######## bus_bridge_master_ctrl ########
==> bus_bridge_master_ctrl/clock_wires.png <==
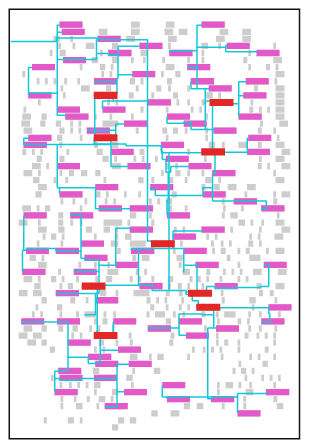
$ cat config.mk
export PLATFORM = sky130hd
export DESIGN_NAME = bus_bridge_master_ctrl
export DESIGN_NICKNAME = d
export VERILOG_FILES = /design/src/rtl/bus_bridge_master_ctrl.sv
export SDC_FILE = /design/constraint.sdc
export NUM_CORES = 1
export LEC_CHECK = 0
export ABC_AREA = 1
export CAP_MARGIN = 10
export CELL_PAD_IN_SITES_DETAIL_PLACEMENT = 2
export CELL_PAD_IN_SITES_GLOBAL_PLACEMENT = 2
export CORE_ASPECT_RATIO = 1.5
export CORE_MARGIN = 2
export CORE_UTILIZATION = 25
export DETAILED_ROUTE_END_ITERATION = 10
export HOLD_SLACK_MARGIN = 0.06
export PLACE_DENSITY_LB_ADDON = 0.1
export SYNTH_ARGS = -nofsm -noshare
export SYNTH_HDL_FRONTEND = slang
export SYNTH_SLANG_ARGS = --single-unit
$ cat constraint.sdc
create_clock -name clk -period 2.3 [get_ports clk]
set_clock_uncertainty 0.1 [all_clocks]
set_input_delay 0.575 -clock clk [delete_from_list [all_inputs] [get_ports clk]]
set_output_delay 0.575 -clock clk [all_outputs]
set_load 0.05 [all_outputs]
$ cat src/rtl/bus_bridge_master_ctrl.sv
// Bridge-master node controller: buffers frames arriving from the UART
// receiver, replays each one on the local bus through a master port and
// returns read data (or an all-ones abort marker) over the UART transmitter.
module bus_bridge_master_ctrl #(
  parameter int ADDR_WIDTH    = 16,
  parameter int DATA_WIDTH    = 8,
  parameter int BB_ADDR_WIDTH = 12,
  parameter logic [ADDR_WIDTH-BB_ADDR_WIDTH-1:0] BB_PREFIX = '0,
  parameter int RD_TIMEOUT    = 1024,
  localparam int FW = DATA_WIDTH + BB_ADDR_WIDTH + 1,
  localparam int CW = $clog2(RD_TIMEOUT) + 1
) (
  input  logic                  clk,
  input  logic                  rstn,
  input  logic                  u_rx_ready,
  input  logic [FW-1:0]         u_dout,
  output logic [DATA_WIDTH-1:0] u_din,
  output logic                  u_en,
  input  logic                  u_tx_busy,
  output logic [ADDR_WIDTH-1:0] daddr,
  output logic [DATA_WIDTH-1:0] dwdata,
  output logic                  dmode,
  output logic                  dvalid,
  input  logic                  dready,
  input  logic [DATA_WIDTH-1:0] drdata,
  input  logic                  drvalid,
  output logic                  frame_drop,
  output logic                  rd_timeout,
  output logic                  busy
);

  typedef enum logic [2:0] {IDLE, REQ, WAIT_RD, TX_START, TX_GUARD} state_t;

  state_t        state;
  logic [FW-1:0] fifo_mem [2];
  logic          wr_ptr, rd_ptr;
  logic [1:0]    count;
  logic [CW-1:0] tmo_cnt;
  logic [FW-1:0] head;
  logic          pop, push;

  // A pop frees a slot in the same cycle, so a full FIFO can still accept
  // a frame while the FSM is taking the head.
  assign head = fifo_mem[rd_ptr];
  assign pop  = (state == IDLE) && (count != 2'd0);
  assign push = u_rx_ready && ((count != 2'd2) || pop);

  // Two-entry frame FIFO
  always_ff @(posedge clk or negedge rstn) begin
    if (!rstn) begin
      fifo_mem[0] <= '0;
      fifo_mem[1] <= '0;
      wr_ptr      <= 1'b0;
      rd_ptr      <= 1'b0;
      count       <= 2'd0;
    end else begin
      if (push) begin
        fifo_mem[wr_ptr] <= u_dout;
        wr_ptr           <= ~wr_ptr;
      end
      if (pop) rd_ptr <= ~rd_ptr;
      case ({push, pop})
        2'b10:   count <= count + 2'd1;
        2'b01:   count <= count - 2'd1;
        default: ;
      endcase
    end
  end

  // Status pulses and busy flag
  always_ff @(posedge clk or negedge rstn) begin
    if (!rstn) begin
      frame_drop <= 1'b0;
      busy       <= 1'b0;
    end else begin
      frame_drop <= u_rx_ready && !push;
      busy       <= (state != IDLE) || (count != 2'd0);
    end
  end

  // Transaction FSM: one bus request at a time, read data forwarded to UART
  always_ff @(posedge clk or negedge rstn) begin
    if (!rstn) begin
      state      <= IDLE;
      daddr      <= '0;
      dwdata     <= '0;
      dmode      <= 1'b0;
      dvalid     <= 1'b0;
      u_din      <= '0;
      u_en       <= 1'b0;
      rd_timeout <= 1'b0;
      tmo_cnt    <= '0;
    end else begin
      u_en       <= 1'b0;
      rd_timeout <= 1'b0;
      case (state)
        IDLE: if (pop) begin
          daddr  <= {BB_PREFIX, head[FW-2:DATA_WIDTH]};
          dwdata <= head[DATA_WIDTH-1:0];
          dmode  <= head[FW-1];
          dvalid <= 1'b1;
          state  <= REQ;
        end
        REQ: if (dready) begin
          dvalid  <= 1'b0;
          tmo_cnt <= '0;
          state   <= dmode ? IDLE : WAIT_RD;
        end
        WAIT_RD: begin
          if (drvalid) begin
            u_din <= drdata;
            state <= TX_START;
          end else if (tmo_cnt == CW'(RD_TIMEOUT - 1)) begin
            // Abort marker lets the remote bridge tell a dead read apart
            u_din      <= '1;
            rd_timeout <= 1'b1;
            state      <= TX_START;
          end else begin
            tmo_cnt <= tmo_cnt + CW'(1);
          end
        end
        TX_START: if (!u_tx_busy) begin
          u_en  <= 1'b1;
          state <= TX_GUARD;
        end
        // UART raises busy a cycle after u_en; don't look at it until then
        TX_GUARD: state <= IDLE;
        default:  state <= IDLE;
      endcase
    end
  end

endmodule

==> results.cfg <==
; synthesis and place-and-route metrics
[final_layout]
seq_share = 0.433
fin_util = 0.323
reg_top3 = fifo_mem x42, daddr x12, tmo_cnt x11
stdcell_count = 782

[setup_path]
crit_start = dmode
r2r_end = fifo_mem[15]
critPathSlowestCell = clkdlybuf4s50_1

[floorplan]
die_h_um = 165

[run_status]
status = finished, final reports clean

[route]
antenna_left = 0

[synth]
topCellsByArea = dfrtp_1, nand2_1, nand4_1

[global_route]
antenna_found_initial = 0
grt_overflow = 0
grt_pass1_wl_um = 21500

[power_and_ir_drop]
seq_power_w = 0.00280

[clock_tree]
clkTransAtPathRegs_ns = 0.07
h-tree-depth = 3
## Picture notes: bus_bridge_master_ctrl/clock_wires.png
Key: magenta = flip-flops [count 94]; red = clock-net drivers [count 9]; cyan = clock wires [length 1500 um]
Position of the flops: all over the die.
clock power share: 0.175
Clk Latency, worst-skew pair: 0.35 ns
Clock Power: 0.00141 W


######## data_io_upload ########
==> data_io_upload/floorplan.png <==
Pins as bars on the die edge. Tap cells in grey.
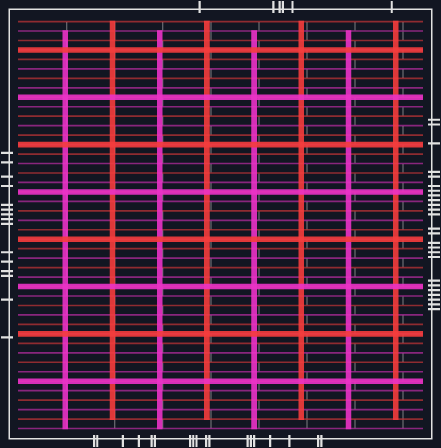
==> data_io_upload/congestion_map.png <==
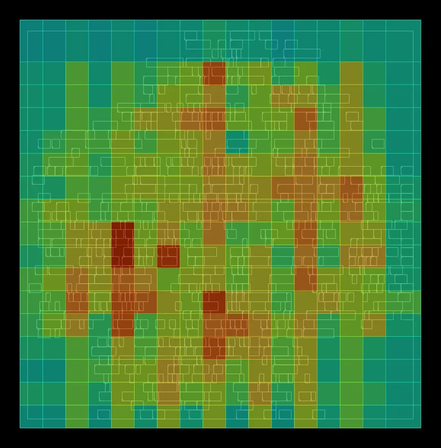
==> data_io_upload/ff_map.png <==
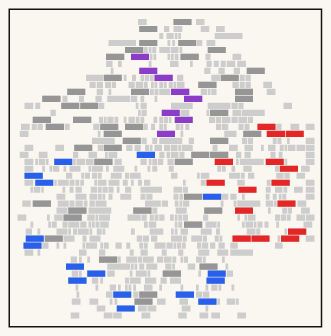
==> config.mk <==
export PLATFORM = sky130hd
export DESIGN_NAME = data_io_upload
export DESIGN_NICKNAME = d
export VERILOG_FILES = /design/src/rtl/data_io_upload.sv
export SDC_FILE = /design/constraint.sdc
export NUM_CORES = 1
export LEC_CHECK = 0
export CAP_MARGIN = 10
export CORE_AREA = 2 2 119 121
export CTS_CLUSTER_DIAMETER = 30
export DETAILED_ROUTE_END_ITERATION = 8
export DIE_AREA = 0 0 121 123
export HOLD_SLACK_MARGIN = 0.1
export RECOVER_POWER = 25
export SLEW_MARGIN = 30
export SYNTH_ARGS = -nofsm -noshare
export SYNTH_HDL_FRONTEND = slang
export SYNTH_SLANG_ARGS = --single-unit
export TNS_END_PERCENT = 50
==> constraint.sdc <==
create_clock -name clk -period 4.7 [get_ports clk]
set_clock_uncertainty 0.15 [all_clocks]
set_input_delay 0.94 -clock clk [delete_from_list [all_inputs] [get_ports clk]]
set_output_delay 0.94 -clock clk [all_outputs]
set_load 0.03 [all_outputs]
==> src/rtl/data_io_upload.sv <==
// SPI-slave upload engine: streams core RAM bytes to the I/O controller, MSB first,
// on the shared oversampled SPI pins (command 0x57 opens/closes a session, 0x58 reads data).
module data_io_upload #(
    parameter logic [14:0] START_ADDR  = 15'h0000,
    parameter int          CLK_DIV_MIN = 8
) (
    input  logic        clk,
    input  logic        reset_n,
    input  logic        sck,
    input  logic        ss,
    input  logic        sdi,
    output logic        sdo,
    output logic        sdo_en,
    input  logic [15:0] size,
    output logic        rd_req,
    output logic [14:0] rd_addr,
    input  logic [7:0]  rd_data,
    output logic        uploading,
    output logic [15:0] tx_count
);

    localparam logic [7:0] CMD_FILE_RX     = 8'h57;
    localparam logic [7:0] CMD_FILE_RX_DAT = 8'h58;

    // A ratio below 8 leaves no room for the fetch to land before the next sck fall.
    if (CLK_DIV_MIN < 8) begin : g_sck_ratio_below_budget
    end

    // sck_q: [0]/[1] synchronizer stages, [2] previous synced value for edge detection
    logic [2:0]  sck_q;
    logic [1:0]  ss_q;
    logic [1:0]  sdi_q;

    logic [4:0]  cnt_q, cnt_d;
    logic [7:0]  cmd_q, cmd_d;
    logic [7:0]  rx_q, rx_d;
    logic [7:0]  shreg_q, shreg_d;
    logic        fresh_q, fresh_d;
    logic        real_q, real_d;
    logic        rd_req_q, rd_req_d;
    logic        load_q, load_d;
    logic        up_q, up_d;
    logic [14:0] addr_q, addr_d;
    logic [15:0] tx_q, tx_d;
    logic [15:0] size_q, size_d;

    logic        ss_s, sdi_s;
    logic        sck_rise, sck_fall;
    logic        bit_edge;
    logic [7:0]  rx_byte;
    logic        data_phase;
    logic        prefetch, next_byte, start_ctl;

    assign ss_s       = ss_q[1];
    assign sdi_s      = sdi_q[1];
    assign sck_rise   = sck_q[1] & ~sck_q[2];
    assign sck_fall   = ~sck_q[1] & sck_q[2];
    assign bit_edge   = sck_rise & ~ss_s;
    assign rx_byte    = {rx_q[6:0], sdi_s};
    assign data_phase = (cmd_q == CMD_FILE_RX_DAT) && (cnt_q >= 5'd8);

    assign prefetch   = bit_edge && (cnt_q == 5'd7)  && (rx_byte == CMD_FILE_RX_DAT);
    assign next_byte  = bit_edge && (cnt_q == 5'd15) && (cmd_q == CMD_FILE_RX_DAT);
    assign start_ctl  = bit_edge && (cnt_q == 5'd15) && (cmd_q == CMD_FILE_RX);

    always_ff @(posedge clk) begin
        if (!reset_n) begin
            sck_q <= '0;
            ss_q  <= '1;
            sdi_q <= '0;
        end else begin
            // NOTE: non-blocking assignments make every stage sample the pre-edge value, so the chain really delays.
            sck_q <= {sck_q[1:0], sck};
            ss_q  <= {ss_q[0], ss};
            sdi_q <= {sdi_q[0], sdi};
        end
    end

    always_comb begin
        // NOTE: every _d gets its hold value first; a path that skips an assignment would otherwise infer a latch.
        cnt_d    = cnt_q;
        cmd_d    = cmd_q;
        rx_d     = rx_q;
        shreg_d  = shreg_q;
        fresh_d  = fresh_q;
        real_d   = real_q;
        rd_req_d = 1'b0;
        load_d   = rd_req_q;
        up_d     = up_q;
        addr_d   = addr_q;
        tx_d     = tx_q;
        size_d   = size_q;

        if (ss_s) begin
            // Deselect drops any partial byte; address and tx_count keep their last committed values.
            cnt_d   = '0;
            cmd_d   = '0;
            fresh_d = 1'b0;
            real_d  = 1'b0;
            load_d  = 1'b0;
        end else begin
            if (sck_rise) begin
                rx_d  = rx_byte;
                cnt_d = (cnt_q == 5'd15) ? 5'd8 : 5'(cnt_q + 5'd1);
                if (cnt_q == 5'd7) begin
                    cmd_d = rx_byte;
                end
            end

            if (start_ctl) begin
                if (sdi_s) begin
                    up_d   = 1'b1;
                    addr_d = START_ADDR;
                    tx_d   = '0;
                    size_d = size;
                end else begin
                    up_d = 1'b0;
                end
            end

            if (next_byte && real_q) begin
                addr_d = 15'(addr_q + 15'd1);
                if (tx_q < size_q) begin
                    tx_d = 16'(tx_q + 16'd1);
                end
            end

            if (sck_fall && data_phase) begin
                if (fresh_q) begin
                    fresh_d = 1'b0;
                end else begin
                    shreg_d = {shreg_q[6:0], 1'b0};
                end
            end

            // tx_d already reflects the byte that just completed, so the limit test sees the new count.
            if (prefetch || next_byte) begin
                if (up_q && (tx_d < size_q)) begin
                    rd_req_d = 1'b1;
                    real_d   = 1'b1;
                end else begin
                    real_d  = 1'b0;
                    shreg_d = '0;
                    fresh_d = 1'b1;
                end
            end

            if (load_q) begin
                shreg_d = rd_data;
                fresh_d = 1'b1;
            end
        end
    end

    always_ff @(posedge clk) begin
        if (!reset_n) begin
            cnt_q    <= '0;
            cmd_q    <= '0;
            rx_q     <= '0;
            shreg_q  <= '0;
            fresh_q  <= 1'b0;
            real_q   <= 1'b0;
            rd_req_q <= 1'b0;
            load_q   <= 1'b0;
            up_q     <= 1'b0;
            addr_q   <= START_ADDR;
            tx_q     <= '0;
            size_q   <= '0;
        end else begin
            cnt_q    <= cnt_d;
            cmd_q    <= cmd_d;
            rx_q     <= rx_d;
            shreg_q  <= shreg_d;
            fresh_q  <= fresh_d;
            real_q   <= real_d;
            rd_req_q <= rd_req_d;
            load_q   <= load_d;
            up_q     <= up_d;
            addr_q   <= addr_d;
            tx_q     <= tx_d;
            size_q   <= size_d;
        end
    end

    assign sdo_en    = ~ss_s & data_phase;
    assign sdo       = sdo_en & shreg_q[7];
    assign rd_req    = rd_req_q;
    assign rd_addr   = addr_q;
    assign uploading = up_q;
    assign tx_count  = tx_q;

endmodule

==> results.cfg <==
; synthesis and place-and-route metrics
[final_layout]
insertedDiodeCount = 0
layout.nonclk_buf_frac = 0.121
drive_gt1_frac = 0.0671

[synth]
netlist_area_mm2 = 0.00466
adder_share = 0.0887

[clock_tree]
cts_setup_buffers = 0

[run_status]
status = finished, final reports clean

[setup_path]
critPathSlowestCell = dfxtp_1

[place]
place_congestion = 0.862
dp.cells = 771

[flow_run]
warnings = 26

[sta]
tns_ns = 0
setup_viol = 0
whs_ns = 0.257
min_period_ns = 4.19

[power_and_ir_drop]
power_density_mw_per_mm2 = 269

[route]
drt_pass1_iterations = 5
met1Wirelength_um = 5440

[floorplan]
die_h_um = 123
About data_io_upload/floorplan.png:
Key: red = VDD; magenta = VSS
8 straps on met4. 44 met1 rails follow the rows. The core has 43 rows. 180 tap cells. 64 signal pins sit on the boundary.

About data_io_upload/congestion_map.png:
final core utilization: 0.428
M2 GR Usage: 0.256
Top Usage Layer GRT: met2

About data_io_upload/ff_map.png:
Key: blue = `size_q` [flops 16]; purple = `cmd_q` [flops 8, where top centre]; red = `rd_addr` [flops 15, where middle right]
Another 48 sequential cells are not coloured.
Seq group: 0.000742 W
fraction of area in registers: 0.299
Flop area: 0.00174 mm2


######## data_memory_lsu_flat ########
===== src/rtl/data_memory_lsu_if.sv =====
// Load/store bus between the datapath and data_memory_lsu.
// Request side : ALUResult (byte address), WriteData (rs2), MemWrite, MemRead, funct3.
// Response side: ReadData, MisalignedErr (combinational), ErrSticky, ErrAddr,
//                StoreCount (registered debug state).
// master = datapath / testbench driving requests, slave = the LSU.
interface data_memory_lsu_if;
    logic [31:0] ALUResult;
    logic [31:0] WriteData;
    logic        MemWrite;
    logic        MemRead;
    logic [2:0]  funct3;
    logic [31:0] ReadData;
    logic        MisalignedErr;
    logic        ErrSticky;
    logic [31:0] ErrAddr;
    logic [15:0] StoreCount;

    modport master (
        output ALUResult, WriteData, MemWrite, MemRead, funct3,
        input  ReadData, MisalignedErr, ErrSticky, ErrAddr, StoreCount
    );

    modport slave (
        input  ALUResult, WriteData, MemWrite, MemRead, funct3,
        output ReadData, MisalignedErr, ErrSticky, ErrAddr, StoreCount
    );
endinterface


===== src/rtl/data_memory_lsu.sv =====
// data_memory_lsu: RV32I data memory with byte/half/word load/store.
// Ports:
//   clk   - single clock, all state updates on posedge
//   reset - synchronous, active-high; zeroes the array and debug registers
//   bus   - data_memory_lsu_if.slave: address/data/control in, load data,
//           error flag and debug registers out
// Loads are zero-latency reads of the array. Stores commit on posedge unless
// the access is misaligned or uses an illegal funct3. A sticky error flag with
// the first faulting address and a saturating committed-store counter are kept.
module data_memory_lsu #(
    parameter int DEPTH_WORDS = 64
) (
    input  logic               clk,
    input  logic               reset,
    data_memory_lsu_if.slave   bus
);
    localparam int AW = $clog2(DEPTH_WORDS);
    localparam int NUM_LANES = 4;

    // Word array held as byte lanes so stores can merge per lane.
    logic [NUM_LANES-1:0][7:0] mem_q [DEPTH_WORDS];
    logic [NUM_LANES-1:0][7:0] mem_d [DEPTH_WORDS];

    logic        err_sticky_q, err_sticky_d;
    logic [31:0] err_addr_q,   err_addr_d;
    logic [15:0] store_cnt_q,  store_cnt_d;

    logic [AW-1:0]             idx;
    logic [1:0]                lane;
    logic [NUM_LANES-1:0][7:0] rd_word;
    logic [7:0]                rd_byte;
    logic [15:0]               rd_half;
    logic [31:0]               load_val;
    logic                      access;
    logic                      load_f3_ok;
    logic                      store_f3_ok;
    logic                      misalign;
    logic                      err;
    logic                      commit;
    logic [NUM_LANES-1:0]      be;
    logic [NUM_LANES-1:0][7:0] wbytes;

    // Upper address bits alias onto the array.
    logic unused_addr_bits;
    assign unused_addr_bits = ^bus.ALUResult[31:AW+2];

    assign idx    = bus.ALUResult[AW+1:2];
    assign lane   = bus.ALUResult[1:0];
    assign access = bus.MemRead | bus.MemWrite;

    // Error detection
    always_comb begin
        load_f3_ok  = 1'b0;
        store_f3_ok = 1'b0;
        misalign    = 1'b0;
        case (bus.funct3)
            3'b000, 3'b100: load_f3_ok = 1'b1;
            3'b001, 3'b101: load_f3_ok = 1'b1;
            3'b010:         load_f3_ok = 1'b1;
            default:        load_f3_ok = 1'b0;
        endcase
        store_f3_ok = (bus.funct3 == 3'b000) || (bus.funct3 == 3'b001) ||
                      (bus.funct3 == 3'b010);
        // Width comes from funct3[1:0]; illegal codes are caught by the f3 checks.
        if (bus.funct3[1:0] == 2'b01 && lane[0])
            misalign = 1'b1;
        if (bus.funct3[1:0] == 2'b10 && lane != 2'b00)
            misalign = 1'b1;
    end

    assign err = access & (misalign | (bus.MemRead & ~load_f3_ok) |
                           (bus.MemWrite & ~store_f3_ok));
    assign commit = bus.MemWrite & ~err;

    // Load path: always shows pre-write contents of the addressed word.
    always_comb begin
        rd_word  = mem_q[idx];
        rd_byte  = rd_word[lane];
        rd_half  = lane[1] ? {rd_word[3], rd_word[2]} : {rd_word[1], rd_word[0]};
        load_val = '0;
        case (bus.funct3)
            3'b000:  load_val = {{24{rd_byte[7]}}, rd_byte};
            3'b001:  load_val = {{16{rd_half[15]}}, rd_half};
            3'b010:  load_val = rd_word;
            3'b100:  load_val = {24'd0, rd_byte};
            3'b101:  load_val = {16'd0, rd_half};
            default: load_val = '0;
        endcase
    end

    assign bus.ReadData      = (bus.MemRead & ~err) ? load_val : 32'd0;
    assign bus.MisalignedErr = err;

    // Store lane enables; data is replicated across lanes and masked by be.
    always_comb begin
        be     = '0;
        wbytes = bus.WriteData;
        case (bus.funct3)
            3'b000: begin
                be     = 4'b0001 << lane;
                wbytes = {4{bus.WriteData[7:0]}};
            end
            3'b001: begin
                be     = lane[1] ? 4'b1100 : 4'b0011;
                wbytes = {2{bus.WriteData[15:0]}};
            end
            3'b010:  be = 4'b1111;
            default: be = '0;
        endcase
    end

    // Next-state
    always_comb begin
        for (int w = 0; w < DEPTH_WORDS; w++)
            mem_d[w] = mem_q[w];
        if (commit) begin
            for (int l = 0; l < NUM_LANES; l++)
                if (be[l])
                    mem_d[idx][l] = wbytes[l];
        end

        err_sticky_d = err_sticky_q;
        err_addr_d   = err_addr_q;
        // Only the first error since reset records its address.
        if (err && !err_sticky_q) begin
            err_sticky_d = 1'b1;
            err_addr_d   = bus.ALUResult;
        end

        store_cnt_d = store_cnt_q;
        if (commit && store_cnt_q != 16'hFFFF)
            store_cnt_d = store_cnt_q + 16'd1;
    end

    always_ff @(posedge clk) begin
        if (reset) begin
            for (int w = 0; w < DEPTH_WORDS; w++)
                mem_q[w] <= '0;
            err_sticky_q <= 1'b0;
            err_addr_q   <= '0;
            store_cnt_q  <= '0;
        end else begin
            for (int w = 0; w < DEPTH_WORDS; w++)
                mem_q[w] <= mem_d[w];
            err_sticky_q <= err_sticky_d;
            err_addr_q   <= err_addr_d;
            store_cnt_q  <= store_cnt_d;
        end
    end

    assign bus.ErrSticky  = err_sticky_q;
    assign bus.ErrAddr    = err_addr_q;
    assign bus.StoreCount = store_cnt_q;
endmodule

===== src/flat_wrapper.sv =====
// flat-port wrapper written by rule: the top's interface ports become plain ports
module data_memory_lsu_flat 
#(
    parameter int DEPTH_WORDS = 64
)
  (clk, reset, bus_ALUResult, bus_WriteData, bus_MemWrite, bus_MemRead, bus_funct3, bus_ReadData, bus_MisalignedErr, bus_ErrSticky, bus_ErrAddr, bus_StoreCount);
  data_memory_lsu_if bus_i ();
  input  logic clk;
  input  logic reset;
  input wire logic [$bits(bus_i.ALUResult)-1:0] bus_ALUResult;
  input wire logic [$bits(bus_i.WriteData)-1:0] bus_WriteData;
  input wire logic [$bits(bus_i.MemWrite)-1:0] bus_MemWrite;
  input wire logic [$bits(bus_i.MemRead)-1:0] bus_MemRead;
  input wire logic [$bits(bus_i.funct3)-1:0] bus_funct3;
  output wire logic [$bits(bus_i.ReadData)-1:0] bus_ReadData;
  output wire logic [$bits(bus_i.MisalignedErr)-1:0] bus_MisalignedErr;
  output wire logic [$bits(bus_i.ErrSticky)-1:0] bus_ErrSticky;
  output wire logic [$bits(bus_i.ErrAddr)-1:0] bus_ErrAddr;
  output wire logic [$bits(bus_i.StoreCount)-1:0] bus_StoreCount;
  assign bus_i.ALUResult = bus_ALUResult;
  assign bus_i.WriteData = bus_WriteData;
  assign bus_i.MemWrite = bus_MemWrite;
  assign bus_i.MemRead = bus_MemRead;
  assign bus_i.funct3 = bus_funct3;
  assign bus_ReadData = bus_i.ReadData;
  assign bus_MisalignedErr = bus_i.MisalignedErr;
  assign bus_ErrSticky = bus_i.ErrSticky;
  assign bus_ErrAddr = bus_i.ErrAddr;
  assign bus_StoreCount = bus_i.StoreCount;
  data_memory_lsu #(.DEPTH_WORDS(DEPTH_WORDS)) u_core (.clk(clk), .reset(reset), .bus(bus_i));
endmodule

===== config.mk =====
export PLATFORM = sky130hd
export DESIGN_NAME = data_memory_lsu_flat
export DESIGN_NICKNAME = d
export VERILOG_FILES = /design/src/rtl/data_memory_lsu_if.sv /design/src/rtl/data_memory_lsu.sv /design/src/flat_wrapper.sv
export SDC_FILE = /design/constraint.sdc
export NUM_CORES = 2
export LEC_CHECK = 0
export CAP_MARGIN = 20
export CORE_MARGIN = 10
export CORE_UTILIZATION = 35
export CTS_CLUSTER_DIAMETER = 200
export DETAILED_ROUTE_END_ITERATION = 6
export PLACE_DENSITY = 0.52
export SKIP_LAST_GASP = 1
export SYNTH_ARGS = -nofsm -noshare
export SYNTH_HDL_FRONTEND = slang
export SYNTH_SLANG_ARGS = --single-unit

===== constraint.sdc =====
create_clock -name clk -period 9.19 [get_ports clk]
set_input_delay 1.838 -clock clk [delete_from_list [all_inputs] [get_ports clk]]
set_output_delay 1.838 -clock clk [all_outputs]
set_load 0.05 [all_outputs]

==> results.cfg <==
; synthesis and place-and-route metrics
[synth]
syn_inst = 10800
ys.flops = 2097
yosysUniqueCellTypes = 86
adder_share = 0.000137
topCellsByArea = dfxtp_1, a211oi_1, a21oi_1
synth-xor-area-share = 0.00125
flop_cell = dfxtp_1

[floorplan]
ioPinCount = 153
n_tap_cell = 3402
fp_util = 0.352

[final_layout]
stdcell_count = 13900
drive_gt1_frac = 0.116
layout.nonclk_buf_frac = 0.0397
clkCellAreaFrac = 0.0732

[place]
placed_area_mm2 = 0.0952
dpl.hpwl_um = 241000

[setup_path]
r2r_end = u_core.bus.StoreCount[10]
reg2reg_from = u_core.bus.StoreCount[0]
ff2ff_path_depth = 10
cp.required_ns = 7.35
cp.depth = 11
path_buffers = 3

[route]
remaining_drc_errors = 11
met1Wirelength_um = 160000
antenna_left = 0
via_per_inst = 6.09
vias = 84800

[run_status]
violations = design-rule violations
status = finished with violations

[sta]
rsz0062_at_grt = no

[power_and_ir_drop]
ir_drop_uv = 192

[flow_run]
warnings = 60
==> data_memory_lsu_flat/ff_map.png <==
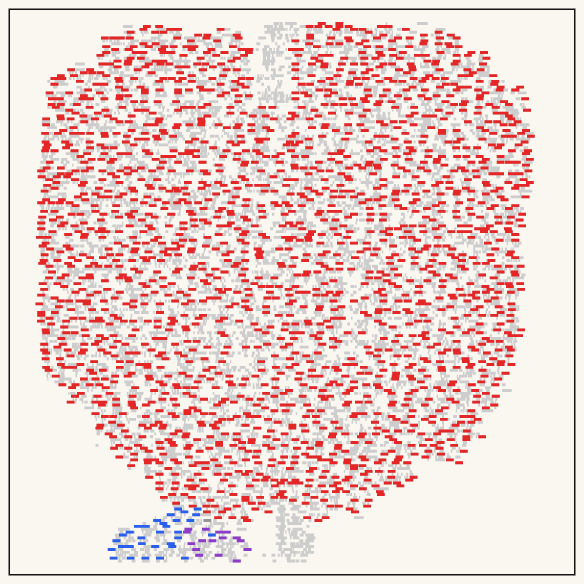
Key: red = `u_core.mem_q` [flops 2048, where all over the die]; purple = `u_core.bus.StoreCount` [flops 16]; blue = `u_core.bus.ErrAddr` [flops 32, where lower left]
Another 1 sequential cells are not coloured.
Flop area: 0.0420 mm2
final core utilization: 0.396
fraction of area in registers: 0.408

==> data_memory_lsu_flat/class_map.png <==
The bar under the picture is 200 um long.
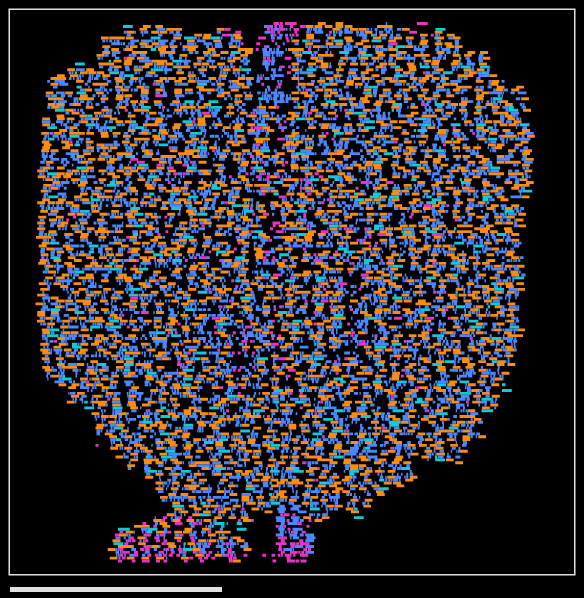
Key: magenta = remaining buffers and delay cells [cells 444, share of their area 4.1%]; blue = remaining logic cells [cells 7546, share of their area 46%]; cyan = clock drivers and dummy loads [cells 414, share of their area 7.6%]; orange = registers [cells 2097, share of their area 43%]
Placeable Area: 0.260 mm2
FP Rows: 187
post-route cell area: 0.103 mm2

==> data_memory_lsu_flat/clock_wires.png <==
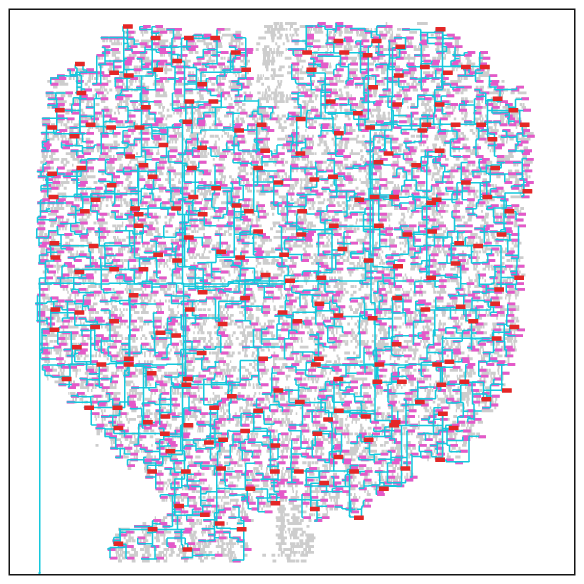
Key: cyan = clock wires [length 27.9 mm]; magenta = flip-flops [count 2097]; red = clock-net drivers [count 223]
Position of the flops: all over the die.
post-route clock skew: 0.0142 ns
clock power share: 0.467
Clk Latency, worst-skew pair: 0.88 ns
Clock Power: 0.00930 W


######## alu_arbiter ########
File: config.mk
export PLATFORM = sky130hd
export DESIGN_NAME = alu_arbiter
export DESIGN_NICKNAME = d
export VERILOG_FILES = /design/src/rtl/alu_arbiter.sv
export SDC_FILE = /design/constraint.sdc
export NUM_CORES = 1
export LEC_CHECK = 0
export CAP_MARGIN = 20
export CORE_ASPECT_RATIO = 1.1
export CORE_UTILIZATION = 38
export CTS_CLUSTER_SIZE = 8
export DETAILED_ROUTE_END_ITERATION = 16
export GPL_TIMING_DRIVEN = 0
export PLACE_DENSITY = 0.77
export SLEW_MARGIN = 10
export SYNTH_ARGS = -nofsm -noshare
export SYNTH_HDL_FRONTEND = slang
export SYNTH_SLANG_ARGS = --single-unit
File: constraint.sdc
create_clock -name clk -period 1.8 [get_ports clk]
set_input_delay 0.36 -clock clk [delete_from_list [all_inputs] [get_ports clk]]
set_output_delay 0.36 -clock clk [all_outputs]
set_load 0.02 [all_outputs]
File: src/rtl/alu_arbiter.sv
// alu_arbiter: round-robin arbiter placing two requesters onto one shared ALU.
// Only one operation is in flight at a time. An accepted request moves through
// ISSUE, then WAIT, then RESP. Each response stays held until its owner consumes it.
module alu_arbiter #(
  parameter int WORD_BITS = 32,
  parameter int TYPE_BITS = 4,
  parameter int OP_BITS   = 6,
  parameter int TIMEOUT   = 64
) (
  input  logic                 clk,
  input  logic                 rst,

  // requester 0
  input  logic                 i_req0_valid,
  output logic                 o_req0_ready,
  input  logic [WORD_BITS-1:0] i_req0_src0,
  input  logic [WORD_BITS-1:0] i_req0_src1,
  input  logic [TYPE_BITS-1:0] i_req0_type,
  input  logic [OP_BITS-1:0]   i_req0_op,
  output logic                 o_rsp0_valid,
  input  logic                 i_rsp0_ready,
  output logic [WORD_BITS-1:0] o_rsp0_result,
  output logic                 o_rsp0_err,

  // requester 1
  input  logic                 i_req1_valid,
  output logic                 o_req1_ready,
  input  logic [WORD_BITS-1:0] i_req1_src0,
  input  logic [WORD_BITS-1:0] i_req1_src1,
  input  logic [TYPE_BITS-1:0] i_req1_type,
  input  logic [OP_BITS-1:0]   i_req1_op,
  output logic                 o_rsp1_valid,
  input  logic                 i_rsp1_ready,
  output logic [WORD_BITS-1:0] o_rsp1_result,
  output logic                 o_rsp1_err,

  // shared ALU
  output logic [WORD_BITS-1:0] o_alu_operand_0_val,
  output logic [WORD_BITS-1:0] o_alu_operand_1_val,
  output logic [TYPE_BITS-1:0] o_alu_type,
  output logic [OP_BITS-1:0]   o_alu_op,
  output logic                 o_alu_calc_start,
  input  logic [WORD_BITS-1:0] i_alu_result_val,
  input  logic                 i_alu_result_valid,

  output logic                 o_busy
);

  // The wait counter only has to reach TIMEOUT-1. The last WAIT cycle is the one
  // where the counter holds that value.
  localparam int CNT_BITS = (TIMEOUT > 2) ? $clog2(TIMEOUT) : 1;
  localparam logic [CNT_BITS-1:0] LAST_WAIT = CNT_BITS'(TIMEOUT - 1);

  typedef enum logic [1:0] {
    IDLE  = 2'd0,
    ISSUE = 2'd1,
    WAIT  = 2'd2,
    RESP  = 2'd3
  } state_t;

  state_t state;
  state_t state_next;

  logic                 prio;        // preferred requester when both are valid
  logic                 owner;       // requester of the op in flight
  logic [WORD_BITS-1:0] src0_q;
  logic [WORD_BITS-1:0] src1_q;
  logic [TYPE_BITS-1:0] type_q;
  logic [OP_BITS-1:0]   op_q;
  logic [CNT_BITS-1:0]  wait_cnt;
  logic [1:0][WORD_BITS-1:0] result_q;  // one result register per requester
  logic [1:0]           err_q;

  logic grant_valid;
  logic grant;
  logic accept;
  logic alu_done;
  logic timeout_hit;
  logic rsp_done;
  logic drive_alu;

  // Round-robin grant: prio breaks a tie; a lone valid requester always wins.
  always_comb begin
    // NOTE: every always_comb output gets a default first so no path can infer a latch.
    grant_valid = 1'b0;
    grant       = 1'b0;
    if (i_req0_valid && i_req1_valid) begin
      grant_valid = 1'b1;
      grant       = prio;
    end else if (i_req0_valid) begin
      grant_valid = 1'b1;
      grant       = 1'b0;
    end else if (i_req1_valid) begin
      grant_valid = 1'b1;
      grant       = 1'b1;
    end
  end

  assign o_req0_ready = (state == IDLE) && grant_valid && (grant == 1'b0);
  assign o_req1_ready = (state == IDLE) && grant_valid && (grant == 1'b1);

  // A ready is only raised toward a valid requester, so any grant in IDLE is a handshake.
  assign accept      = (state == IDLE) && grant_valid;
  assign alu_done    = (state == WAIT) && i_alu_result_valid;
  assign timeout_hit = (state == WAIT) && !i_alu_result_valid && (wait_cnt == LAST_WAIT);
  assign rsp_done    = (state == RESP) && (owner ? i_rsp1_ready : i_rsp0_ready);

  // Next-state logic and the one-cycle ALU start pulse.
  always_comb begin
    state_next       = state;
    o_alu_calc_start = 1'b0;
    unique case (state)
      IDLE: begin
        if (accept) state_next = ISSUE;
      end
      ISSUE: begin
        o_alu_calc_start = 1'b1;
        state_next       = WAIT;
      end
      WAIT: begin
        if (alu_done || timeout_hit) state_next = RESP;
      end
      RESP: begin
        if (rsp_done) state_next = IDLE;
      end
      default: state_next = IDLE;
    endcase
  end

  // State register.
  always_ff @(posedge clk) begin
    // NOTE: sequential state uses non-blocking assignments so every flop samples pre-edge values.
    if (rst) state <= IDLE;
    else     state <= state_next;
  end

  // Capture the winning request's operands and owner on the handshake.
  always_ff @(posedge clk) begin
    // NOTE: these are plain flops, not a memory array, so they are cleared on reset to keep ALU outputs defined.
    if (rst) begin
      owner  <= 1'b0;
      src0_q <= '0;
      src1_q <= '0;
      type_q <= '0;
      op_q   <= '0;
    end else if (accept) begin
      owner  <= grant;
      src0_q <= grant ? i_req1_src0 : i_req0_src0;
      src1_q <= grant ? i_req1_src1 : i_req0_src1;
      type_q <= grant ? i_req1_type : i_req0_type;
      op_q   <= grant ? i_req1_op   : i_req0_op;
    end
  end

  // Count WAIT cycles; cleared while the op is being issued.
  always_ff @(posedge clk) begin
    if (rst) begin
      wait_cnt <= '0;
    end else if (state == ISSUE) begin
      wait_cnt <= '0;
    end else if ((state == WAIT) && !alu_done && !timeout_hit) begin
      wait_cnt <= wait_cnt + 1'b1;
    end
  end

  // Completion: store the ALU result, or 0 with err set on timeout.
  always_ff @(posedge clk) begin
    if (rst) begin
      result_q <= '0;
      err_q    <= '0;
    end else if (alu_done) begin
      result_q[owner] <= i_alu_result_val;
      err_q[owner]    <= 1'b0;
    end else if (timeout_hit) begin
      result_q[owner] <= '0;
      err_q[owner]    <= 1'b1;
    end
  end

  // The tie-break passes to the other requester once a response is consumed.
  always_ff @(posedge clk) begin
    if (rst)           prio <= 1'b0;
    else if (rsp_done) prio <= ~owner;
  end

  // The ALU side only sees the latched op while it is being issued or awaited.
  assign drive_alu           = (state == ISSUE) || (state == WAIT);
  assign o_alu_operand_0_val = drive_alu ? src0_q : '0;
  assign o_alu_operand_1_val = drive_alu ? src1_q : '0;
  assign o_alu_type          = drive_alu ? type_q : '0;
  assign o_alu_op            = drive_alu ? op_q   : '0;

  // Each response port shows only its owner's pending completion.
  assign o_rsp0_valid  = (state == RESP) && (owner == 1'b0);
  assign o_rsp1_valid  = (state == RESP) && (owner == 1'b1);
  assign o_rsp0_result = o_rsp0_valid ? result_q[0] : '0;
  assign o_rsp1_result = o_rsp1_valid ? result_q[1] : '0;
  assign o_rsp0_err    = o_rsp0_valid & err_q[0];
  assign o_rsp1_err    = o_rsp1_valid & err_q[1];

  assign o_busy = (state != IDLE);

endmodule

==> alu_arbiter/class_map.png <==
The bar under the picture is 50 um long.
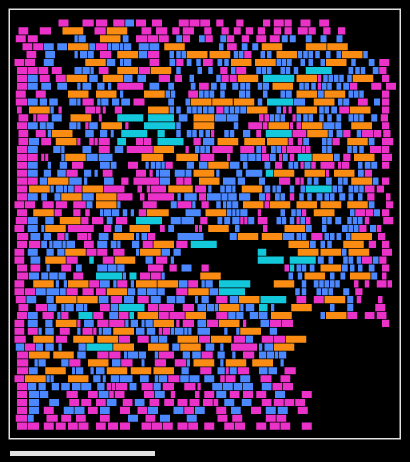
Key: orange = registers [cells 150, share of their area 25%]; magenta = remaining buffers and delay cells [cells 460, share of their area 35%]; blue = remaining logic cells [cells 622, share of their area 34%]; cyan = clock drivers and dummy loads [cells 31, share of their area 5.1%]

==> results.cfg <==
; synthesis and place-and-route metrics
[sta]
setup_viol = 144
tightest_slew_ns = 0.740
slew_violations = 0
setup_slack_ns = -0.293
max_freq_mhz = 478
finClkSkew_ns = 0.0101
rsz0062_at_grt = yes

[final_layout]
sh_comb_area = 0.335
seq_share = 0.246
insertedDiodeCount = 0
drive_gt1_frac = 0.281

[floorplan]
rows = 52
die_h_um = 147

[global_route]
grt_overflow = 0
grt_pass1_vias = 8101

[synth]
top_cell_area_share = 0.412
synth_chip_area_mm2 = 0.00729
ys_sh_mux = 0.00549

[run_status]
status = finished with violations
violations = negative setup slack

[setup_path]
start_kind = register
cpLargestDelayFamily = buffers and inverters
critPathMaxStageDelay_ns = 0.36
crit_path_cell_trace = inv_2 > ha_4 > clkbuf_16 > clkbuf_16 > and2_4 > buf_6

[clock_tree]
cts_resized = 861

[place]
place_ws_ns = -1.14

[route]
remaining_drc_errors = 0
==> alu_arbiter/clock_wires.png <==
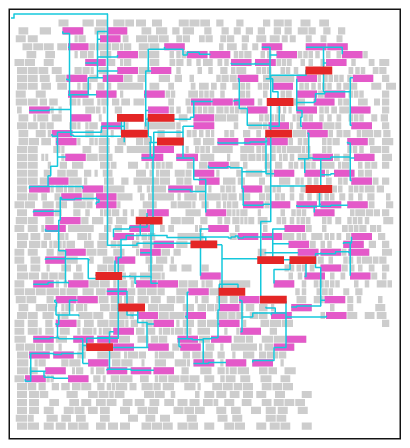
Key: magenta = flip-flops [count 150]; red = clock-net drivers [count 17]; cyan = clock wires [length 1920 um]
There are 18 routed clock nets. Position of the flops: all over the die.


######## i2c_reg_target_flat ########
[config.mk]
export PLATFORM = sky130hd
export DESIGN_NAME = i2c_reg_target_flat
export DESIGN_NICKNAME = d
export VERILOG_FILES = /design/src/rtl/i2c_reg_target_if.sv /design/src/rtl/i2c_reg_target.sv /design/src/flat_wrapper.sv
export SDC_FILE = /design/constraint.sdc
export NUM_CORES = 1
export LEC_CHECK = 0
export CAP_MARGIN = 10
export CELL_PAD_IN_SITES_DETAIL_PLACEMENT = 1
export CELL_PAD_IN_SITES_GLOBAL_PLACEMENT = 2
export CORE_MARGIN = 2
export CORE_UTILIZATION = 47
export CTS_CLUSTER_DIAMETER = 120
export CTS_CLUSTER_SIZE = 20
export DETAILED_ROUTE_END_ITERATION = 16
export GPL_TIMING_DRIVEN = 0
export PLACE_DENSITY_LB_ADDON = 0.1
export RECOVER_POWER = 25
export SLEW_MARGIN = 20
export SYNTH_ARGS = -nofsm -noshare
export SYNTH_HDL_FRONTEND = slang
export SYNTH_SLANG_ARGS = --single-unit
[constraint.sdc]
create_clock -name clk -period 6.8 [get_ports clk]
set_input_delay 1.36 -clock clk [delete_from_list [all_inputs] [get_ports clk]]
set_output_delay 1.36 -clock clk [all_outputs]
set_load 0.05 [all_outputs]
[src/rtl/i2c_reg_target_if.sv]
// I2C pin bundle between a bus master model and the register target.
// The target samples scl_i/sda_i and pulls the lines low through the *_oe outputs.
interface i2c_reg_target_if;
  logic scl_i;
  logic sda_i;
  logic sda_oe;
  logic scl_oe;

  modport master (output scl_i, output sda_i, input sda_oe, input scl_oe);
  modport slave  (input scl_i, input sda_i, output sda_oe, output scl_oe);
endinterface

[src/rtl/i2c_reg_target.sv]
// I2C target with a pointer-addressed register bank; pin-to-decision latency 3 clk.
// No backpressure on the SoC side; the I2C side can be held off by SCL stretching.
module i2c_reg_target #(
  parameter logic [6:0] DEV_ADDR = 7'h50,
  parameter int         NREGS    = 16,
  parameter int         PTR_W    = 4
) (
  input  logic             clk,
  input  logic             rst,
  i2c_reg_target_if.slave  bus,
  input  logic             stretch,
  input  logic [PTR_W-1:0] rd_addr,
  output logic [7:0]       rd_data,
  output logic             wr_strobe,
  output logic [PTR_W-1:0] wr_addr,
  output logic [7:0]       wr_data,
  output logic             busy
);

  typedef enum logic [3:0] {
    IDLE, ADDR, ADDR_ACK, PTR, PTR_ACK, WDATA, WACK, RDATA, RACK, IGNORE
  } state_t;

  state_t           state;
  logic             scl_s1, scl_s2, scl_s3;
  logic             sda_s1, sda_s2, sda_s3;
  logic [3:0]       bit_cnt;
  logic [7:0]       shift;
  logic             rw;
  logic [PTR_W-1:0] ptr;
  logic             sda_oe_q;
  logic             scl_oe_q;
  logic [7:0]       regs [NREGS];

  logic       scl_rise, scl_fall, start_det, stop_det;
  logic [7:0] byte_in;

  assign scl_rise  = scl_s2 & ~scl_s3;
  assign scl_fall  = ~scl_s2 & scl_s3;
  assign start_det = scl_s2 & scl_s3 & ~sda_s2 & sda_s3;
  assign stop_det  = scl_s2 & scl_s3 & sda_s2 & ~sda_s3;
  assign byte_in   = {shift[6:0], sda_s2};

  assign bus.sda_oe = sda_oe_q;
  assign bus.scl_oe = scl_oe_q;
  assign rd_data    = regs[rd_addr];

  always_ff @(posedge clk or negedge rst) begin
    if (!rst) begin
      // Synchronisers reset to the idle (released) bus level so no false START is seen.
      scl_s1    <= 1'b1;
      scl_s2    <= 1'b1;
      scl_s3    <= 1'b1;
      sda_s1    <= 1'b1;
      sda_s2    <= 1'b1;
      sda_s3    <= 1'b1;
      state     <= IDLE;
      bit_cnt   <= 4'd0;
      shift     <= 8'h00;
      rw        <= 1'b0;
      ptr       <= '0;
      sda_oe_q  <= 1'b0;
      scl_oe_q  <= 1'b0;
      wr_strobe <= 1'b0;
      wr_addr   <= '0;
      wr_data   <= 8'h00;
      busy      <= 1'b0;
      for (int i = 0; i < NREGS; i++) regs[i] <= 8'h00;
    end else begin
      scl_s1    <= bus.scl_i;
      scl_s2    <= scl_s1;
      scl_s3    <= scl_s2;
      sda_s1    <= bus.sda_i;
      sda_s2    <= sda_s1;
      sda_s3    <= sda_s2;
      wr_strobe <= 1'b0;
      // Only start pulling once SCL has been low in both synchroniser stages.
      scl_oe_q  <= stretch && !scl_s1 && !scl_s2 && state != IDLE && state != IGNORE;

      if (start_det) begin
        state    <= ADDR;
        bit_cnt  <= 4'd0;
        sda_oe_q <= 1'b0;
        busy     <= 1'b0;
      end else if (stop_det) begin
        state    <= IDLE;
        bit_cnt  <= 4'd0;
        sda_oe_q <= 1'b0;
        busy     <= 1'b0;
      end else if (scl_rise) begin
        case (state)
          ADDR, PTR, WDATA: begin
            shift   <= byte_in;
            bit_cnt <= bit_cnt + 4'd1;
            if (bit_cnt == 4'd7) begin
              case (state)
                ADDR: begin
                  if (byte_in[7:1] == DEV_ADDR) begin
                    state <= ADDR_ACK;
                    busy  <= 1'b1;
                    rw    <= byte_in[0];
                  end else begin
                    state <= IGNORE;
                  end
                end
                PTR: begin
                  ptr   <= byte_in[PTR_W-1:0];
                  state <= PTR_ACK;
                end
                default: begin
                  regs[ptr] <= byte_in;
                  wr_strobe <= 1'b1;
                  wr_addr   <= ptr;
                  wr_data   <= byte_in;
                  ptr       <= ptr + 1'b1;
                  state     <= WACK;
                end
              endcase
            end
          end
          RDATA: begin
            bit_cnt <= bit_cnt + 4'd1;
            if (bit_cnt == 4'd7) state <= RACK;
          end
          ADDR_ACK, PTR_ACK, WACK: bit_cnt <= 4'd0;
          RACK: begin
            bit_cnt <= 4'd0;
            if (!sda_s2) begin
              ptr <= ptr + 1'b1;
            end else begin
              state <= IGNORE;
              busy  <= 1'b0;
            end
          end
          default: ;
        endcase
      end else if (scl_fall) begin
        // bit_cnt==8 marks the low phase leading into the ACK slot; 0 marks the one after it.
        case (state)
          ADDR_ACK, PTR_ACK, WACK: begin
            if (bit_cnt == 4'd8) begin
              sda_oe_q <= 1'b1;
            end else if (state == ADDR_ACK && rw) begin
              state    <= RDATA;
              shift    <= regs[ptr];
              sda_oe_q <= !regs[ptr][7];
            end else begin
              state    <= (state == ADDR_ACK) ? PTR : WDATA;
              sda_oe_q <= 1'b0;
            end
          end
          RDATA: begin
            if (bit_cnt != 4'd0) begin
              shift    <= {shift[6:0], 1'b0};
              sda_oe_q <= !shift[6];
            end
          end
          RACK: begin
            if (bit_cnt == 4'd8) begin
              sda_oe_q <= 1'b0;
            end else begin
              state    <= RDATA;
              shift    <= regs[ptr];
              sda_oe_q <= !regs[ptr][7];
            end
          end
          default: ;
        endcase
      end
    end
  end

endmodule
[src/flat_wrapper.sv]
// flat-port wrapper written by rule: the top's interface ports become plain ports
module i2c_reg_target_flat 
#(
  parameter logic [6:0] DEV_ADDR = 7'h50,
  parameter int         NREGS    = 16,
  parameter int         PTR_W    = 4
)
  (clk, rst, stretch, rd_addr, rd_data, wr_strobe, wr_addr, wr_data, busy, bus_scl_i, bus_sda_i, bus_sda_oe, bus_scl_oe);
  i2c_reg_target_if bus_i ();
  input  logic clk;
  input  logic rst;
  input  logic stretch;
  input  logic [PTR_W-1:0] rd_addr;
  output logic [7:0] rd_data;
  output logic wr_strobe;
  output logic [PTR_W-1:0] wr_addr;
  output logic [7:0] wr_data;
  output logic busy;
  input wire logic [$bits(bus_i.scl_i)-1:0] bus_scl_i;
  input wire logic [$bits(bus_i.sda_i)-1:0] bus_sda_i;
  output wire logic [$bits(bus_i.sda_oe)-1:0] bus_sda_oe;
  output wire logic [$bits(bus_i.scl_oe)-1:0] bus_scl_oe;
  assign bus_i.scl_i = bus_scl_i;
  assign bus_i.sda_i = bus_sda_i;
  assign bus_sda_oe = bus_i.sda_oe;
  assign bus_scl_oe = bus_i.scl_oe;
  i2c_reg_target #(.DEV_ADDR(DEV_ADDR), .NREGS(NREGS), .PTR_W(PTR_W)) u_core (.clk(clk), .rst(rst), .bus(bus_i), .stretch(stretch), .rd_addr(rd_addr), .rd_data(rd_data), .wr_strobe(wr_strobe), .wr_addr(wr_addr), .wr_data(wr_data), .busy(busy));
endmodule
==> i2c_reg_target_flat/ff_map.png <==
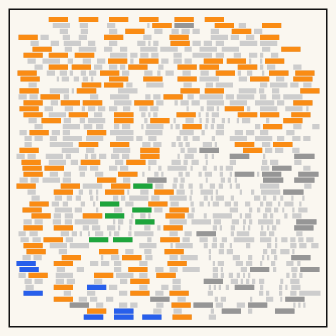
Key: blue = `u_core.wr_data` [flops 8]; green = `u_core.shift` [flops 7]; orange = `u_core.regs` [flops 128, where all over the die]
Another 27 sequential cells are not coloured.

==> i2c_reg_target_flat/class_map.png <==
The bar under the picture is 50 um long.
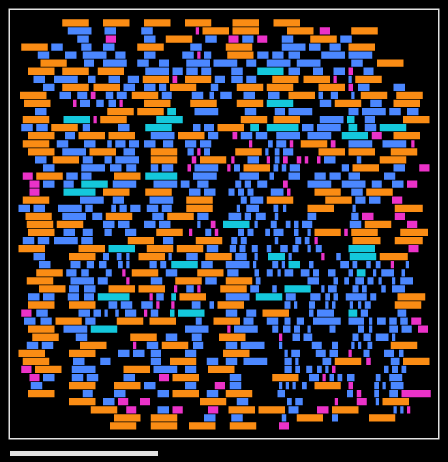
Key: blue = remaining logic cells [cells 480, share of their area 47%]; cyan = clock drivers and dummy loads [cells 31, share of their area 6.2%]; magenta = remaining buffers and delay cells [cells 84, share of their area 5.4%]; orange = registers [cells 170, share of their area 42%]

==> results.cfg <==
; synthesis and place-and-route metrics
[run_status]
status = finished with violations
violations = max-capacitance violations, max-slew violations

[power_and_ir_drop]
power_frac_clock = 0.336
power_density_mw_per_mm2 = 307
p_leak_nw = 4.76

[route]
vias = 6533

[final_layout]
final_cell_mix = dfrtp_1, mux2_2, mux2i_1, mux4_2, clkbuf_1
fin_util = 0.544

[global_route]
grt_pass1_vias = 7077
grt_overflow = 0
use_met3 = 0.0520

[place]
place_congestion = 0.869
place_ws_ns = 1.10

[min_path]
hold_start = u_core.sda_s1

[synth]
top_cell_area_share = 0.443

[floorplan]
core_mm2 = 0.0194
n_tap_cell = 265
die_x_um = 144
rows = 51

[flow_run]
max_cap_violations = 1

[setup_path]
cpLargestDelayFamily = buffers and inverters
crit_path_cell_trace = clkdlybuf4s50_1 > clkbuf_1 > mux4_2 > mux4_2 > clkdlybuf4s50_1

[sta]
slew_violations = 84
whs_ns = 0.368

[clock_tree]
cts_buffer_depth = 2

######## fc_layer_sequencer ########
==> fc_layer_sequencer/clock_wires.png <==
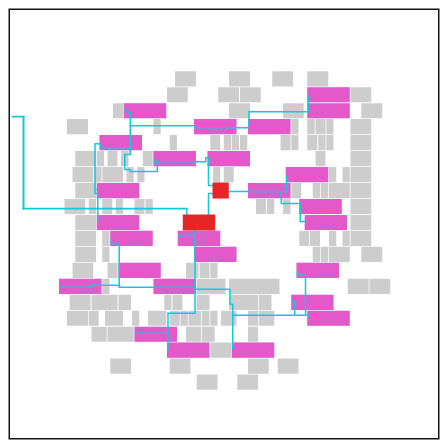
==> fc_layer_sequencer/class_map.png <==
The bar under the picture is 20 um long.
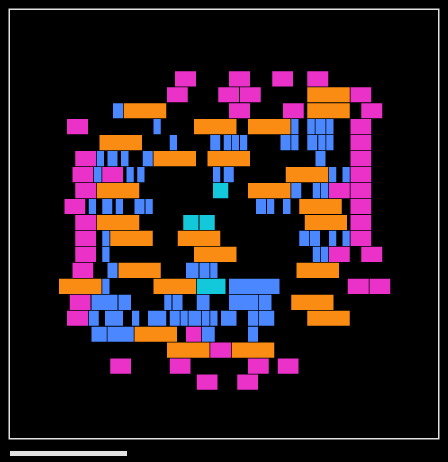
<file path="src/rtl/fc_layer_sequencer_pkg.sv">
// Shared definitions for the fully-connected layer: sequencer states and
// the weight/bias ROM address map used by the sequencer, fc_neuron and ROM init.
package fc_pkg;

    typedef enum logic [2:0] {
        ACCUM = 3'd0,
        BIAS  = 3'd1,
        FLUSH = 3'd2,
        DONE  = 3'd3,
        CLEAR = 3'd4
    } fc_seq_state_t;

    // Addresses 0..H-1 are weights, address H is the bias.
    function automatic int fc_addr_width(input int h);
        return $clog2(h + 1);
    endfunction

    function automatic int fc_bias_addr(input int h);
        return h;
    endfunction

endpackage

</file>
<file path="src/rtl/fc_layer_sequencer.sv">
// Serial-input sequencer for one fully-connected layer: streams words, ROM
// addresses and sum/bias strobes to the neurons, then hands off the result.
module fc_layer_sequencer
    import fc_pkg::*;
#(
    parameter int WORD_SIZE             = 16,
    parameter int PREVIOUS_LAYER_HEIGHT = 4,
    localparam int AW                   = fc_addr_width(PREVIOUS_LAYER_HEIGHT)
) (
    input  logic                        clk_i,
    input  logic                        reset_i,
    input  logic signed [WORD_SIZE-1:0] data_i,
    input  logic                        valid_i,
    output logic                        ready_o,
    output logic signed [WORD_SIZE-1:0] data_o,
    output logic [AW-1:0]               mem_addr_o,
    output logic                        sum_en_o,
    output logic                        add_bias_o,
    output logic                        neuron_clear_o,
    output logic                        valid_o,
    input  logic                        ready_i
);

    localparam logic [AW-1:0] LAST_CNT = AW'(PREVIOUS_LAYER_HEIGHT - 1);
    localparam logic [AW-1:0] BIAS_CNT = AW'(fc_bias_addr(PREVIOUS_LAYER_HEIGHT));

    fc_seq_state_t               state_q, state_d;
    logic [AW-1:0]               cnt_q, cnt_d;
    logic signed [WORD_SIZE-1:0] data_q, data_d;
    logic                        sum_en_q, sum_en_d;
    logic                        add_bias_q, add_bias_d;
    logic                        clear_q, clear_d;
    logic                        valid_q, valid_d;
    logic                        accept_s;

    assign accept_s = valid_i && (state_q == ACCUM);

    // State register
    always_ff @(posedge clk_i) begin
        if (reset_i) begin
            state_q <= ACCUM;
        end else begin
            state_q <= state_d;
        end
    end

    // Next-state logic
    always_comb begin
        state_d = state_q;
        case (state_q)
            ACCUM: begin
                if (accept_s && (cnt_q == LAST_CNT)) begin
                    state_d = BIAS;
                end else begin
                    state_d = ACCUM;
                end
            end
            BIAS:  state_d = FLUSH;
            FLUSH: state_d = DONE;
            DONE: begin
                if (ready_i) begin
                    state_d = CLEAR;
                end else begin
                    state_d = DONE;
                end
            end
            CLEAR:   state_d = ACCUM;
            default: state_d = ACCUM;
        endcase
    end

    // Output and datapath next-values; strobes land one cycle later so they
    // line up with the neurons' registered ROM read.
    always_comb begin
        ready_o    = (state_q == ACCUM);
        mem_addr_o = cnt_q;
        cnt_d      = cnt_q;
        data_d     = data_q;
        sum_en_d   = 1'b0;
        add_bias_d = 1'b0;
        clear_d    = 1'b0;
        valid_d    = 1'b0;
        case (state_q)
            ACCUM: begin
                if (accept_s) begin
                    data_d   = data_i;
                    sum_en_d = 1'b1;
                    cnt_d    = (cnt_q == LAST_CNT) ? BIAS_CNT : cnt_q + AW'(1);
                end else begin
                    sum_en_d = 1'b0;
                end
            end
            BIAS: begin
                sum_en_d   = 1'b1;
                add_bias_d = 1'b1;
            end
            FLUSH: valid_d = 1'b1;
            DONE: begin
                if (ready_i) begin
                    clear_d = 1'b1;
                    cnt_d   = '0;
                end else begin
                    valid_d = 1'b1;
                end
            end
            CLEAR:   cnt_d = '0;
            default: cnt_d = '0;
        endcase
    end

    // Counter and registered outputs
    always_ff @(posedge clk_i) begin
        if (reset_i) begin
            cnt_q      <= '0;
            data_q     <= '0;
            sum_en_q   <= 1'b0;
            add_bias_q <= 1'b0;
            clear_q    <= 1'b0;
            valid_q    <= 1'b0;
        end else begin
            cnt_q      <= cnt_d;
            data_q     <= data_d;
            sum_en_q   <= sum_en_d;
            add_bias_q <= add_bias_d;
            clear_q    <= clear_d;
            valid_q    <= valid_d;
        end
    end

    assign data_o         = data_q;
    assign sum_en_o       = sum_en_q;
    assign add_bias_o     = add_bias_q;
    assign neuron_clear_o = clear_q;
    assign valid_o        = valid_q;

endmodule

</file>
<file path="config.mk">
export PLATFORM = sky130hd
export DESIGN_NAME = fc_layer_sequencer
export DESIGN_NICKNAME = d
export VERILOG_FILES = /design/src/rtl/fc_layer_sequencer_pkg.sv /design/src/rtl/fc_layer_sequencer.sv
export SDC_FILE = /design/constraint.sdc
export NUM_CORES = 1
export LEC_CHECK = 0
export CAP_MARGIN = 20
export CORE_MARGIN = 8
export CORE_UTILIZATION = 30
export CTS_CLUSTER_DIAMETER = 50
export DETAILED_ROUTE_END_ITERATION = 6
export PLACE_DENSITY_LB_ADDON = 0.2
export SETUP_SLACK_MARGIN = 0.02
export SLEW_MARGIN = 20
export SYNTH_ARGS = -nofsm -noshare
export SYNTH_HDL_FRONTEND = slang
export SYNTH_SLANG_ARGS = --single-unit
</file>
<file path="constraint.sdc">
create_clock -name clk_i -period 3.4 [get_ports clk_i]
set_clock_uncertainty 0.05 [all_clocks]
set_input_delay 0.51 -clock clk_i [delete_from_list [all_inputs] [get_ports clk_i]]
set_output_delay 0.51 -clock clk_i [all_outputs]
set_load 0.03 [all_outputs]
</file>
==> results.cfg <==
; synthesis and place-and-route metrics
[run_status]
status = finished, final reports clean

[final_layout]
ff_count = 26
comb.multi_input.count = 75
fin_util = 0.470

[clock_tree]
clk_latency_ns = 0.31
root_buffer = clkbuf_4

[global_route]
track_usage = 0.0946

[route]
drt_pass1_iterations = 4
via_per_inst = 4.60
antenna_left = 0
remaining_drc_errors = 0
met2_wirelength_um = 1120
met1Wirelength_um = 1060
drt_iter0_drc = 38

[synth]
synthTopCellsByCount = nand2_1, dfxtp_1, a21oi_1
edf_count = 0

[setup_path]
path_buffers = 1
critPathMaxStageDelay_ns = 0.69
r2r_end = data_o[13]

[place]
place_ws_ns = 1.18
dp.cells = 190

[power_and_ir_drop]
ir_drop_uv = 181

[min_path]
hold_start = data_o[4]

[floorplan]
ioPinCount = 44
## Picture notes: fc_layer_sequencer/clock_wires.png
Key: red = clock-net drivers [count 3]; cyan = clock wires [length 283 um]; magenta = flip-flops [count 26]
There are 4 routed clock nets.

## Picture notes: fc_layer_sequencer/class_map.png
Key: cyan = clock drivers and dummy loads [cells 4, share of their area 2.6%]; blue = remaining logic cells [cells 76, share of their area 29%]; magenta = remaining buffers and delay cells [cells 44, share of their area 31%]; orange = registers [cells 26, share of their area 37%]
post-route cell area: 0.00145 mm2
FP Rows: 20


######## frame_pass_scheduler_flat ########
==> frame_pass_scheduler_flat/congestion_map.png <==
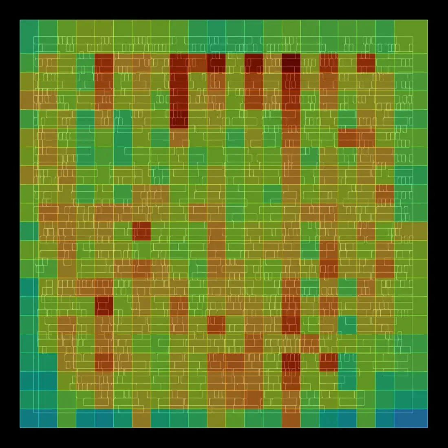
<file path="src/rtl/frame_pass_scheduler_pkg.sv">
// Shared types and defaults for the pixel-BRAM pass scheduler.
package frame_pass_scheduler_pkg;

    localparam int unsigned DefFrameWidth  = 512;
    localparam int unsigned DefFrameHeight = 384;
    localparam int unsigned PbramAddrBits  = 18;
    localparam int unsigned ColorWidthPad  = 16;
    localparam int unsigned DefCoordBits   = 16;
    localparam int unsigned DefTriWidth    = 96;
    localparam int unsigned DefFillLatency = 3;

    // Pass state: idle, full-frame clear, triangle scan, fill-pipeline drain.
    typedef enum logic [1:0] {
        StIdle,
        StClear,
        StScan,
        StDrain
    } pass_state_e;

endpackage

</file>
<file path="src/rtl/frame_pass_scheduler_if.sv">
// Job handshake, fill-unit and BRAM port-A signals of the pass scheduler.
interface frame_pass_scheduler_if #(
    parameter int unsigned TRI_WIDTH   = frame_pass_scheduler_pkg::DefTriWidth,
    parameter int unsigned COLOR_WIDTH = frame_pass_scheduler_pkg::ColorWidthPad,
    parameter int unsigned COORD_BITS  = frame_pass_scheduler_pkg::DefCoordBits,
    parameter int unsigned ADDR_BITS   = frame_pass_scheduler_pkg::PbramAddrBits
) ();

    // Job side
    logic                   clear_req;
    logic                   tri_valid;
    logic                   tri_ready;
    logic [TRI_WIDTH-1:0]   tri_in;
    logic [COLOR_WIDTH-1:0] tri_color;
    logic                   busy;
    logic                   pass_done;

    // Fill-unit side
    logic [TRI_WIDTH-1:0]   fill_tri;
    logic                   fill_tri_load;
    logic [COORD_BITS-1:0]  hcount;
    logic [COORD_BITS-1:0]  vcount;
    logic                   fill_is_within;

    // BRAM port A
    logic                   pixel_we;
    logic [ADDR_BITS-1:0]   pixel_addr;
    logic [COLOR_WIDTH-1:0] pixel_data;

    // Environment: rasterization controller, fill unit and BRAM.
    modport master (
        output clear_req, tri_valid, tri_in, tri_color, fill_is_within,
        input  tri_ready, busy, pass_done, fill_tri, fill_tri_load, hcount, vcount,
        input  pixel_we, pixel_addr, pixel_data
    );

    // Scheduler.
    modport slave (
        input  clear_req, tri_valid, tri_in, tri_color, fill_is_within,
        output tri_ready, busy, pass_done, fill_tri, fill_tri_load, hcount, vcount,
        output pixel_we, pixel_addr, pixel_data
    );

endinterface

</file>
<file path="src/rtl/frame_pass_scheduler_pipe.sv">
// Fixed-length register delay line; every stage clears on reset.
module frame_pass_scheduler_pipe #(
    parameter int unsigned LENGTH = 3,
    parameter int unsigned WIDTH  = 33
) (
    input  logic             clk_i,
    input  logic             rst_ni,
    input  logic [WIDTH-1:0] data_i,
    output logic [WIDTH-1:0] data_o
);

    logic [WIDTH-1:0] stage_q [LENGTH];

    // Shift one stage per cycle.
    always_ff @(posedge clk_i or negedge rst_ni) begin
        if (!rst_ni) begin
            for (int unsigned i = 0; i < LENGTH; i++) begin
                stage_q[i] <= '0;
            end
        end else begin
            stage_q[0] <= data_i;
            for (int unsigned i = 1; i < LENGTH; i++) begin
                stage_q[i] <= stage_q[i-1];
            end
        end
    end

    assign data_o = stage_q[LENGTH-1];

endmodule

</file>
<file path="src/rtl/frame_pass_scheduler.sv">
// Sequences the pixel BRAM write port through clear passes and triangle scan passes.
module frame_pass_scheduler
    import frame_pass_scheduler_pkg::*;
#(
    parameter int unsigned FRAME_WIDTH  = DefFrameWidth,
    parameter int unsigned FRAME_HEIGHT = DefFrameHeight,
    parameter int unsigned ADDR_BITS    = PbramAddrBits,
    parameter int unsigned COORD_BITS   = DefCoordBits,
    parameter int unsigned COLOR_WIDTH  = ColorWidthPad,
    parameter int unsigned TRI_WIDTH    = DefTriWidth,
    parameter int unsigned FILL_LATENCY = DefFillLatency,
    parameter logic [COLOR_WIDTH-1:0] CLEAR_COLOR = '0
) (
    input logic                   clk,
    input logic                   rst_n,
    frame_pass_scheduler_if.slave bus
);

    localparam int unsigned HBits    = $clog2(FRAME_WIDTH);
    localparam int unsigned DlyWidth = 2 * COORD_BITS + 1;
    localparam int unsigned CntBits  = (FILL_LATENCY > 1) ? $clog2(FILL_LATENCY) : 1;

    localparam logic [ADDR_BITS-1:0]  LastAddr  = ADDR_BITS'(FRAME_WIDTH * FRAME_HEIGHT - 1);
    localparam logic [COORD_BITS-1:0] LastH     = COORD_BITS'(FRAME_WIDTH - 1);
    localparam logic [COORD_BITS-1:0] LastV     = COORD_BITS'(FRAME_HEIGHT - 1);
    localparam logic [CntBits-1:0]    LastDrain = CntBits'(FILL_LATENCY - 1);

    pass_state_e            state_q, state_d;
    logic [COORD_BITS-1:0]  h_q, h_d;
    logic [COORD_BITS-1:0]  v_q, v_d;
    logic [ADDR_BITS-1:0]   clr_addr_q, clr_addr_d;
    logic [CntBits-1:0]     drain_q, drain_d;
    logic [TRI_WIDTH-1:0]   fill_tri_q, fill_tri_d;
    logic [COLOR_WIDTH-1:0] color_q, color_d;
    logic                   load_q, load_d;
    logic [ADDR_BITS-1:0]   last_addr_q;
    logic [COLOR_WIDTH-1:0] last_data_q;

    logic                   tri_ready;
    logic [DlyWidth-1:0]    dly_in, dly_out;
    logic                   dly_valid;
    logic [COORD_BITS-1:0]  dly_h, dly_v;
    logic [ADDR_BITS-1:0]   scan_addr;
    logic                   pix_we;
    logic [ADDR_BITS-1:0]   pix_addr;
    logic [COLOR_WIDTH-1:0] pix_data;
    logic                   done;

    // Gated by rst_n so no job can be offered an accept while reset is held.
    assign tri_ready = rst_n && (state_q == StIdle) && !bus.clear_req;

    // Next-state logic: pass sequencing, scan/clear counters and job capture.
    always_comb begin
        state_d    = state_q;
        h_d        = h_q;
        v_d        = v_q;
        clr_addr_d = clr_addr_q;
        drain_d    = drain_q;
        fill_tri_d = fill_tri_q;
        color_d    = color_q;
        load_d     = 1'b0;
        unique case (state_q)
            StIdle: begin
                if (bus.clear_req) begin
                    state_d    = StClear;
                    clr_addr_d = '0;
                end else if (bus.tri_valid && tri_ready) begin
                    state_d    = StScan;
                    h_d        = '0;
                    v_d        = '0;
                    fill_tri_d = bus.tri_in;
                    color_d    = bus.tri_color;
                    load_d     = 1'b1;
                end
            end
            StClear: begin
                if (clr_addr_q == LastAddr) begin
                    state_d    = StIdle;
                    clr_addr_d = '0;
                end else begin
                    clr_addr_d = clr_addr_q + 1'b1;
                end
            end
            StScan: begin
                if (h_q == LastH) begin
                    h_d = '0;
                    if (v_q == LastV) begin
                        v_d     = '0;
                        drain_d = '0;
                        state_d = StDrain;
                    end else begin
                        v_d = v_q + 1'b1;
                    end
                end else begin
                    h_d = h_q + 1'b1;
                end
            end
            StDrain: begin
                if (drain_q == LastDrain) begin
                    drain_d = '0;
                    state_d = StIdle;
                end else begin
                    drain_d = drain_q + 1'b1;
                end
            end
            default: state_d = StIdle;
        endcase
    end

    // State and datapath registers; reset aborts any pass without a done pulse.
    always_ff @(posedge clk or negedge rst_n) begin
        if (!rst_n) begin
            state_q     <= StIdle;
            h_q         <= '0;
            v_q         <= '0;
            clr_addr_q  <= '0;
            drain_q     <= '0;
            fill_tri_q  <= '0;
            color_q     <= '0;
            load_q      <= 1'b0;
            last_addr_q <= '0;
            last_data_q <= '0;
        end else begin
            state_q     <= state_d;
            h_q         <= h_d;
            v_q         <= v_d;
            clr_addr_q  <= clr_addr_d;
            drain_q     <= drain_d;
            fill_tri_q  <= fill_tri_d;
            color_q     <= color_d;
            load_q      <= load_d;
            last_addr_q <= pix_addr;
            last_data_q <= pix_data;
        end
    end

    // Coordinates travel alongside the fill unit so the result meets its own address.
    assign dly_in = {(state_q == StScan), h_q, v_q};

    frame_pass_scheduler_pipe #(
        .LENGTH (FILL_LATENCY),
        .WIDTH  (DlyWidth)
    ) u_dly (
        .clk_i  (clk),
        .rst_ni (rst_n),
        .data_i (dly_in),
        .data_o (dly_out)
    );

    assign {dly_valid, dly_h, dly_v} = dly_out;

    // FRAME_WIDTH is a power of two, so row-major addressing is a shift-or.
    assign scan_addr = (ADDR_BITS'(dly_v) << HBits) | ADDR_BITS'(dly_h);

    // Write-port mux; address and data hold their last value when nothing is written.
    always_comb begin
        pix_we   = 1'b0;
        pix_addr = last_addr_q;
        pix_data = last_data_q;
        done     = 1'b0;
        if (state_q == StClear) begin
            pix_we   = 1'b1;
            pix_addr = clr_addr_q;
            pix_data = CLEAR_COLOR;
            done     = (clr_addr_q == LastAddr);
        end else if (dly_valid) begin
            pix_we   = bus.fill_is_within;
            pix_addr = scan_addr;
            pix_data = color_q;
        end
        if ((state_q == StDrain) && (drain_q == LastDrain)) begin
            done = 1'b1;
        end
    end

    assign bus.tri_ready     = tri_ready;
    assign bus.busy          = (state_q != StIdle);
    assign bus.pass_done     = done;
    assign bus.fill_tri      = fill_tri_q;
    assign bus.fill_tri_load = load_q;
    assign bus.hcount        = h_q;
    assign bus.vcount        = v_q;
    assign bus.pixel_we      = pix_we;
    assign bus.pixel_addr    = pix_addr;
    assign bus.pixel_data    = pix_data;

endmodule
</file>
<file path="src/flat_wrapper.sv">
// flat-port wrapper written by rule: the top's interface ports become plain ports
module frame_pass_scheduler_flat import frame_pass_scheduler_pkg::*;
#(
    parameter int unsigned FRAME_WIDTH  = DefFrameWidth,
    parameter int unsigned FRAME_HEIGHT = DefFrameHeight,
    parameter int unsigned ADDR_BITS    = PbramAddrBits,
    parameter int unsigned COORD_BITS   = DefCoordBits,
    parameter int unsigned COLOR_WIDTH  = ColorWidthPad,
    parameter int unsigned TRI_WIDTH    = DefTriWidth,
    parameter int unsigned FILL_LATENCY = DefFillLatency,
    parameter logic [COLOR_WIDTH-1:0] CLEAR_COLOR = '0
)
  (clk, rst_n, bus_clear_req, bus_tri_valid, bus_tri_in, bus_tri_color, bus_fill_is_within, bus_tri_ready, bus_busy, bus_pass_done, bus_fill_tri, bus_fill_tri_load, bus_hcount, bus_vcount, bus_pixel_we, bus_pixel_addr, bus_pixel_data);
  frame_pass_scheduler_if #(.TRI_WIDTH(TRI_WIDTH), .COLOR_WIDTH(COLOR_WIDTH), .COORD_BITS(COORD_BITS), .ADDR_BITS(ADDR_BITS)) bus_i ();
  input logic clk;
  input logic rst_n;
  input wire logic [$bits(bus_i.clear_req)-1:0] bus_clear_req;
  input wire logic [$bits(bus_i.tri_valid)-1:0] bus_tri_valid;
  input wire logic [$bits(bus_i.tri_in)-1:0] bus_tri_in;
  input wire logic [$bits(bus_i.tri_color)-1:0] bus_tri_color;
  input wire logic [$bits(bus_i.fill_is_within)-1:0] bus_fill_is_within;
  output wire logic [$bits(bus_i.tri_ready)-1:0] bus_tri_ready;
  output wire logic [$bits(bus_i.busy)-1:0] bus_busy;
  output wire logic [$bits(bus_i.pass_done)-1:0] bus_pass_done;
  output wire logic [$bits(bus_i.fill_tri)-1:0] bus_fill_tri;
  output wire logic [$bits(bus_i.fill_tri_load)-1:0] bus_fill_tri_load;
  output wire logic [$bits(bus_i.hcount)-1:0] bus_hcount;
  output wire logic [$bits(bus_i.vcount)-1:0] bus_vcount;
  output wire logic [$bits(bus_i.pixel_we)-1:0] bus_pixel_we;
  output wire logic [$bits(bus_i.pixel_addr)-1:0] bus_pixel_addr;
  output wire logic [$bits(bus_i.pixel_data)-1:0] bus_pixel_data;
  assign bus_i.clear_req = bus_clear_req;
  assign bus_i.tri_valid = bus_tri_valid;
  assign bus_i.tri_in = bus_tri_in;
  assign bus_i.tri_color = bus_tri_color;
  assign bus_i.fill_is_within = bus_fill_is_within;
  assign bus_tri_ready = bus_i.tri_ready;
  assign bus_busy = bus_i.busy;
  assign bus_pass_done = bus_i.pass_done;
  assign bus_fill_tri = bus_i.fill_tri;
  assign bus_fill_tri_load = bus_i.fill_tri_load;
  assign bus_hcount = bus_i.hcount;
  assign bus_vcount = bus_i.vcount;
  assign bus_pixel_we = bus_i.pixel_we;
  assign bus_pixel_addr = bus_i.pixel_addr;
  assign bus_pixel_data = bus_i.pixel_data;
  frame_pass_scheduler #(.FRAME_WIDTH(FRAME_WIDTH), .FRAME_HEIGHT(FRAME_HEIGHT), .ADDR_BITS(ADDR_BITS), .COORD_BITS(COORD_BITS), .COLOR_WIDTH(COLOR_WIDTH), .TRI_WIDTH(TRI_WIDTH), .FILL_LATENCY(FILL_LATENCY), .CLEAR_COLOR(CLEAR_COLOR)) u_core (.clk(clk), .rst_n(rst_n), .bus(bus_i));
endmodule
</file>
<file path="config.mk">
export PLATFORM = sky130hd
export DESIGN_NAME = frame_pass_scheduler_flat
export DESIGN_NICKNAME = d
export VERILOG_FILES = /design/src/rtl/frame_pass_scheduler_pkg.sv /design/src/rtl/frame_pass_scheduler_if.sv /design/src/rtl/frame_pass_scheduler_pipe.sv /design/src/rtl/frame_pass_scheduler.sv /design/src/flat_wrapper.sv
export SDC_FILE = /design/constraint.sdc
export NUM_CORES = 1
export LEC_CHECK = 0
export CAP_MARGIN = 20
export CORE_MARGIN = 5
export CORE_UTILIZATION = 55
export DETAILED_ROUTE_END_ITERATION = 6
export DONT_BUFFER_PORTS = 1
export HOLD_SLACK_MARGIN = 0.02
export PLACE_DENSITY_LB_ADDON = 0.1
export SLEW_MARGIN = 40
export SYNTH_ARGS = -nofsm -noshare
export SYNTH_HDL_FRONTEND = slang
export SYNTH_SLANG_ARGS = --single-unit
</file>
<file path="constraint.sdc">
create_clock -name clk -period 2.4 [get_ports clk]
set_input_delay 0.48 -clock clk [delete_from_list [all_inputs] [get_ports clk]]
set_output_delay 0.48 -clock clk [all_outputs]
set_load 0.02 [all_outputs]
</file>
==> results.cfg <==
; synthesis and place-and-route metrics
[sta]
finalHoldViolations = 279
whs_ns = -0.359
max_freq_mhz = 403
setup_viol = 1
setup_slack_ns = -0.0807

[synth]
avgSynthCellArea_um2 = 10.3
top_cell_area_share = 0.645
synth_chip_area_mm2 = 0.0108
synth-xor-area-share = 0.0113
synthTopCellsByCount = nand2_1, dfrtp_1, nor2_1

[final_layout]
sh_comb_area = 0.281
drive_gt1_frac = 0.160

[setup_path]
r2r_end = u_core.bus.vcount[8]
crit_path_end_kind = output pin

[route]
drt_iter0_drc = 598
drt_pass1_iterations = 5

[run_status]
status = finished with violations
violations = negative hold slack, negative setup slack

[global_route]
met2_usage = 0.344

[power_and_ir_drop]
combPwrFrac = 0.008

[floorplan]
n_tap_cell = 265
Notes on frame_pass_scheduler_flat/congestion_map.png above:
final core utilization: 0.649
DR WL/cell: 18.9 um


######## mygo_chan_recv ########
$ cat src/rtl/mygo_chan_recv.sv
// mygo_chan_recv: receive endpoint at the consumer end of a mygo channel FIFO.
// Converts a blocking "v, ok := <-ch" request into a single valid/ready pop
// and reports (data, ok). Close is sticky and only reported once the channel
// has drained, so buffered elements are always delivered before ok=0.
// Optional build macro: MYGO_CHAN_RECV_PREFETCH_EN adds a one-entry prefetch
// register. While idle it pops one element ahead of time, so a receive can
// complete one cycle after the request.
//
//   state | meaning
//   IDLE  | no receive pending, waiting for recv_req
//   WAIT  | receive pending, blocked until data or drained close
//   DONE  | result registered, recv_done pulses this cycle
module mygo_chan_recv #(
    parameter int WIDTH      = 32,
    parameter int COUNT_BITS = 16
) (
    input  logic                  clk,
    input  logic                  rst,
    input  logic [WIDTH-1:0]      fifo_data,
    input  logic                  fifo_valid,
    output logic                  fifo_ready,
    input  logic                  close_req,
    input  logic                  recv_req,
    output logic                  recv_busy,
    output logic                  recv_done,
    output logic [WIDTH-1:0]      recv_data,
    output logic                  recv_ok,
    output logic                  closed,
    output logic [COUNT_BITS-1:0] recv_count
);

    typedef enum logic [1:0] {
        ST_IDLE = 2'd0,
        ST_WAIT = 2'd1,
        ST_DONE = 2'd2
    } state_e;

    state_e                state_q, state_d;
    logic [WIDTH-1:0]      data_q, data_d;
    logic                  ok_q, ok_d;
    logic                  closed_q, closed_d;
    logic [COUNT_BITS-1:0] count_q, count_d;
    logic                  pop;

`ifdef MYGO_CHAN_RECV_PREFETCH_EN
    logic [WIDTH-1:0]      pf_data_q, pf_data_d;
    logic                  pf_valid_q, pf_valid_d;
`endif

    // Next-state, result capture and pop strobe.
    always_comb begin
        state_d  = state_q;
        data_d   = data_q;
        ok_d     = ok_q;
        count_d  = count_q;
        closed_d = closed_q | close_req;
        pop      = 1'b0;
`ifdef MYGO_CHAN_RECV_PREFETCH_EN
        pf_data_d  = pf_data_q;
        pf_valid_d = pf_valid_q;
`endif
        case (state_q)
            ST_IDLE: begin
`ifdef MYGO_CHAN_RECV_PREFETCH_EN
                if (recv_req && pf_valid_q) begin
                    data_d     = pf_data_q;
                    ok_d       = 1'b1;
                    count_d    = count_q + 1'b1;
                    pf_valid_d = 1'b0;
                    state_d    = ST_DONE;
                end else if (recv_req) begin
                    state_d = ST_WAIT;
                end else if (!pf_valid_q && fifo_valid) begin
                    // Only prefetch when no request is arriving, so WAIT
                    // never has to arbitrate between two buffered elements.
                    pop        = 1'b1;
                    pf_data_d  = fifo_data;
                    pf_valid_d = 1'b1;
                end
`else
                if (recv_req) begin
                    state_d = ST_WAIT;
                end
`endif
            end
            ST_WAIT: begin
`ifdef MYGO_CHAN_RECV_PREFETCH_EN
                if (pf_valid_q) begin
                    data_d     = pf_data_q;
                    ok_d       = 1'b1;
                    count_d    = count_q + 1'b1;
                    pf_valid_d = 1'b0;
                    state_d    = ST_DONE;
                end else
`endif
                if (fifo_valid) begin
                    // Data wins over close: the channel is not drained yet.
                    pop     = 1'b1;
                    data_d  = fifo_data;
                    ok_d    = 1'b1;
                    count_d = count_q + 1'b1;
                    state_d = ST_DONE;
                end else if (closed_q) begin
                    data_d  = '0;
                    ok_d    = 1'b0;
                    state_d = ST_DONE;
                end
            end
            ST_DONE: begin
                state_d = ST_IDLE;
            end
            default: begin
                state_d = ST_IDLE;
            end
        endcase
    end

    // State and result registers, cleared asynchronously.
    always_ff @(posedge clk or negedge rst) begin
        if (!rst) begin
            state_q  <= ST_IDLE;
            data_q   <= '0;
            ok_q     <= 1'b0;
            closed_q <= 1'b0;
            count_q  <= '0;
        end else begin
            state_q  <= state_d;
            data_q   <= data_d;
            ok_q     <= ok_d;
            closed_q <= closed_d;
            count_q  <= count_d;
        end
    end

`ifdef MYGO_CHAN_RECV_PREFETCH_EN
    // Prefetch slot; a prefetched element is discarded by reset.
    always_ff @(posedge clk or negedge rst) begin
        if (!rst) begin
            pf_data_q  <= '0;
            pf_valid_q <= 1'b0;
        end else begin
            pf_data_q  <= pf_data_d;
            pf_valid_q <= pf_valid_d;
        end
    end
`endif

    // The pop strobe is gated by reset so nothing leaves the FIFO while held.
    assign fifo_ready = pop & rst;
    assign recv_busy  = (state_q != ST_IDLE);
    assign recv_done  = (state_q == ST_DONE);
    assign recv_data  = data_q;
    assign recv_ok    = ok_q;
    assign closed     = closed_q;
    assign recv_count = count_q;

endmodule

$ cat config.mk
export PLATFORM = sky130hd
export DESIGN_NAME = mygo_chan_recv
export DESIGN_NICKNAME = d
export VERILOG_FILES = /design/src/rtl/mygo_chan_recv.sv
export SDC_FILE = /design/constraint.sdc
export NUM_CORES = 1
export LEC_CHECK = 0
export CAP_MARGIN = 20
export CORE_MARGIN = 5
export CORE_UTILIZATION = 37
export DETAILED_ROUTE_END_ITERATION = 10
export GPL_TIMING_DRIVEN = 0
export PLACE_DENSITY = 0.75
export SETUP_SLACK_MARGIN = 0.4
export SLEW_MARGIN = 40
export SYNTH_ARGS = -nofsm -noshare
export SYNTH_HDL_FRONTEND = slang
export SYNTH_SLANG_ARGS = --single-unit
$ cat constraint.sdc
create_clock -name clk -period 1.6 [get_ports clk]
set_clock_uncertainty 0.2 [all_clocks]
set_input_delay 0.32 -clock clk [delete_from_list [all_inputs] [get_ports clk]]
set_output_delay 0.32 -clock clk [all_outputs]
set_load 0.005 [all_outputs]
==> mygo_chan_recv/ff_map.png <==
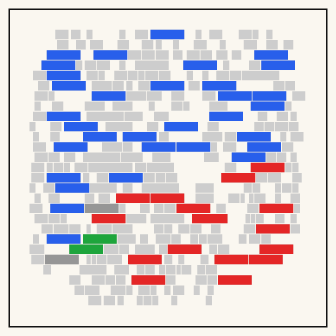
Key: red = `recv_count` [flops 16]; green = `state_q` [flops 2]; blue = `recv_data` [flops 32]
Another 2 sequential cells are not coloured.
final core utilization: 0.662
fraction of area in registers: 0.364
Seq group: 0.00172 W

==> mygo_chan_recv/clock_wires.png <==
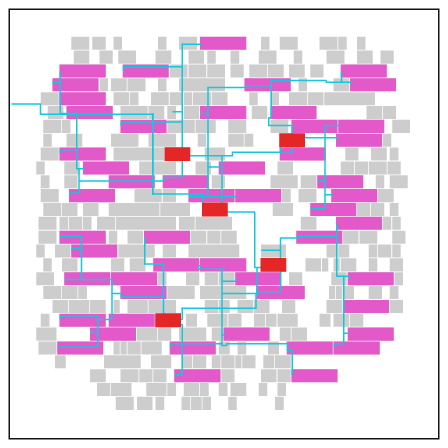
Key: cyan = clock wires [length 607 um]; red = clock-net drivers [count 5]; magenta = flip-flops [count 52]
There are 6 routed clock nets.

==> results.cfg <==
; synthesis and place-and-route metrics
[sta]
max_freq_mhz = 530
setup_slack_ns = -0.288
setup_viol = 52
whs_ns = -0.283
rsz0062_at_grt = yes
finalHoldViolations = 25

[run_status]
violations = negative hold slack, negative setup slack
status = finished with violations

[synth]
yosysTopAreaCell = dfrtp_1
syn_inst = 146
avgSynthCellArea_um2 = 13.9

[place]
place_congestion = 0.668
placed_area_mm2 = 0.00306
dp.cells = 308

[final_layout]
clkCellAreaFrac = 0.0259
largest_reg_flops = 32
lay_top_count = buf_2
largest_cell_class = buffers
final_area_mm2 = 0.00358

[power_and_ir_drop]
power_density_mw_per_mm2 = 1080
switching_share = 0.277

[floorplan]
chipArea_mm2 = 0.00707
die_x_um = 84.1

[global_route]
grt_use_met1 = 0.191
antenna_found_initial = 0

######## keypad_event_queue_flat ########
==> keypad_event_queue_flat/floorplan.png <==
Pins as bars on the die edge. Tap cells in grey.
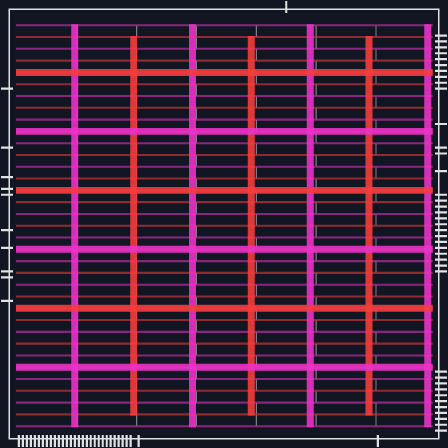
==> keypad_event_queue_flat/congestion_map.png <==
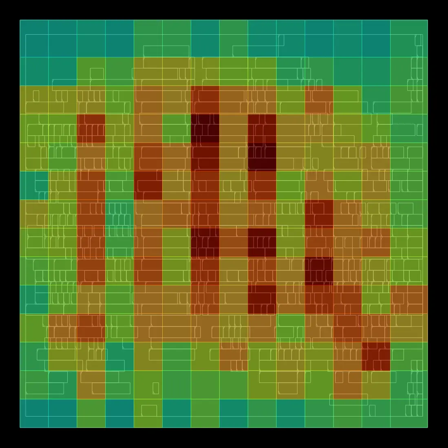
==> keypad_event_queue_flat/class_map.png <==
The bar under the picture is 20 um long.
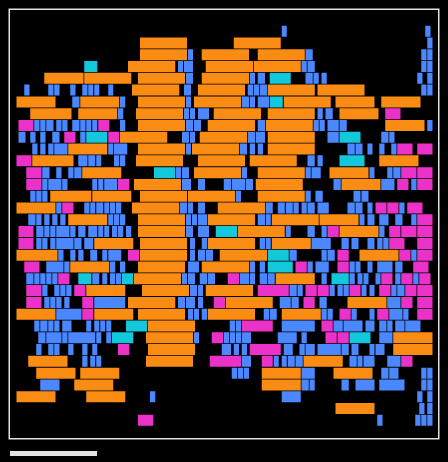
--- src/rtl/keypad_event_queue_if.sv ---
// Register-bus and scanner-sample bundle for keypad_event_queue.
// master: the side driving the scanner samples and the CPU strobes.
// slave:  keypad_event_queue itself.
interface keypad_event_queue_if;
  logic        sample_tick;
  logic [7:0]  key_code;
  logic [2:0]  addr;
  logic        wr_en;
  logic        rd_en;
  logic [31:0] wdata;
  logic [31:0] rdata;
  logic        irq;

  modport master (
    output sample_tick, key_code, addr, wr_en, rd_en, wdata,
    input  rdata, irq
  );

  modport slave (
    input  sample_tick, key_code, addr, wr_en, rd_en, wdata,
    output rdata, irq
  );
endinterface

--- src/rtl/keypad_event_queue.sv ---
// keypad_event_queue: debounces the scanner's per-frame key code, queues one
// event per new press in a small FIFO and exposes it on a byte-wide register
// bus (DATA=0, STATUS=1, CTRL=2) with a registered level interrupt.
// Optional auto-repeat is compiled in when KEYPAD_REPEAT_EN is defined.
module keypad_event_queue #(
  parameter int DEPTH        = 8,
  parameter int DEBOUNCE     = 4,
  parameter int REPEAT_TICKS = 32
) (
  input logic                 clk,
  input logic                 rst,
  keypad_event_queue_if.slave bus
);
  localparam int AW = (DEPTH > 1) ? $clog2(DEPTH) : 1;
  localparam int CW = $clog2(DEPTH + 1);
  localparam logic [7:0] DEB8 = 8'(DEBOUNCE);

  // Debounce state
  logic [7:0] last_code_q, last_code_d;
  logic [7:0] stable_cnt_q, stable_cnt_d;
  logic [7:0] accepted_code_q, accepted_code_d;
  logic       accept_hit;
  logic       deb_push;
  logic       push_req;

  // FIFO and register state
  logic [7:0]    mem [DEPTH];
  logic [AW-1:0] wr_ptr_q, wr_ptr_d, rd_ptr_q, rd_ptr_d;
  logic [CW-1:0] count_q, count_d;
  logic          overflow_q, overflow_d;
  logic          irq_en_q, irq_en_d;
  logic [31:0]   rdata_q, rdata_d;
  logic          irq_q, irq_d;

  logic       empty, full, pop, flush, ovf_clr, push_ok;
  logic [7:0] count_ext;
  logic [3:0] count_sat;
  logic       unused_wdata;

  assign empty        = (count_q == '0);
  assign full         = (count_q == CW'(DEPTH));
  assign pop          = bus.rd_en && (bus.addr == 3'd0) && !empty;
  assign flush        = bus.wr_en && (bus.addr == 3'd2) && bus.wdata[1];
  assign ovf_clr      = bus.wr_en && (bus.addr == 3'd1) && bus.wdata[2];
  assign push_ok      = push_req && !full && !flush;
  assign count_ext    = 8'(count_q);
  assign count_sat    = (count_ext > 8'd15) ? 4'hF : count_ext[3:0];
  assign unused_wdata = ^bus.wdata[31:3];

  // Debounce: track the last code, count identical ticks, accept at DEBOUNCE
  always_comb begin
    last_code_d     = last_code_q;
    stable_cnt_d    = stable_cnt_q;
    accepted_code_d = accepted_code_q;
    accept_hit      = 1'b0;
    deb_push        = 1'b0;
    if (bus.sample_tick) begin
      if (bus.key_code != last_code_q) begin
        last_code_d  = bus.key_code;
        stable_cnt_d = 8'd1;
      end else begin
        if (stable_cnt_q < DEB8) stable_cnt_d = stable_cnt_q + 8'd1;
        if (stable_cnt_q == DEB8 - 8'd1) begin
          accept_hit      = 1'b1;
          accepted_code_d = last_code_q;
          // A stable zero re-arms the same key by clearing accepted_code
          deb_push = (last_code_q != 8'h00) && (last_code_q != accepted_code_q);
        end
      end
    end
  end

`ifdef KEYPAD_REPEAT_EN
  localparam logic [7:0] RPT8 = 8'(REPEAT_TICKS);
  logic [7:0] rpt_cnt_q, rpt_cnt_d;
  logic       rpt_push;

  // Auto-repeat: re-push the held code every REPEAT_TICKS ticks after acceptance
  always_comb begin
    rpt_cnt_d = rpt_cnt_q;
    rpt_push  = 1'b0;
    if (bus.sample_tick) begin
      if (bus.key_code != last_code_q || accept_hit) begin
        rpt_cnt_d = 8'd0;
      end else if (accepted_code_q != 8'h00 && bus.key_code == accepted_code_q) begin
        if (rpt_cnt_q == RPT8 - 8'd1) begin
          rpt_push  = 1'b1;
          rpt_cnt_d = 8'd0;
        end else begin
          rpt_cnt_d = rpt_cnt_q + 8'd1;
        end
      end
    end
  end

  // Repeat counter register
  always_ff @(posedge clk or posedge rst) begin
    if (rst) rpt_cnt_q <= 8'd0;
    else     rpt_cnt_q <= rpt_cnt_d;
  end

  assign push_req = deb_push | rpt_push;
`else
  assign push_req = deb_push;
`endif

  // FIFO pointers, count, sticky overflow, control and read-data next state
  always_comb begin
    wr_ptr_d   = wr_ptr_q;
    rd_ptr_d   = rd_ptr_q;
    count_d    = count_q;
    overflow_d = overflow_q;
    irq_en_d   = irq_en_q;
    rdata_d    = rdata_q;
    if (flush) begin
      wr_ptr_d   = '0;
      rd_ptr_d   = '0;
      count_d    = '0;
      overflow_d = 1'b0;
    end else begin
      if (push_ok) wr_ptr_d = AW'(wr_ptr_q + 1'b1);
      if (pop)     rd_ptr_d = AW'(rd_ptr_q + 1'b1);
      case ({push_ok, pop})
        2'b10:   count_d = CW'(count_q + 1'b1);
        2'b01:   count_d = CW'(count_q - 1'b1);
        default: count_d = count_q;
      endcase
      // A new overflow wins over a simultaneous clear
      if (push_req && full) overflow_d = 1'b1;
      else if (ovf_clr)     overflow_d = 1'b0;
    end
    if (bus.wr_en && bus.addr == 3'd2) irq_en_d = bus.wdata[0];
    if (bus.rd_en) begin
      case (bus.addr)
        3'd0:    rdata_d = empty ? 32'd0 : {24'd0, mem[rd_ptr_q]};
        3'd1:    rdata_d = {24'd0, count_sat, 1'b0, overflow_q, full, empty};
        3'd2:    rdata_d = {31'd0, irq_en_q};
        default: rdata_d = 32'd0;
      endcase
    end
  end

  assign irq_d = irq_en_q & ~empty;

  // State registers
  always_ff @(posedge clk or posedge rst) begin
    if (rst) begin
      last_code_q     <= 8'h00;
      stable_cnt_q    <= 8'd0;
      accepted_code_q <= 8'h00;
      wr_ptr_q        <= '0;
      rd_ptr_q        <= '0;
      count_q         <= '0;
      overflow_q      <= 1'b0;
      irq_en_q        <= 1'b0;
      rdata_q         <= 32'd0;
      irq_q           <= 1'b0;
    end else begin
      last_code_q     <= last_code_d;
      stable_cnt_q    <= stable_cnt_d;
      accepted_code_q <= accepted_code_d;
      wr_ptr_q        <= wr_ptr_d;
      rd_ptr_q        <= rd_ptr_d;
      count_q         <= count_d;
      overflow_q      <= overflow_d;
      irq_en_q        <= irq_en_d;
      rdata_q         <= rdata_d;
      irq_q           <= irq_d;
    end
  end

  // FIFO storage write; contents need no reset since count gates every read
  always_ff @(posedge clk) begin
    if (push_ok) mem[wr_ptr_q] <= last_code_q;
  end

  assign bus.rdata = rdata_q;
  assign bus.irq   = irq_q;
endmodule

--- src/flat_wrapper.sv ---
// flat-port wrapper written by rule: the top's interface ports become plain ports
module keypad_event_queue_flat 
#(
  parameter int DEPTH        = 8,
  parameter int DEBOUNCE     = 4,
  parameter int REPEAT_TICKS = 32
)
  (clk, rst, bus_sample_tick, bus_key_code, bus_addr, bus_wr_en, bus_rd_en, bus_wdata, bus_rdata, bus_irq);
  keypad_event_queue_if bus_i ();
  input logic clk;
  input logic rst;
  input wire logic [$bits(bus_i.sample_tick)-1:0] bus_sample_tick;
  input wire logic [$bits(bus_i.key_code)-1:0] bus_key_code;
  input wire logic [$bits(bus_i.addr)-1:0] bus_addr;
  input wire logic [$bits(bus_i.wr_en)-1:0] bus_wr_en;
  input wire logic [$bits(bus_i.rd_en)-1:0] bus_rd_en;
  input wire logic [$bits(bus_i.wdata)-1:0] bus_wdata;
  output wire logic [$bits(bus_i.rdata)-1:0] bus_rdata;
  output wire logic [$bits(bus_i.irq)-1:0] bus_irq;
  assign bus_i.sample_tick = bus_sample_tick;
  assign bus_i.key_code = bus_key_code;
  assign bus_i.addr = bus_addr;
  assign bus_i.wr_en = bus_wr_en;
  assign bus_i.rd_en = bus_rd_en;
  assign bus_i.wdata = bus_wdata;
  assign bus_rdata = bus_i.rdata;
  assign bus_irq = bus_i.irq;
  keypad_event_queue #(.DEPTH(DEPTH), .DEBOUNCE(DEBOUNCE), .REPEAT_TICKS(REPEAT_TICKS)) u_core (.clk(clk), .rst(rst), .bus(bus_i));
endmodule
--- config.mk ---
export PLATFORM = sky130hd
export DESIGN_NAME = keypad_event_queue_flat
export DESIGN_NICKNAME = d
export VERILOG_FILES = /design/src/rtl/keypad_event_queue_if.sv /design/src/rtl/keypad_event_queue.sv /design/src/flat_wrapper.sv
export SDC_FILE = /design/constraint.sdc
export NUM_CORES = 1
export LEC_CHECK = 0
export ABC_AREA = 1
export CORE_UTILIZATION = 54
export DETAILED_ROUTE_END_ITERATION = 12
export GPL_ROUTABILITY_DRIVEN = 1
export PLACE_DENSITY = 0.9
export REMOVE_ABC_BUFFERS = 1
export SYNTH_ARGS = -nofsm -noshare
export SYNTH_HDL_FRONTEND = slang
export SYNTH_SLANG_ARGS = --single-unit
export TNS_END_PERCENT = 10
--- constraint.sdc ---
create_clock -name clk -period 2.7 [get_ports clk]
set_clock_uncertainty 0.15 [all_clocks]
set_input_delay 0.54 -clock clk [delete_from_list [all_inputs] [get_ports clk]]
set_output_delay 0.54 -clock clk [all_outputs]
set_load 0.005 [all_outputs]
==> results.cfg <==
; synthesis and place-and-route metrics
[final_layout]
largest_reg_flops = 64
largest_register = u_core.mem
insertedDiodeCount = 0
comb.multi_input.count = 338
nClkBuffers = 9
final_nets = 629
buffers_excl_clock = 71
stdcell_count = 688

[run_status]
status = finished, final reports clean

[route]
met1Wirelength_um = 4170
vias = 3696
met2_wirelength_um = 5270
remaining_drc_errors = 0

[synth]
ys_sh_mux = 0
synth_chip_area_mm2 = 0.00505
synth-xor-area-share = 0.0208
avgSynthCellArea_um2 = 9.96
async_flop_share = 0.413
netlist_area_mm2 = 0.00505
yosysUniqueCellTypes = 34
yosysTopAreaCell = edfxtp_1
top_cell = nand2_1

[clock_tree]
h-tree-depth = 3
clk_latency_ns = 0.39
cts-buffers-inserted = 9
clkTransAtPathRegs_ns = 0.11

[setup_path]
cpLargestDelayFamily = simple AND/OR/NAND/NOR gates
reg2reg_from = u_core.last_code_q[7]
ff2ff_path_depth = 14
cp.required_ns = 2.82
start_kind = primary input

[sta]
finalClockPeriodUsage = 0.965
finalHoldViolations = 0
tns_ns = 0
max_freq_mhz = 384

[power_and_ir_drop]
p_leak_nw = 2.46

[flow_run]
warnings = 56

[place]
placed_area_mm2 = 0.00566
dpl.hpwl_um = 6930

[global_route]
antenna_found_initial = 0
Notes on keypad_event_queue_flat/floorplan.png above:
Key: magenta = VSS; red = VDD
81 signal pins sit on the boundary. The core has 34 rows. 108 tap cells.
Die Y: 98.7 um
Die X: 98.7 um

Notes on keypad_event_queue_flat/congestion_map.png above:
final core utilization: 0.666
met3 usage in global routing: 0.0567
Top Usage Layer GRT: met2

Notes on keypad_event_queue_flat/class_map.png above:
Key: magenta = remaining buffers and delay cells [cells 71, share of their area 11%]; orange = registers [cells 109, share of their area 53%]; blue = remaining logic cells [cells 384, share of their area 33%]; cyan = clock drivers and dummy loads [cells 16, share of their area 3.5%]
post-route cell area: 0.00592 mm2
Placeable Area: 0.00889 mm2
FP Rows: 34
fraction of area in registers: 0.516


######## noc_out_arbiter ########
<file path="src/rtl/noc_out_arbiter.sv">
// noc_out_arbiter: packet-granular round-robin arbiter driving one registered flit channel.
// Define NOC_ARB_WATCHDOG_EN to build the lock watchdog (LOCK_TIMEOUT cycles) and timeout_err.
module noc_out_arbiter #(
    parameter int NUM_IN       = 4,
    parameter int W            = 9,
    parameter int LOCK_TIMEOUT = 64
) (
    input  logic                      CLK,
    input  logic                      _RESET,
    input  logic [NUM_IN-1:0]         in_valid,
    output logic [NUM_IN-1:0]         in_ready,
    input  logic [NUM_IN*W-1:0]       in_data,
    output logic                      out_valid,
    input  logic                      out_ready,
    output logic [W-1:0]              out_data,
    output logic [$clog2(NUM_IN)-1:0] grant_idx,
    output logic                      busy,
    output logic                      timeout_err
);

    localparam int IW = $clog2(NUM_IN);

    if (NUM_IN < 2 || W < 2 || LOCK_TIMEOUT < 1) begin : g_bad_params
        $error("noc_out_arbiter: NUM_IN >= 2, W >= 2 and LOCK_TIMEOUT >= 1 are required");
    end

    typedef enum logic {IDLE, LOCKED} state_t;

    state_t         state_q;
    logic [IW-1:0]  rr_q;
    logic [IW-1:0]  owner_q;
    logic [IW-1:0]  grant_q;
    logic           out_valid_q;
    logic [W-1:0]   out_data_q;

    logic           slot_free;
    logic           found;
    logic           xfer;
    logic [IW-1:0]  win;
    logic [W-1:0]   flit;

    function automatic logic [IW-1:0] laneAt(input logic [IW-1:0] base, input int k);
        int s;
        s = (int'(base) + k) % NUM_IN;
        return s[IW-1:0];
    endfunction

    // Winner search: the owner alone while locked, otherwise first valid lane from rr_q upward.
    always_comb begin
        found = 1'b0;
        win   = '0;
        if (state_q == LOCKED) begin
            win   = owner_q;
            found = in_valid[owner_q];
        end else begin
            for (int k = 0; k < NUM_IN; k++) begin
                if (!found && in_valid[laneAt(rr_q, k)]) begin
                    found = 1'b1;
                    win   = laneAt(rr_q, k);
                end
            end
        end
    end

    assign slot_free = !out_valid_q || out_ready;
    assign xfer      = found && slot_free && _RESET;
    assign flit      = in_data[win*W +: W];

    always_comb begin
        in_ready = '0;
        if (xfer) begin
            in_ready[win] = 1'b1;
        end
    end

`ifdef NOC_ARB_WATCHDOG_EN
    localparam int CW = $clog2(LOCK_TIMEOUT + 1);

    logic [CW-1:0] wd_q;
    logic          timeout_err_q;
    logic          wd_expire;

    assign wd_expire   = (state_q == LOCKED) && !xfer && (wd_q == CW'(LOCK_TIMEOUT - 1));
    assign timeout_err = timeout_err_q;
`else
    assign timeout_err = 1'b0;
`endif

    always_ff @(posedge CLK or negedge _RESET) begin
        if (!_RESET) begin
            state_q       <= IDLE;
            rr_q          <= '0;
            owner_q       <= '0;
            grant_q       <= '0;
            out_valid_q   <= 1'b0;
            out_data_q    <= '0;
`ifdef NOC_ARB_WATCHDOG_EN
            wd_q          <= '0;
            timeout_err_q <= 1'b0;
`endif
        end else begin
            if (xfer) begin
                out_valid_q <= 1'b1;
                out_data_q  <= flit;
                grant_q     <= win;
                if (flit[W-1]) begin
                    state_q <= IDLE;
                    rr_q    <= laneAt(win, 1);
                end else begin
                    state_q <= LOCKED;
                    owner_q <= win;
                end
            end else if (out_ready) begin
                out_valid_q <= 1'b0;
            end
`ifdef NOC_ARB_WATCHDOG_EN
            // A stalled owner loses the lock; its next flit is arbitrated as a fresh head.
            if (state_q == LOCKED && !xfer) begin
                if (wd_expire) begin
                    state_q       <= IDLE;
                    rr_q          <= laneAt(owner_q, 1);
                    timeout_err_q <= 1'b1;
                    wd_q          <= '0;
                end else begin
                    wd_q <= wd_q + 1'b1;
                end
            end else begin
                wd_q <= '0;
            end
`endif
        end
    end

    assign out_valid = out_valid_q;
    assign out_data  = out_data_q;
    assign grant_idx = grant_q;
    assign busy      = (state_q == LOCKED);

endmodule

</file>
<file path="config.mk">
export PLATFORM = sky130hd
export DESIGN_NAME = noc_out_arbiter
export DESIGN_NICKNAME = d
export VERILOG_FILES = /design/src/rtl/noc_out_arbiter.sv
export SDC_FILE = /design/constraint.sdc
export NUM_CORES = 1
export LEC_CHECK = 0
export CAP_MARGIN = 20
export CORE_MARGIN = 2
export CORE_UTILIZATION = 42
export CTS_CLUSTER_SIZE = 24
export DETAILED_ROUTE_END_ITERATION = 10
export GPL_ROUTABILITY_DRIVEN = 0
export GPL_TIMING_DRIVEN = 0
export PLACE_DENSITY = 0.87
export SLEW_MARGIN = 5
export SYNTH_ARGS = -nofsm -noshare
export SYNTH_HDL_FRONTEND = slang
export SYNTH_SLANG_ARGS = --single-unit
export TNS_END_PERCENT = 1
</file>
<file path="constraint.sdc">
create_clock -name CLK -period 2.7 [get_ports CLK]
set_clock_uncertainty 0.05 [all_clocks]
set_input_delay 0.54 -clock CLK [delete_from_list [all_inputs] [get_ports CLK]]
set_output_delay 0.54 -clock CLK [all_outputs]
set_load 0.005 [all_outputs]
</file>
==> noc_out_arbiter/congestion_map.png <==
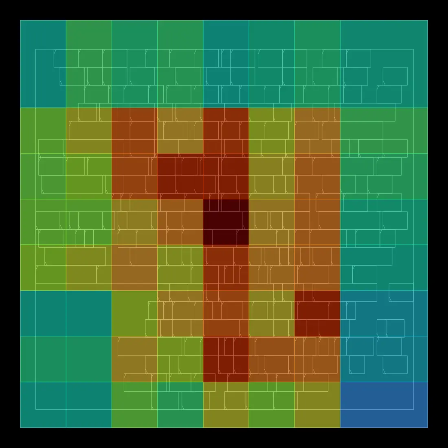
DR WL/cell: 15.1 um
met1 usage: 0.287
final core utilization: 0.706
M2 GR Usage: 0.386
met3 usage in global routing: 0.0609

==> results.cfg <==
; synthesis and place-and-route metrics
[clock_tree]
clk_latency_ns = 0.30
cts-hold-fix-buffers = 0
clkTransAtPathRegs_ns = 0.10

[run_status]
violations = negative setup slack
status = finished with violations

[place]
placed_area_mm2 = 0.00203

[power_and_ir_drop]
switching_share = 0.405
power_density_mw_per_mm2 = 957

[setup_path]
r2r_setup_slack_ns = 0.22
cp-endpoint = in_ready[0]

[synth]
synthesis.nets = 195
top_cell = dfrtp_1
flop_cell = dfrtp_1
ys_sh_mux = 0.172
yosys_warnings = 0
synth.logic.top_family = AND-OR/OR-AND gates

[sta]
setup_slack_ns = -0.00911
setup_viol = 1

[route]
vias = 1419
==> noc_out_arbiter/ff_map.png <==
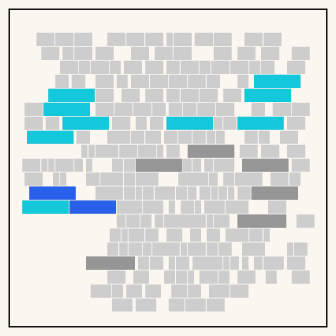
Key: cyan = `out_data` [flops 9]; blue = `grant_idx` [flops 2]
Another 6 sequential cells are not coloured.


######## alu_iterative ########
==> config.mk <==
export PLATFORM = sky130hd
export DESIGN_NAME = alu_iterative
export DESIGN_NICKNAME = d
export VERILOG_FILES = /design/src/rtl/alu_iterative.sv
export SDC_FILE = /design/constraint.sdc
export NUM_CORES = 2
export LEC_CHECK = 0
export CORE_ASPECT_RATIO = 1.4
export CORE_UTILIZATION = 50
export CTS_BUF_LIST = sky130_fd_sc_hd__clkbuf_16
export DETAILED_ROUTE_END_ITERATION = 12
export PLACE_DENSITY = 0.68
export SLEW_MARGIN = 20
export SYNTH_ARGS = -nofsm -noshare
export SYNTH_HDL_FRONTEND = slang
export SYNTH_SLANG_ARGS = --single-unit
==> constraint.sdc <==
create_clock -name clk -period 13.3 [get_ports clk]
set_clock_uncertainty 0.15 [all_clocks]
set_input_delay 1.33 -clock clk [delete_from_list [all_inputs] [get_ports clk]]
set_output_delay 1.33 -clock clk [all_outputs]
set_load 0.01 [all_outputs]
==> src/rtl/alu_iterative.sv <==
// Execute-stage ALU: single-cycle logic/arith/shift/compare ops plus iterative
// shift-add multiply and restoring unsigned divide/remainder behind valid/ready.
module alu_iterative #(
  parameter int unsigned WIDTH = 64,
  parameter int unsigned SHW   = $clog2(WIDTH)
) (
  input  logic             clk,
  input  logic             rst,
  input  logic             in_valid,
  output logic             in_ready,
  input  logic [WIDTH-1:0] a,
  input  logic [WIDTH-1:0] b,
  input  logic [3:0]       op,
  input  logic             flush,
  output logic             out_valid,
  output logic [WIDTH-1:0] result,
  output logic             zero,
  output logic             busy
);

  localparam int unsigned CW = SHW + 1;

  typedef enum logic [1:0] {
    ST_IDLE,
    ST_MUL,
    ST_DIV
  } state_e;

  state_e           state_q, state_d;
  logic [WIDTH-1:0] opa_q, opa_d;   // multiplicand (MUL) or divisor (DIV)
  logic [WIDTH-1:0] opb_q, opb_d;   // multiplier (MUL) or dividend/quotient (DIV)
  logic [WIDTH-1:0] acc_q, acc_d;   // product accumulator or partial remainder
  logic [CW-1:0]    cnt_q, cnt_d;
  logic             rem_sel_q, rem_sel_d;
  logic [WIDTH-1:0] result_q, result_d;
  logic             out_valid_q, out_valid_d;

  logic [SHW-1:0]   shamt;
  logic [WIDTH-1:0] alu_res;
  logic             slt_bit;
  logic             sltu_bit;

  logic [WIDTH-1:0] mul_acc_next;
  logic [WIDTH:0]   div_trial;
  logic             div_ge;
  logic [WIDTH-1:0] div_rem_next;
  logic [WIDTH-1:0] div_quo_next;

  assign shamt    = b[SHW-1:0];
  assign slt_bit  = $signed(a) < $signed(b);
  assign sltu_bit = a < b;

  always_comb begin
    alu_res = '0;
    case (op)
      4'd0:    alu_res = a + b;
      4'd1:    alu_res = a - b;
      4'd2:    alu_res = a & b;
      4'd3:    alu_res = a | b;
      4'd4:    alu_res = a ^ b;
      4'd5:    alu_res = a << shamt;
      4'd6:    alu_res = a >> shamt;
      4'd7:    alu_res = $signed(a) >>> shamt;
      4'd8:    alu_res = {{(WIDTH-1){1'b0}}, slt_bit};
      4'd9:    alu_res = {{(WIDTH-1){1'b0}}, sltu_bit};
      default: alu_res = '0;
    endcase
  end

  // Remainder is always below the divisor, so only the top trial bit is needed
  // to decide; the subtraction itself fits in WIDTH bits.
  assign mul_acc_next = acc_q + (opb_q[0] ? opa_q : '0);
  assign div_trial    = {acc_q, opb_q[WIDTH-1]};
  assign div_ge       = div_trial >= {1'b0, opa_q};
  assign div_rem_next = div_ge ? (div_trial[WIDTH-1:0] - opa_q) : div_trial[WIDTH-1:0];
  assign div_quo_next = {opb_q[WIDTH-2:0], div_ge};

  always_comb begin
    state_d     = state_q;
    opa_d       = opa_q;
    opb_d       = opb_q;
    acc_d       = acc_q;
    cnt_d       = cnt_q;
    rem_sel_d   = rem_sel_q;
    result_d    = result_q;
    out_valid_d = 1'b0;
    case (state_q)
      ST_IDLE: begin
        if (in_valid && !flush) begin
          if (op == 4'd10) begin
            opa_d   = a;
            opb_d   = b;
            acc_d   = '0;
            cnt_d   = CW'(WIDTH);
            state_d = ST_MUL;
          end else if (op == 4'd11 || op == 4'd12) begin
            opa_d     = b;
            opb_d     = a;
            acc_d     = '0;
            cnt_d     = CW'(WIDTH);
            rem_sel_d = (op == 4'd12);
            state_d   = ST_DIV;
          end else begin
            result_d    = alu_res;
            out_valid_d = 1'b1;
          end
        end
      end
      ST_MUL: begin
        if (flush) begin
          cnt_d   = '0;
          state_d = ST_IDLE;
        end else begin
          acc_d = mul_acc_next;
          opa_d = opa_q << 1;
          opb_d = opb_q >> 1;
          cnt_d = cnt_q - CW'(1);
          if (cnt_q == CW'(1)) begin
            result_d    = mul_acc_next;
            out_valid_d = 1'b1;
            state_d     = ST_IDLE;
          end
        end
      end
      ST_DIV: begin
        if (flush) begin
          cnt_d   = '0;
          state_d = ST_IDLE;
        end else begin
          acc_d = div_rem_next;
          opb_d = div_quo_next;
          cnt_d = cnt_q - CW'(1);
          if (cnt_q == CW'(1)) begin
            result_d    = rem_sel_q ? div_rem_next : div_quo_next;
            out_valid_d = 1'b1;
            state_d     = ST_IDLE;
          end
        end
      end
      default: state_d = ST_IDLE;
    endcase
  end

  always_ff @(posedge clk or posedge rst) begin
    if (rst) begin
      state_q     <= ST_IDLE;
      opa_q       <= '0;
      opb_q       <= '0;
      acc_q       <= '0;
      cnt_q       <= '0;
      rem_sel_q   <= 1'b0;
      result_q    <= '0;
      out_valid_q <= 1'b0;
    end else begin
      state_q     <= state_d;
      opa_q       <= opa_d;
      opb_q       <= opb_d;
      acc_q       <= acc_d;
      cnt_q       <= cnt_d;
      rem_sel_q   <= rem_sel_d;
      result_q    <= result_d;
      out_valid_q <= out_valid_d;
    end
  end

  assign in_ready  = (state_q == ST_IDLE);
  assign busy      = (state_q != ST_IDLE);
  assign out_valid = out_valid_q;
  assign result    = result_q;
  assign zero      = (result_q == '0);

endmodule

==> alu_iterative/class_map.png <==
The bar under the picture is 100 um long.
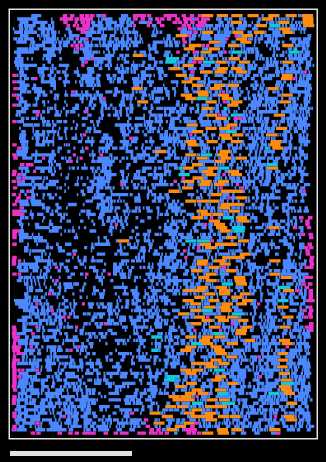
Key: cyan = clock drivers and dummy loads [cells 48, share of their area 2.1%]; blue = remaining logic cells [cells 5357, share of their area 77%]; orange = registers [cells 267, share of their area 15%]; magenta = remaining buffers and delay cells [cells 311, share of their area 6.2%]
post-route cell area: 0.0471 mm2
final core utilization: 0.548
FP Rows: 127
Placeable Area: 0.0860 mm2

==> alu_iterative/ff_map.png <==
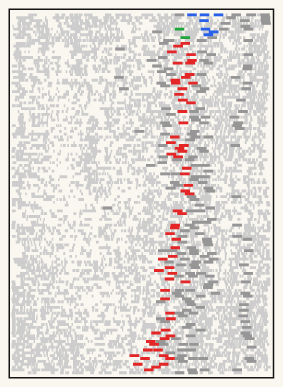
Key: blue = `cnt_q` [flops 7, where upper right]; green = `state_q` [flops 2]; red = `opb_q` [flops 64]
Another 194 sequential cells are not coloured.
fraction of area in registers: 0.142
Flop area: 0.00669 mm2

==> results.cfg <==
; synthesis and place-and-route metrics
[run_status]
status = finished, final reports clean

[final_layout]
insertedDiodeCount = 6
fillers = 8517
clkCellAreaFrac = 0.0208
num-nonclk-inverters = 315
ff_count = 267

[sta]
slew-limit-headroom = 0.0821
finalClockPeriodUsage = 0.481
whs_ns = 0.339
slew_violations = 0

[global_route]
grt_max_degree = 177

[power_and_ir_drop]
p_leak_nw = 19.6

[synth]
ys_seq_frac = 0.153
synthesis.nets = 6554
simple_gate_share = 0.205
top_cell_area_share = 0.153
synthTopCellsByCount = nand2_1, nor2_1, a21oi_1

[setup_path]
worstPathMaxFanout = 46
reg2reg_from = opa_q[19]
critPathSlowestCell = o22ai_1
crit_start = b[1]
start_kind = primary input
criticalPathCategory = in -> reg
cp.required_ns = 13.58
r2r_setup_slack_ns = 7.37

[route]
drt_pass1_iterations = 9
met1Wirelength_um = 85100
via_per_inst = 7.23
antenna_left = 0

[floorplan]
die_h_um = 351

[clock_tree]
clk_latency_ns = 0.59
cts_setup_buffers = 0
cts_resized = 0

[place]
dpl.hpwl_um = 183000

######## comms_tx_scheduler ########
File: src/rtl/comms_tx_scheduler.sv
// comms_tx_scheduler
// Round-robin scheduler that lets NUM_REQ requesters share a single
// comms_processor DP transmit path. It owns the path from the grant until
// tx_done arrives or the ready/done timer expires.
module comms_tx_scheduler #(
    parameter int NUM_REQ = 4,
    parameter int DATA_W  = 16,
    parameter int LEN_W   = 8,
    parameter int TIMEOUT = 1023
) (
    input  logic                      clk,
    input  logic                      rst,
    input  logic [NUM_REQ-1:0]        req,
    input  logic [NUM_REQ*LEN_W-1:0]  req_len,
    input  logic [NUM_REQ*DATA_W-1:0] req_data,
    output logic [NUM_REQ-1:0]        grant,
    output logic [NUM_REQ-1:0]        word_ack,
    output logic [NUM_REQ-1:0]        done,
    output logic [NUM_REQ-1:0]        err,
    output logic                      busy,
    input  logic                      gpp_trf_cp,
    input  logic                      tx_done,
    output logic                      gpp_trf_dp,
    output logic [DATA_W-1:0]         gpp_tx_data
);

    localparam int IDX_W = (NUM_REQ > 1) ? $clog2(NUM_REQ) : 1;
    localparam int TMR_W = $clog2(TIMEOUT + 1);

    typedef enum logic [1:0] {
        IDLE      = 2'd0,
        WAIT_RDY  = 2'd1,
        XFER      = 2'd2,
        WAIT_DONE = 2'd3
    } state_t;

    state_t             state, state_n;
    logic [IDX_W-1:0]   ptr, ptr_n;
    logic [IDX_W-1:0]   idx, idx_n;
    logic [LEN_W-1:0]   len, len_n;
    logic [LEN_W-1:0]   cnt, cnt_n;
    logic [TMR_W-1:0]   timer, timer_n;
    logic [NUM_REQ-1:0] done_q, done_n;
    logic [NUM_REQ-1:0] err_q, err_n;

    logic [NUM_REQ-1:0] req_avail;
    logic               win_found;
    logic [IDX_W-1:0]   win_idx;
    logic [LEN_W-1:0]   win_len;
    logic               timer_exp;
    logic               strobe;
    int                 arb_j;

    function automatic logic [NUM_REQ-1:0] onehot(input logic [IDX_W-1:0] i);
        logic [NUM_REQ-1:0] v;
        v    = '0;
        v[i] = 1'b1;
        return v;
    endfunction

    // A requester still shows req in the cycle its done/err pulses, so it is
    // masked out of that cycle's arbitration to avoid being served twice.
    assign req_avail = req & ~(done_q | err_q);
    assign timer_exp = (timer == TMR_W'(TIMEOUT - 1));

    // Round-robin search starting just after the last granted requester.
    always_comb begin
        win_found = 1'b0;
        win_idx   = '0;
        arb_j     = 0;
        for (int k = 1; k <= NUM_REQ; k++) begin
            arb_j = int'(ptr) + k;
            if (arb_j >= NUM_REQ) begin
                arb_j = arb_j - NUM_REQ;
            end
            if (!win_found && req_avail[IDX_W'(arb_j)]) begin
                win_found = 1'b1;
                win_idx   = IDX_W'(arb_j);
            end
        end
    end

    assign win_len = req_len[win_idx*LEN_W +: LEN_W];

    // Next-state logic; the XFER strobe follows gpp_trf_cp combinationally.
    always_comb begin
        state_n = state;
        ptr_n   = ptr;
        idx_n   = idx;
        len_n   = len;
        cnt_n   = cnt;
        done_n  = '0;
        err_n   = '0;
        strobe  = 1'b0;
        unique case (state)
            IDLE: begin
                if (win_found) begin
                    ptr_n = win_idx;
                    idx_n = win_idx;
                    len_n = win_len;
                    cnt_n = '0;
                    if (win_len == '0) begin
                        done_n = onehot(win_idx);
                    end else begin
                        state_n = WAIT_RDY;
                    end
                end
            end
            WAIT_RDY: begin
                if (gpp_trf_cp) begin
                    state_n = XFER;
                end else if (timer_exp) begin
                    err_n   = onehot(idx);
                    state_n = IDLE;
                end
            end
            XFER: begin
                if (gpp_trf_cp) begin
                    strobe = 1'b1;
                    cnt_n  = cnt + LEN_W'(1);
                    if (cnt == len - LEN_W'(1)) begin
                        state_n = WAIT_DONE;
                    end
                end
            end
            WAIT_DONE: begin
                if (tx_done) begin
                    done_n  = onehot(idx);
                    state_n = IDLE;
                end else if (timer_exp) begin
                    err_n   = onehot(idx);
                    state_n = IDLE;
                end
            end
            default: begin
                state_n = IDLE;
            end
        endcase
    end

    // Timer runs only while staying in a wait state; any state change clears it.
    always_comb begin
        timer_n = '0;
        if ((state_n == state) && ((state == WAIT_RDY) || (state == WAIT_DONE))) begin
            timer_n = timer + TMR_W'(1);
        end
    end

    // State register; reset drops any message in flight without a pulse.
    always_ff @(posedge clk) begin
        if (rst) begin
            state  <= IDLE;
            ptr    <= IDX_W'(NUM_REQ - 1);
            idx    <= '0;
            len    <= '0;
            cnt    <= '0;
            timer  <= '0;
            done_q <= '0;
            err_q  <= '0;
        end else begin
            state  <= state_n;
            ptr    <= ptr_n;
            idx    <= idx_n;
            len    <= len_n;
            cnt    <= cnt_n;
            timer  <= timer_n;
            done_q <= done_n;
            err_q  <= err_n;
        end
    end

    assign busy        = (state != IDLE);
    assign grant       = busy ? onehot(idx) : '0;
    assign word_ack    = strobe ? onehot(idx) : '0;
    assign gpp_trf_dp  = strobe;
    assign gpp_tx_data = strobe ? req_data[idx*DATA_W +: DATA_W] : '0;
    assign done        = done_q;
    assign err         = err_q;

endmodule

File: config.mk
export PLATFORM = sky130hd
export DESIGN_NAME = comms_tx_scheduler
export DESIGN_NICKNAME = d
export VERILOG_FILES = /design/src/rtl/comms_tx_scheduler.sv
export SDC_FILE = /design/constraint.sdc
export NUM_CORES = 1
export LEC_CHECK = 0
export ABC_CLOCK_PERIOD_IN_PS = 4300
export CAP_MARGIN = 20
export CELL_PAD_IN_SITES_DETAIL_PLACEMENT = 0
export CELL_PAD_IN_SITES_GLOBAL_PLACEMENT = 2
export CORE_MARGIN = 1.5
export CORE_UTILIZATION = 25
export DETAILED_ROUTE_END_ITERATION = 16
export GPL_TIMING_DRIVEN = 0
export PLACE_DENSITY_LB_ADDON = 0.1
export SLEW_MARGIN = 20
export SYNTH_ARGS = -nofsm -noshare
export SYNTH_HDL_FRONTEND = slang
export SYNTH_SLANG_ARGS = --single-unit
File: constraint.sdc
create_clock -name clk -period 4.3 [get_ports clk]
set_clock_uncertainty 0.15 [all_clocks]
set_input_delay 0.86 -clock clk [delete_from_list [all_inputs] [get_ports clk]]
set_output_delay 0.86 -clock clk [all_outputs]
set_load 0.02 [all_outputs]
==> results.cfg <==
; synthesis and place-and-route metrics
[global_route]
grt_overflow = 0
grt_pass1_wl_um = 16300
antenna_found_initial = 0
grt_pass1_vias = 3122
grt_max_degree = 15

[sta]
min_period_ns = 3.94
tns_ns = 0
rsz0062_at_grt = no

[power_and_ir_drop]
pg_comb_w = 0.00123
switching_share = 0.410
pg_clk_w = 0.000439
internal_power_w = 0.00129

[synth]
yosysUniqueCellTypes = 58
synthesis.nets = 468
ys_sh_mux = 0.169
topCellsByArea = dfxtp_1, mux4_2, nor2_1
synth.logic.top_family = simple AND/OR/NAND/NOR gates
syn_inst = 356
ys.flops = 40

[setup_path]
criticalPathCategory = reg -> out
start_kind = register
cp.depth = 5

[final_layout]
ff_count = 40
sh_comb_area = 0.446
num-nonclk-inverters = 12
fillers = 1218

[route]
met2_wirelength_um = 5160
wl_per_cell_um = 15.7
met1Wirelength_um = 4480

[place]
dp.cells = 661

[run_status]
status = finished, final reports clean

[clock_tree]
cts_tree = built
cts_resized = 0

[min_path]
holdPathStages = 1

[flow_run]
max_cap_violations = 0
==> comms_tx_scheduler/floorplan.png <==
Pins as bars on the die edge. Tap cells in grey.
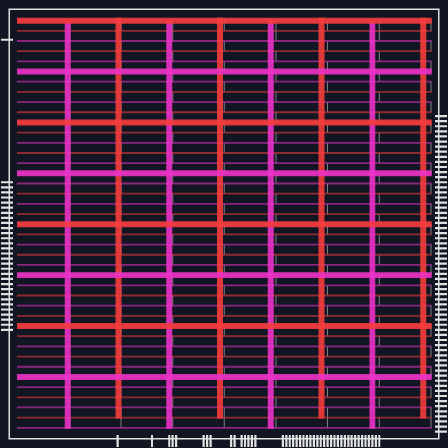
Key: red = VDD; magenta = VSS
8 straps on met5. The core has 40 rows.
Max VDD drop: 178 uV
Die X: 114 um
Placeable Area: 0.0121 mm2
Die Y: 114 um

==> comms_tx_scheduler/ff_map.png <==
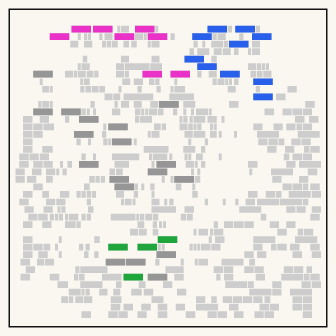
Key: blue = `timer` [flops 10]; green = `done` [flops 4, where bottom centre]; magenta = `cnt` [flops 8]
Another 18 sequential cells are not coloured.
Seq group: 0.000513 W
final core utilization: 0.402
Flop area: 801 um2
fraction of area in registers: 0.165



==> screenshots <==
Clock distribution.
Plate I
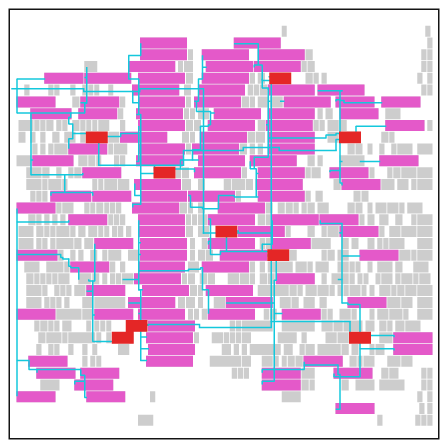
Plate II
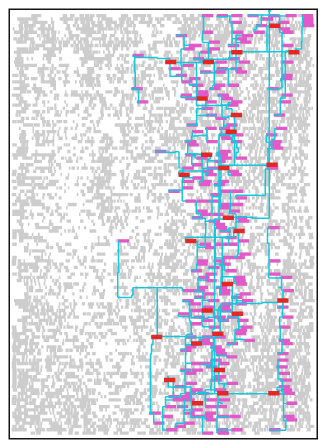
Plate III
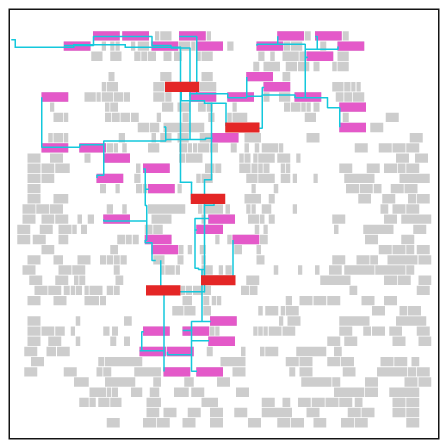
Plate IV
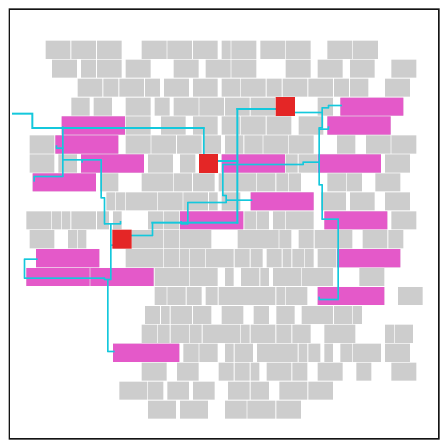
Plate V
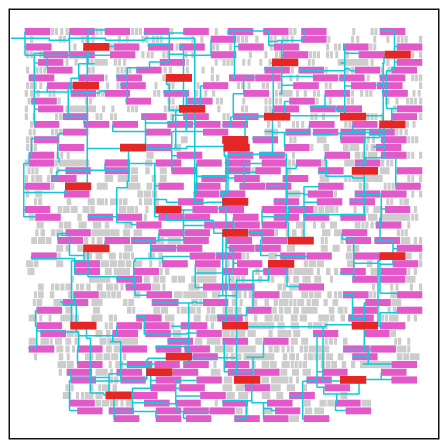
Plate VI
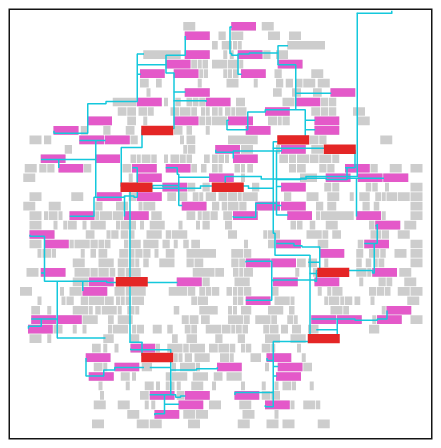
data_io_upload: Plate VI
alu_iterative: Plate II
noc_out_arbiter: Plate IV
comms_tx_scheduler: Plate III
frame_pass_scheduler_flat: Plate V
keypad_event_queue_flat: Plate I
Of these, fewest sequential cells: Plate IV

Key to Plate IV:
Key: cyan = clock wires [length 225 um]; magenta = flip-flops [count 17]; red = clock-net drivers [count 3]
There are 4 routed clock nets.


==> gallery <==
Cell classes on the final placement.
panel A
The bar under the picture is 20 um long.
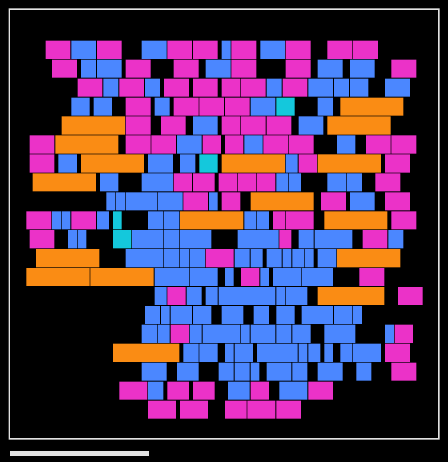
panel B
The bar under the picture is 20 um long.
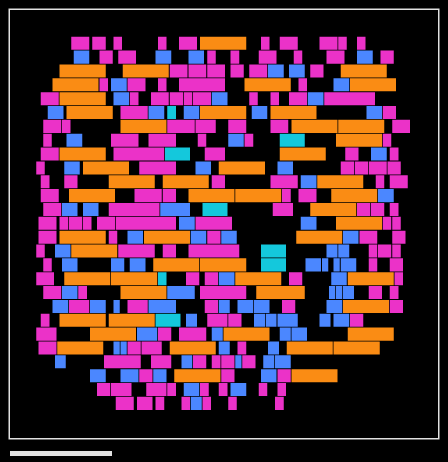
panel C
The bar under the picture is 20 um long.
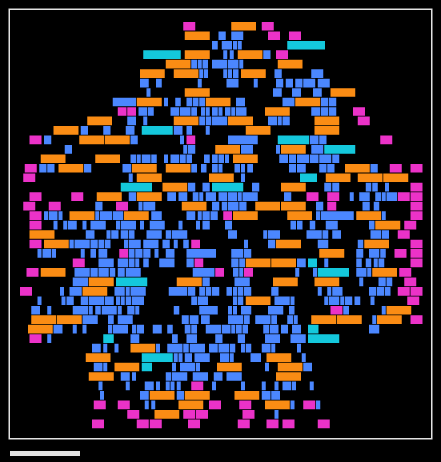
panel D
The bar under the picture is 50 um long.
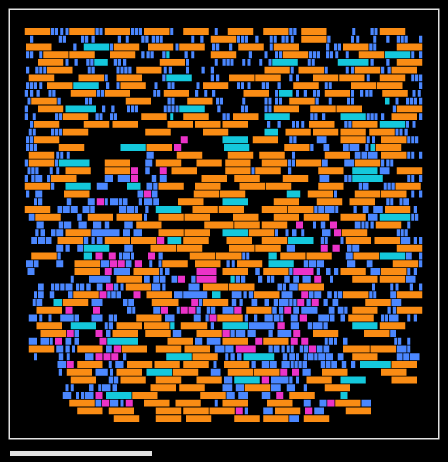
panel E
The bar under the picture is 20 um long.
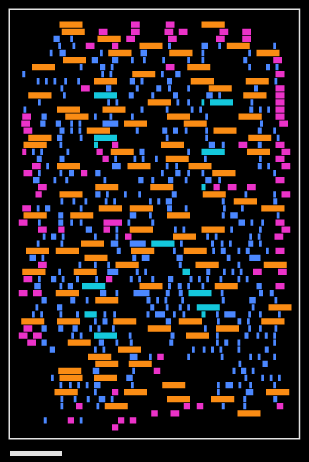
panel F
The bar under the picture is 20 um long.
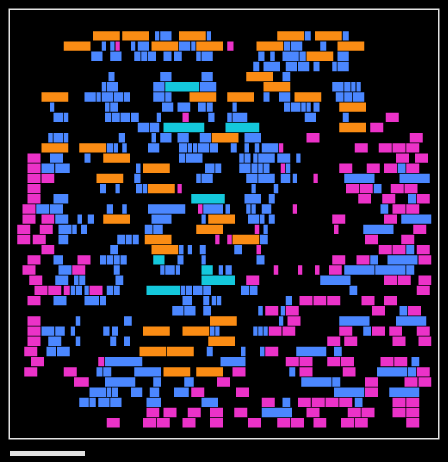
For data_io_upload, see panel C.
For comms_tx_scheduler, see panel F.
For frame_pass_scheduler_flat, see panel D.
For bus_bridge_master_ctrl, see panel E.
For noc_out_arbiter, see panel A.
For mygo_chan_recv, see panel B.
- lowest utilization: panel E
- most cells: panel D

Key to panel F:
Key: cyan = clock drivers and dummy loads [cells 8, share of their area 3.7%]; orange = registers [cells 40, share of their area 17%]; blue = remaining logic cells [cells 296, share of their area 48%]; magenta = remaining buffers and delay cells [cells 157, share of their area 31%]

Power is estimated from default activity; no workload was simulated.
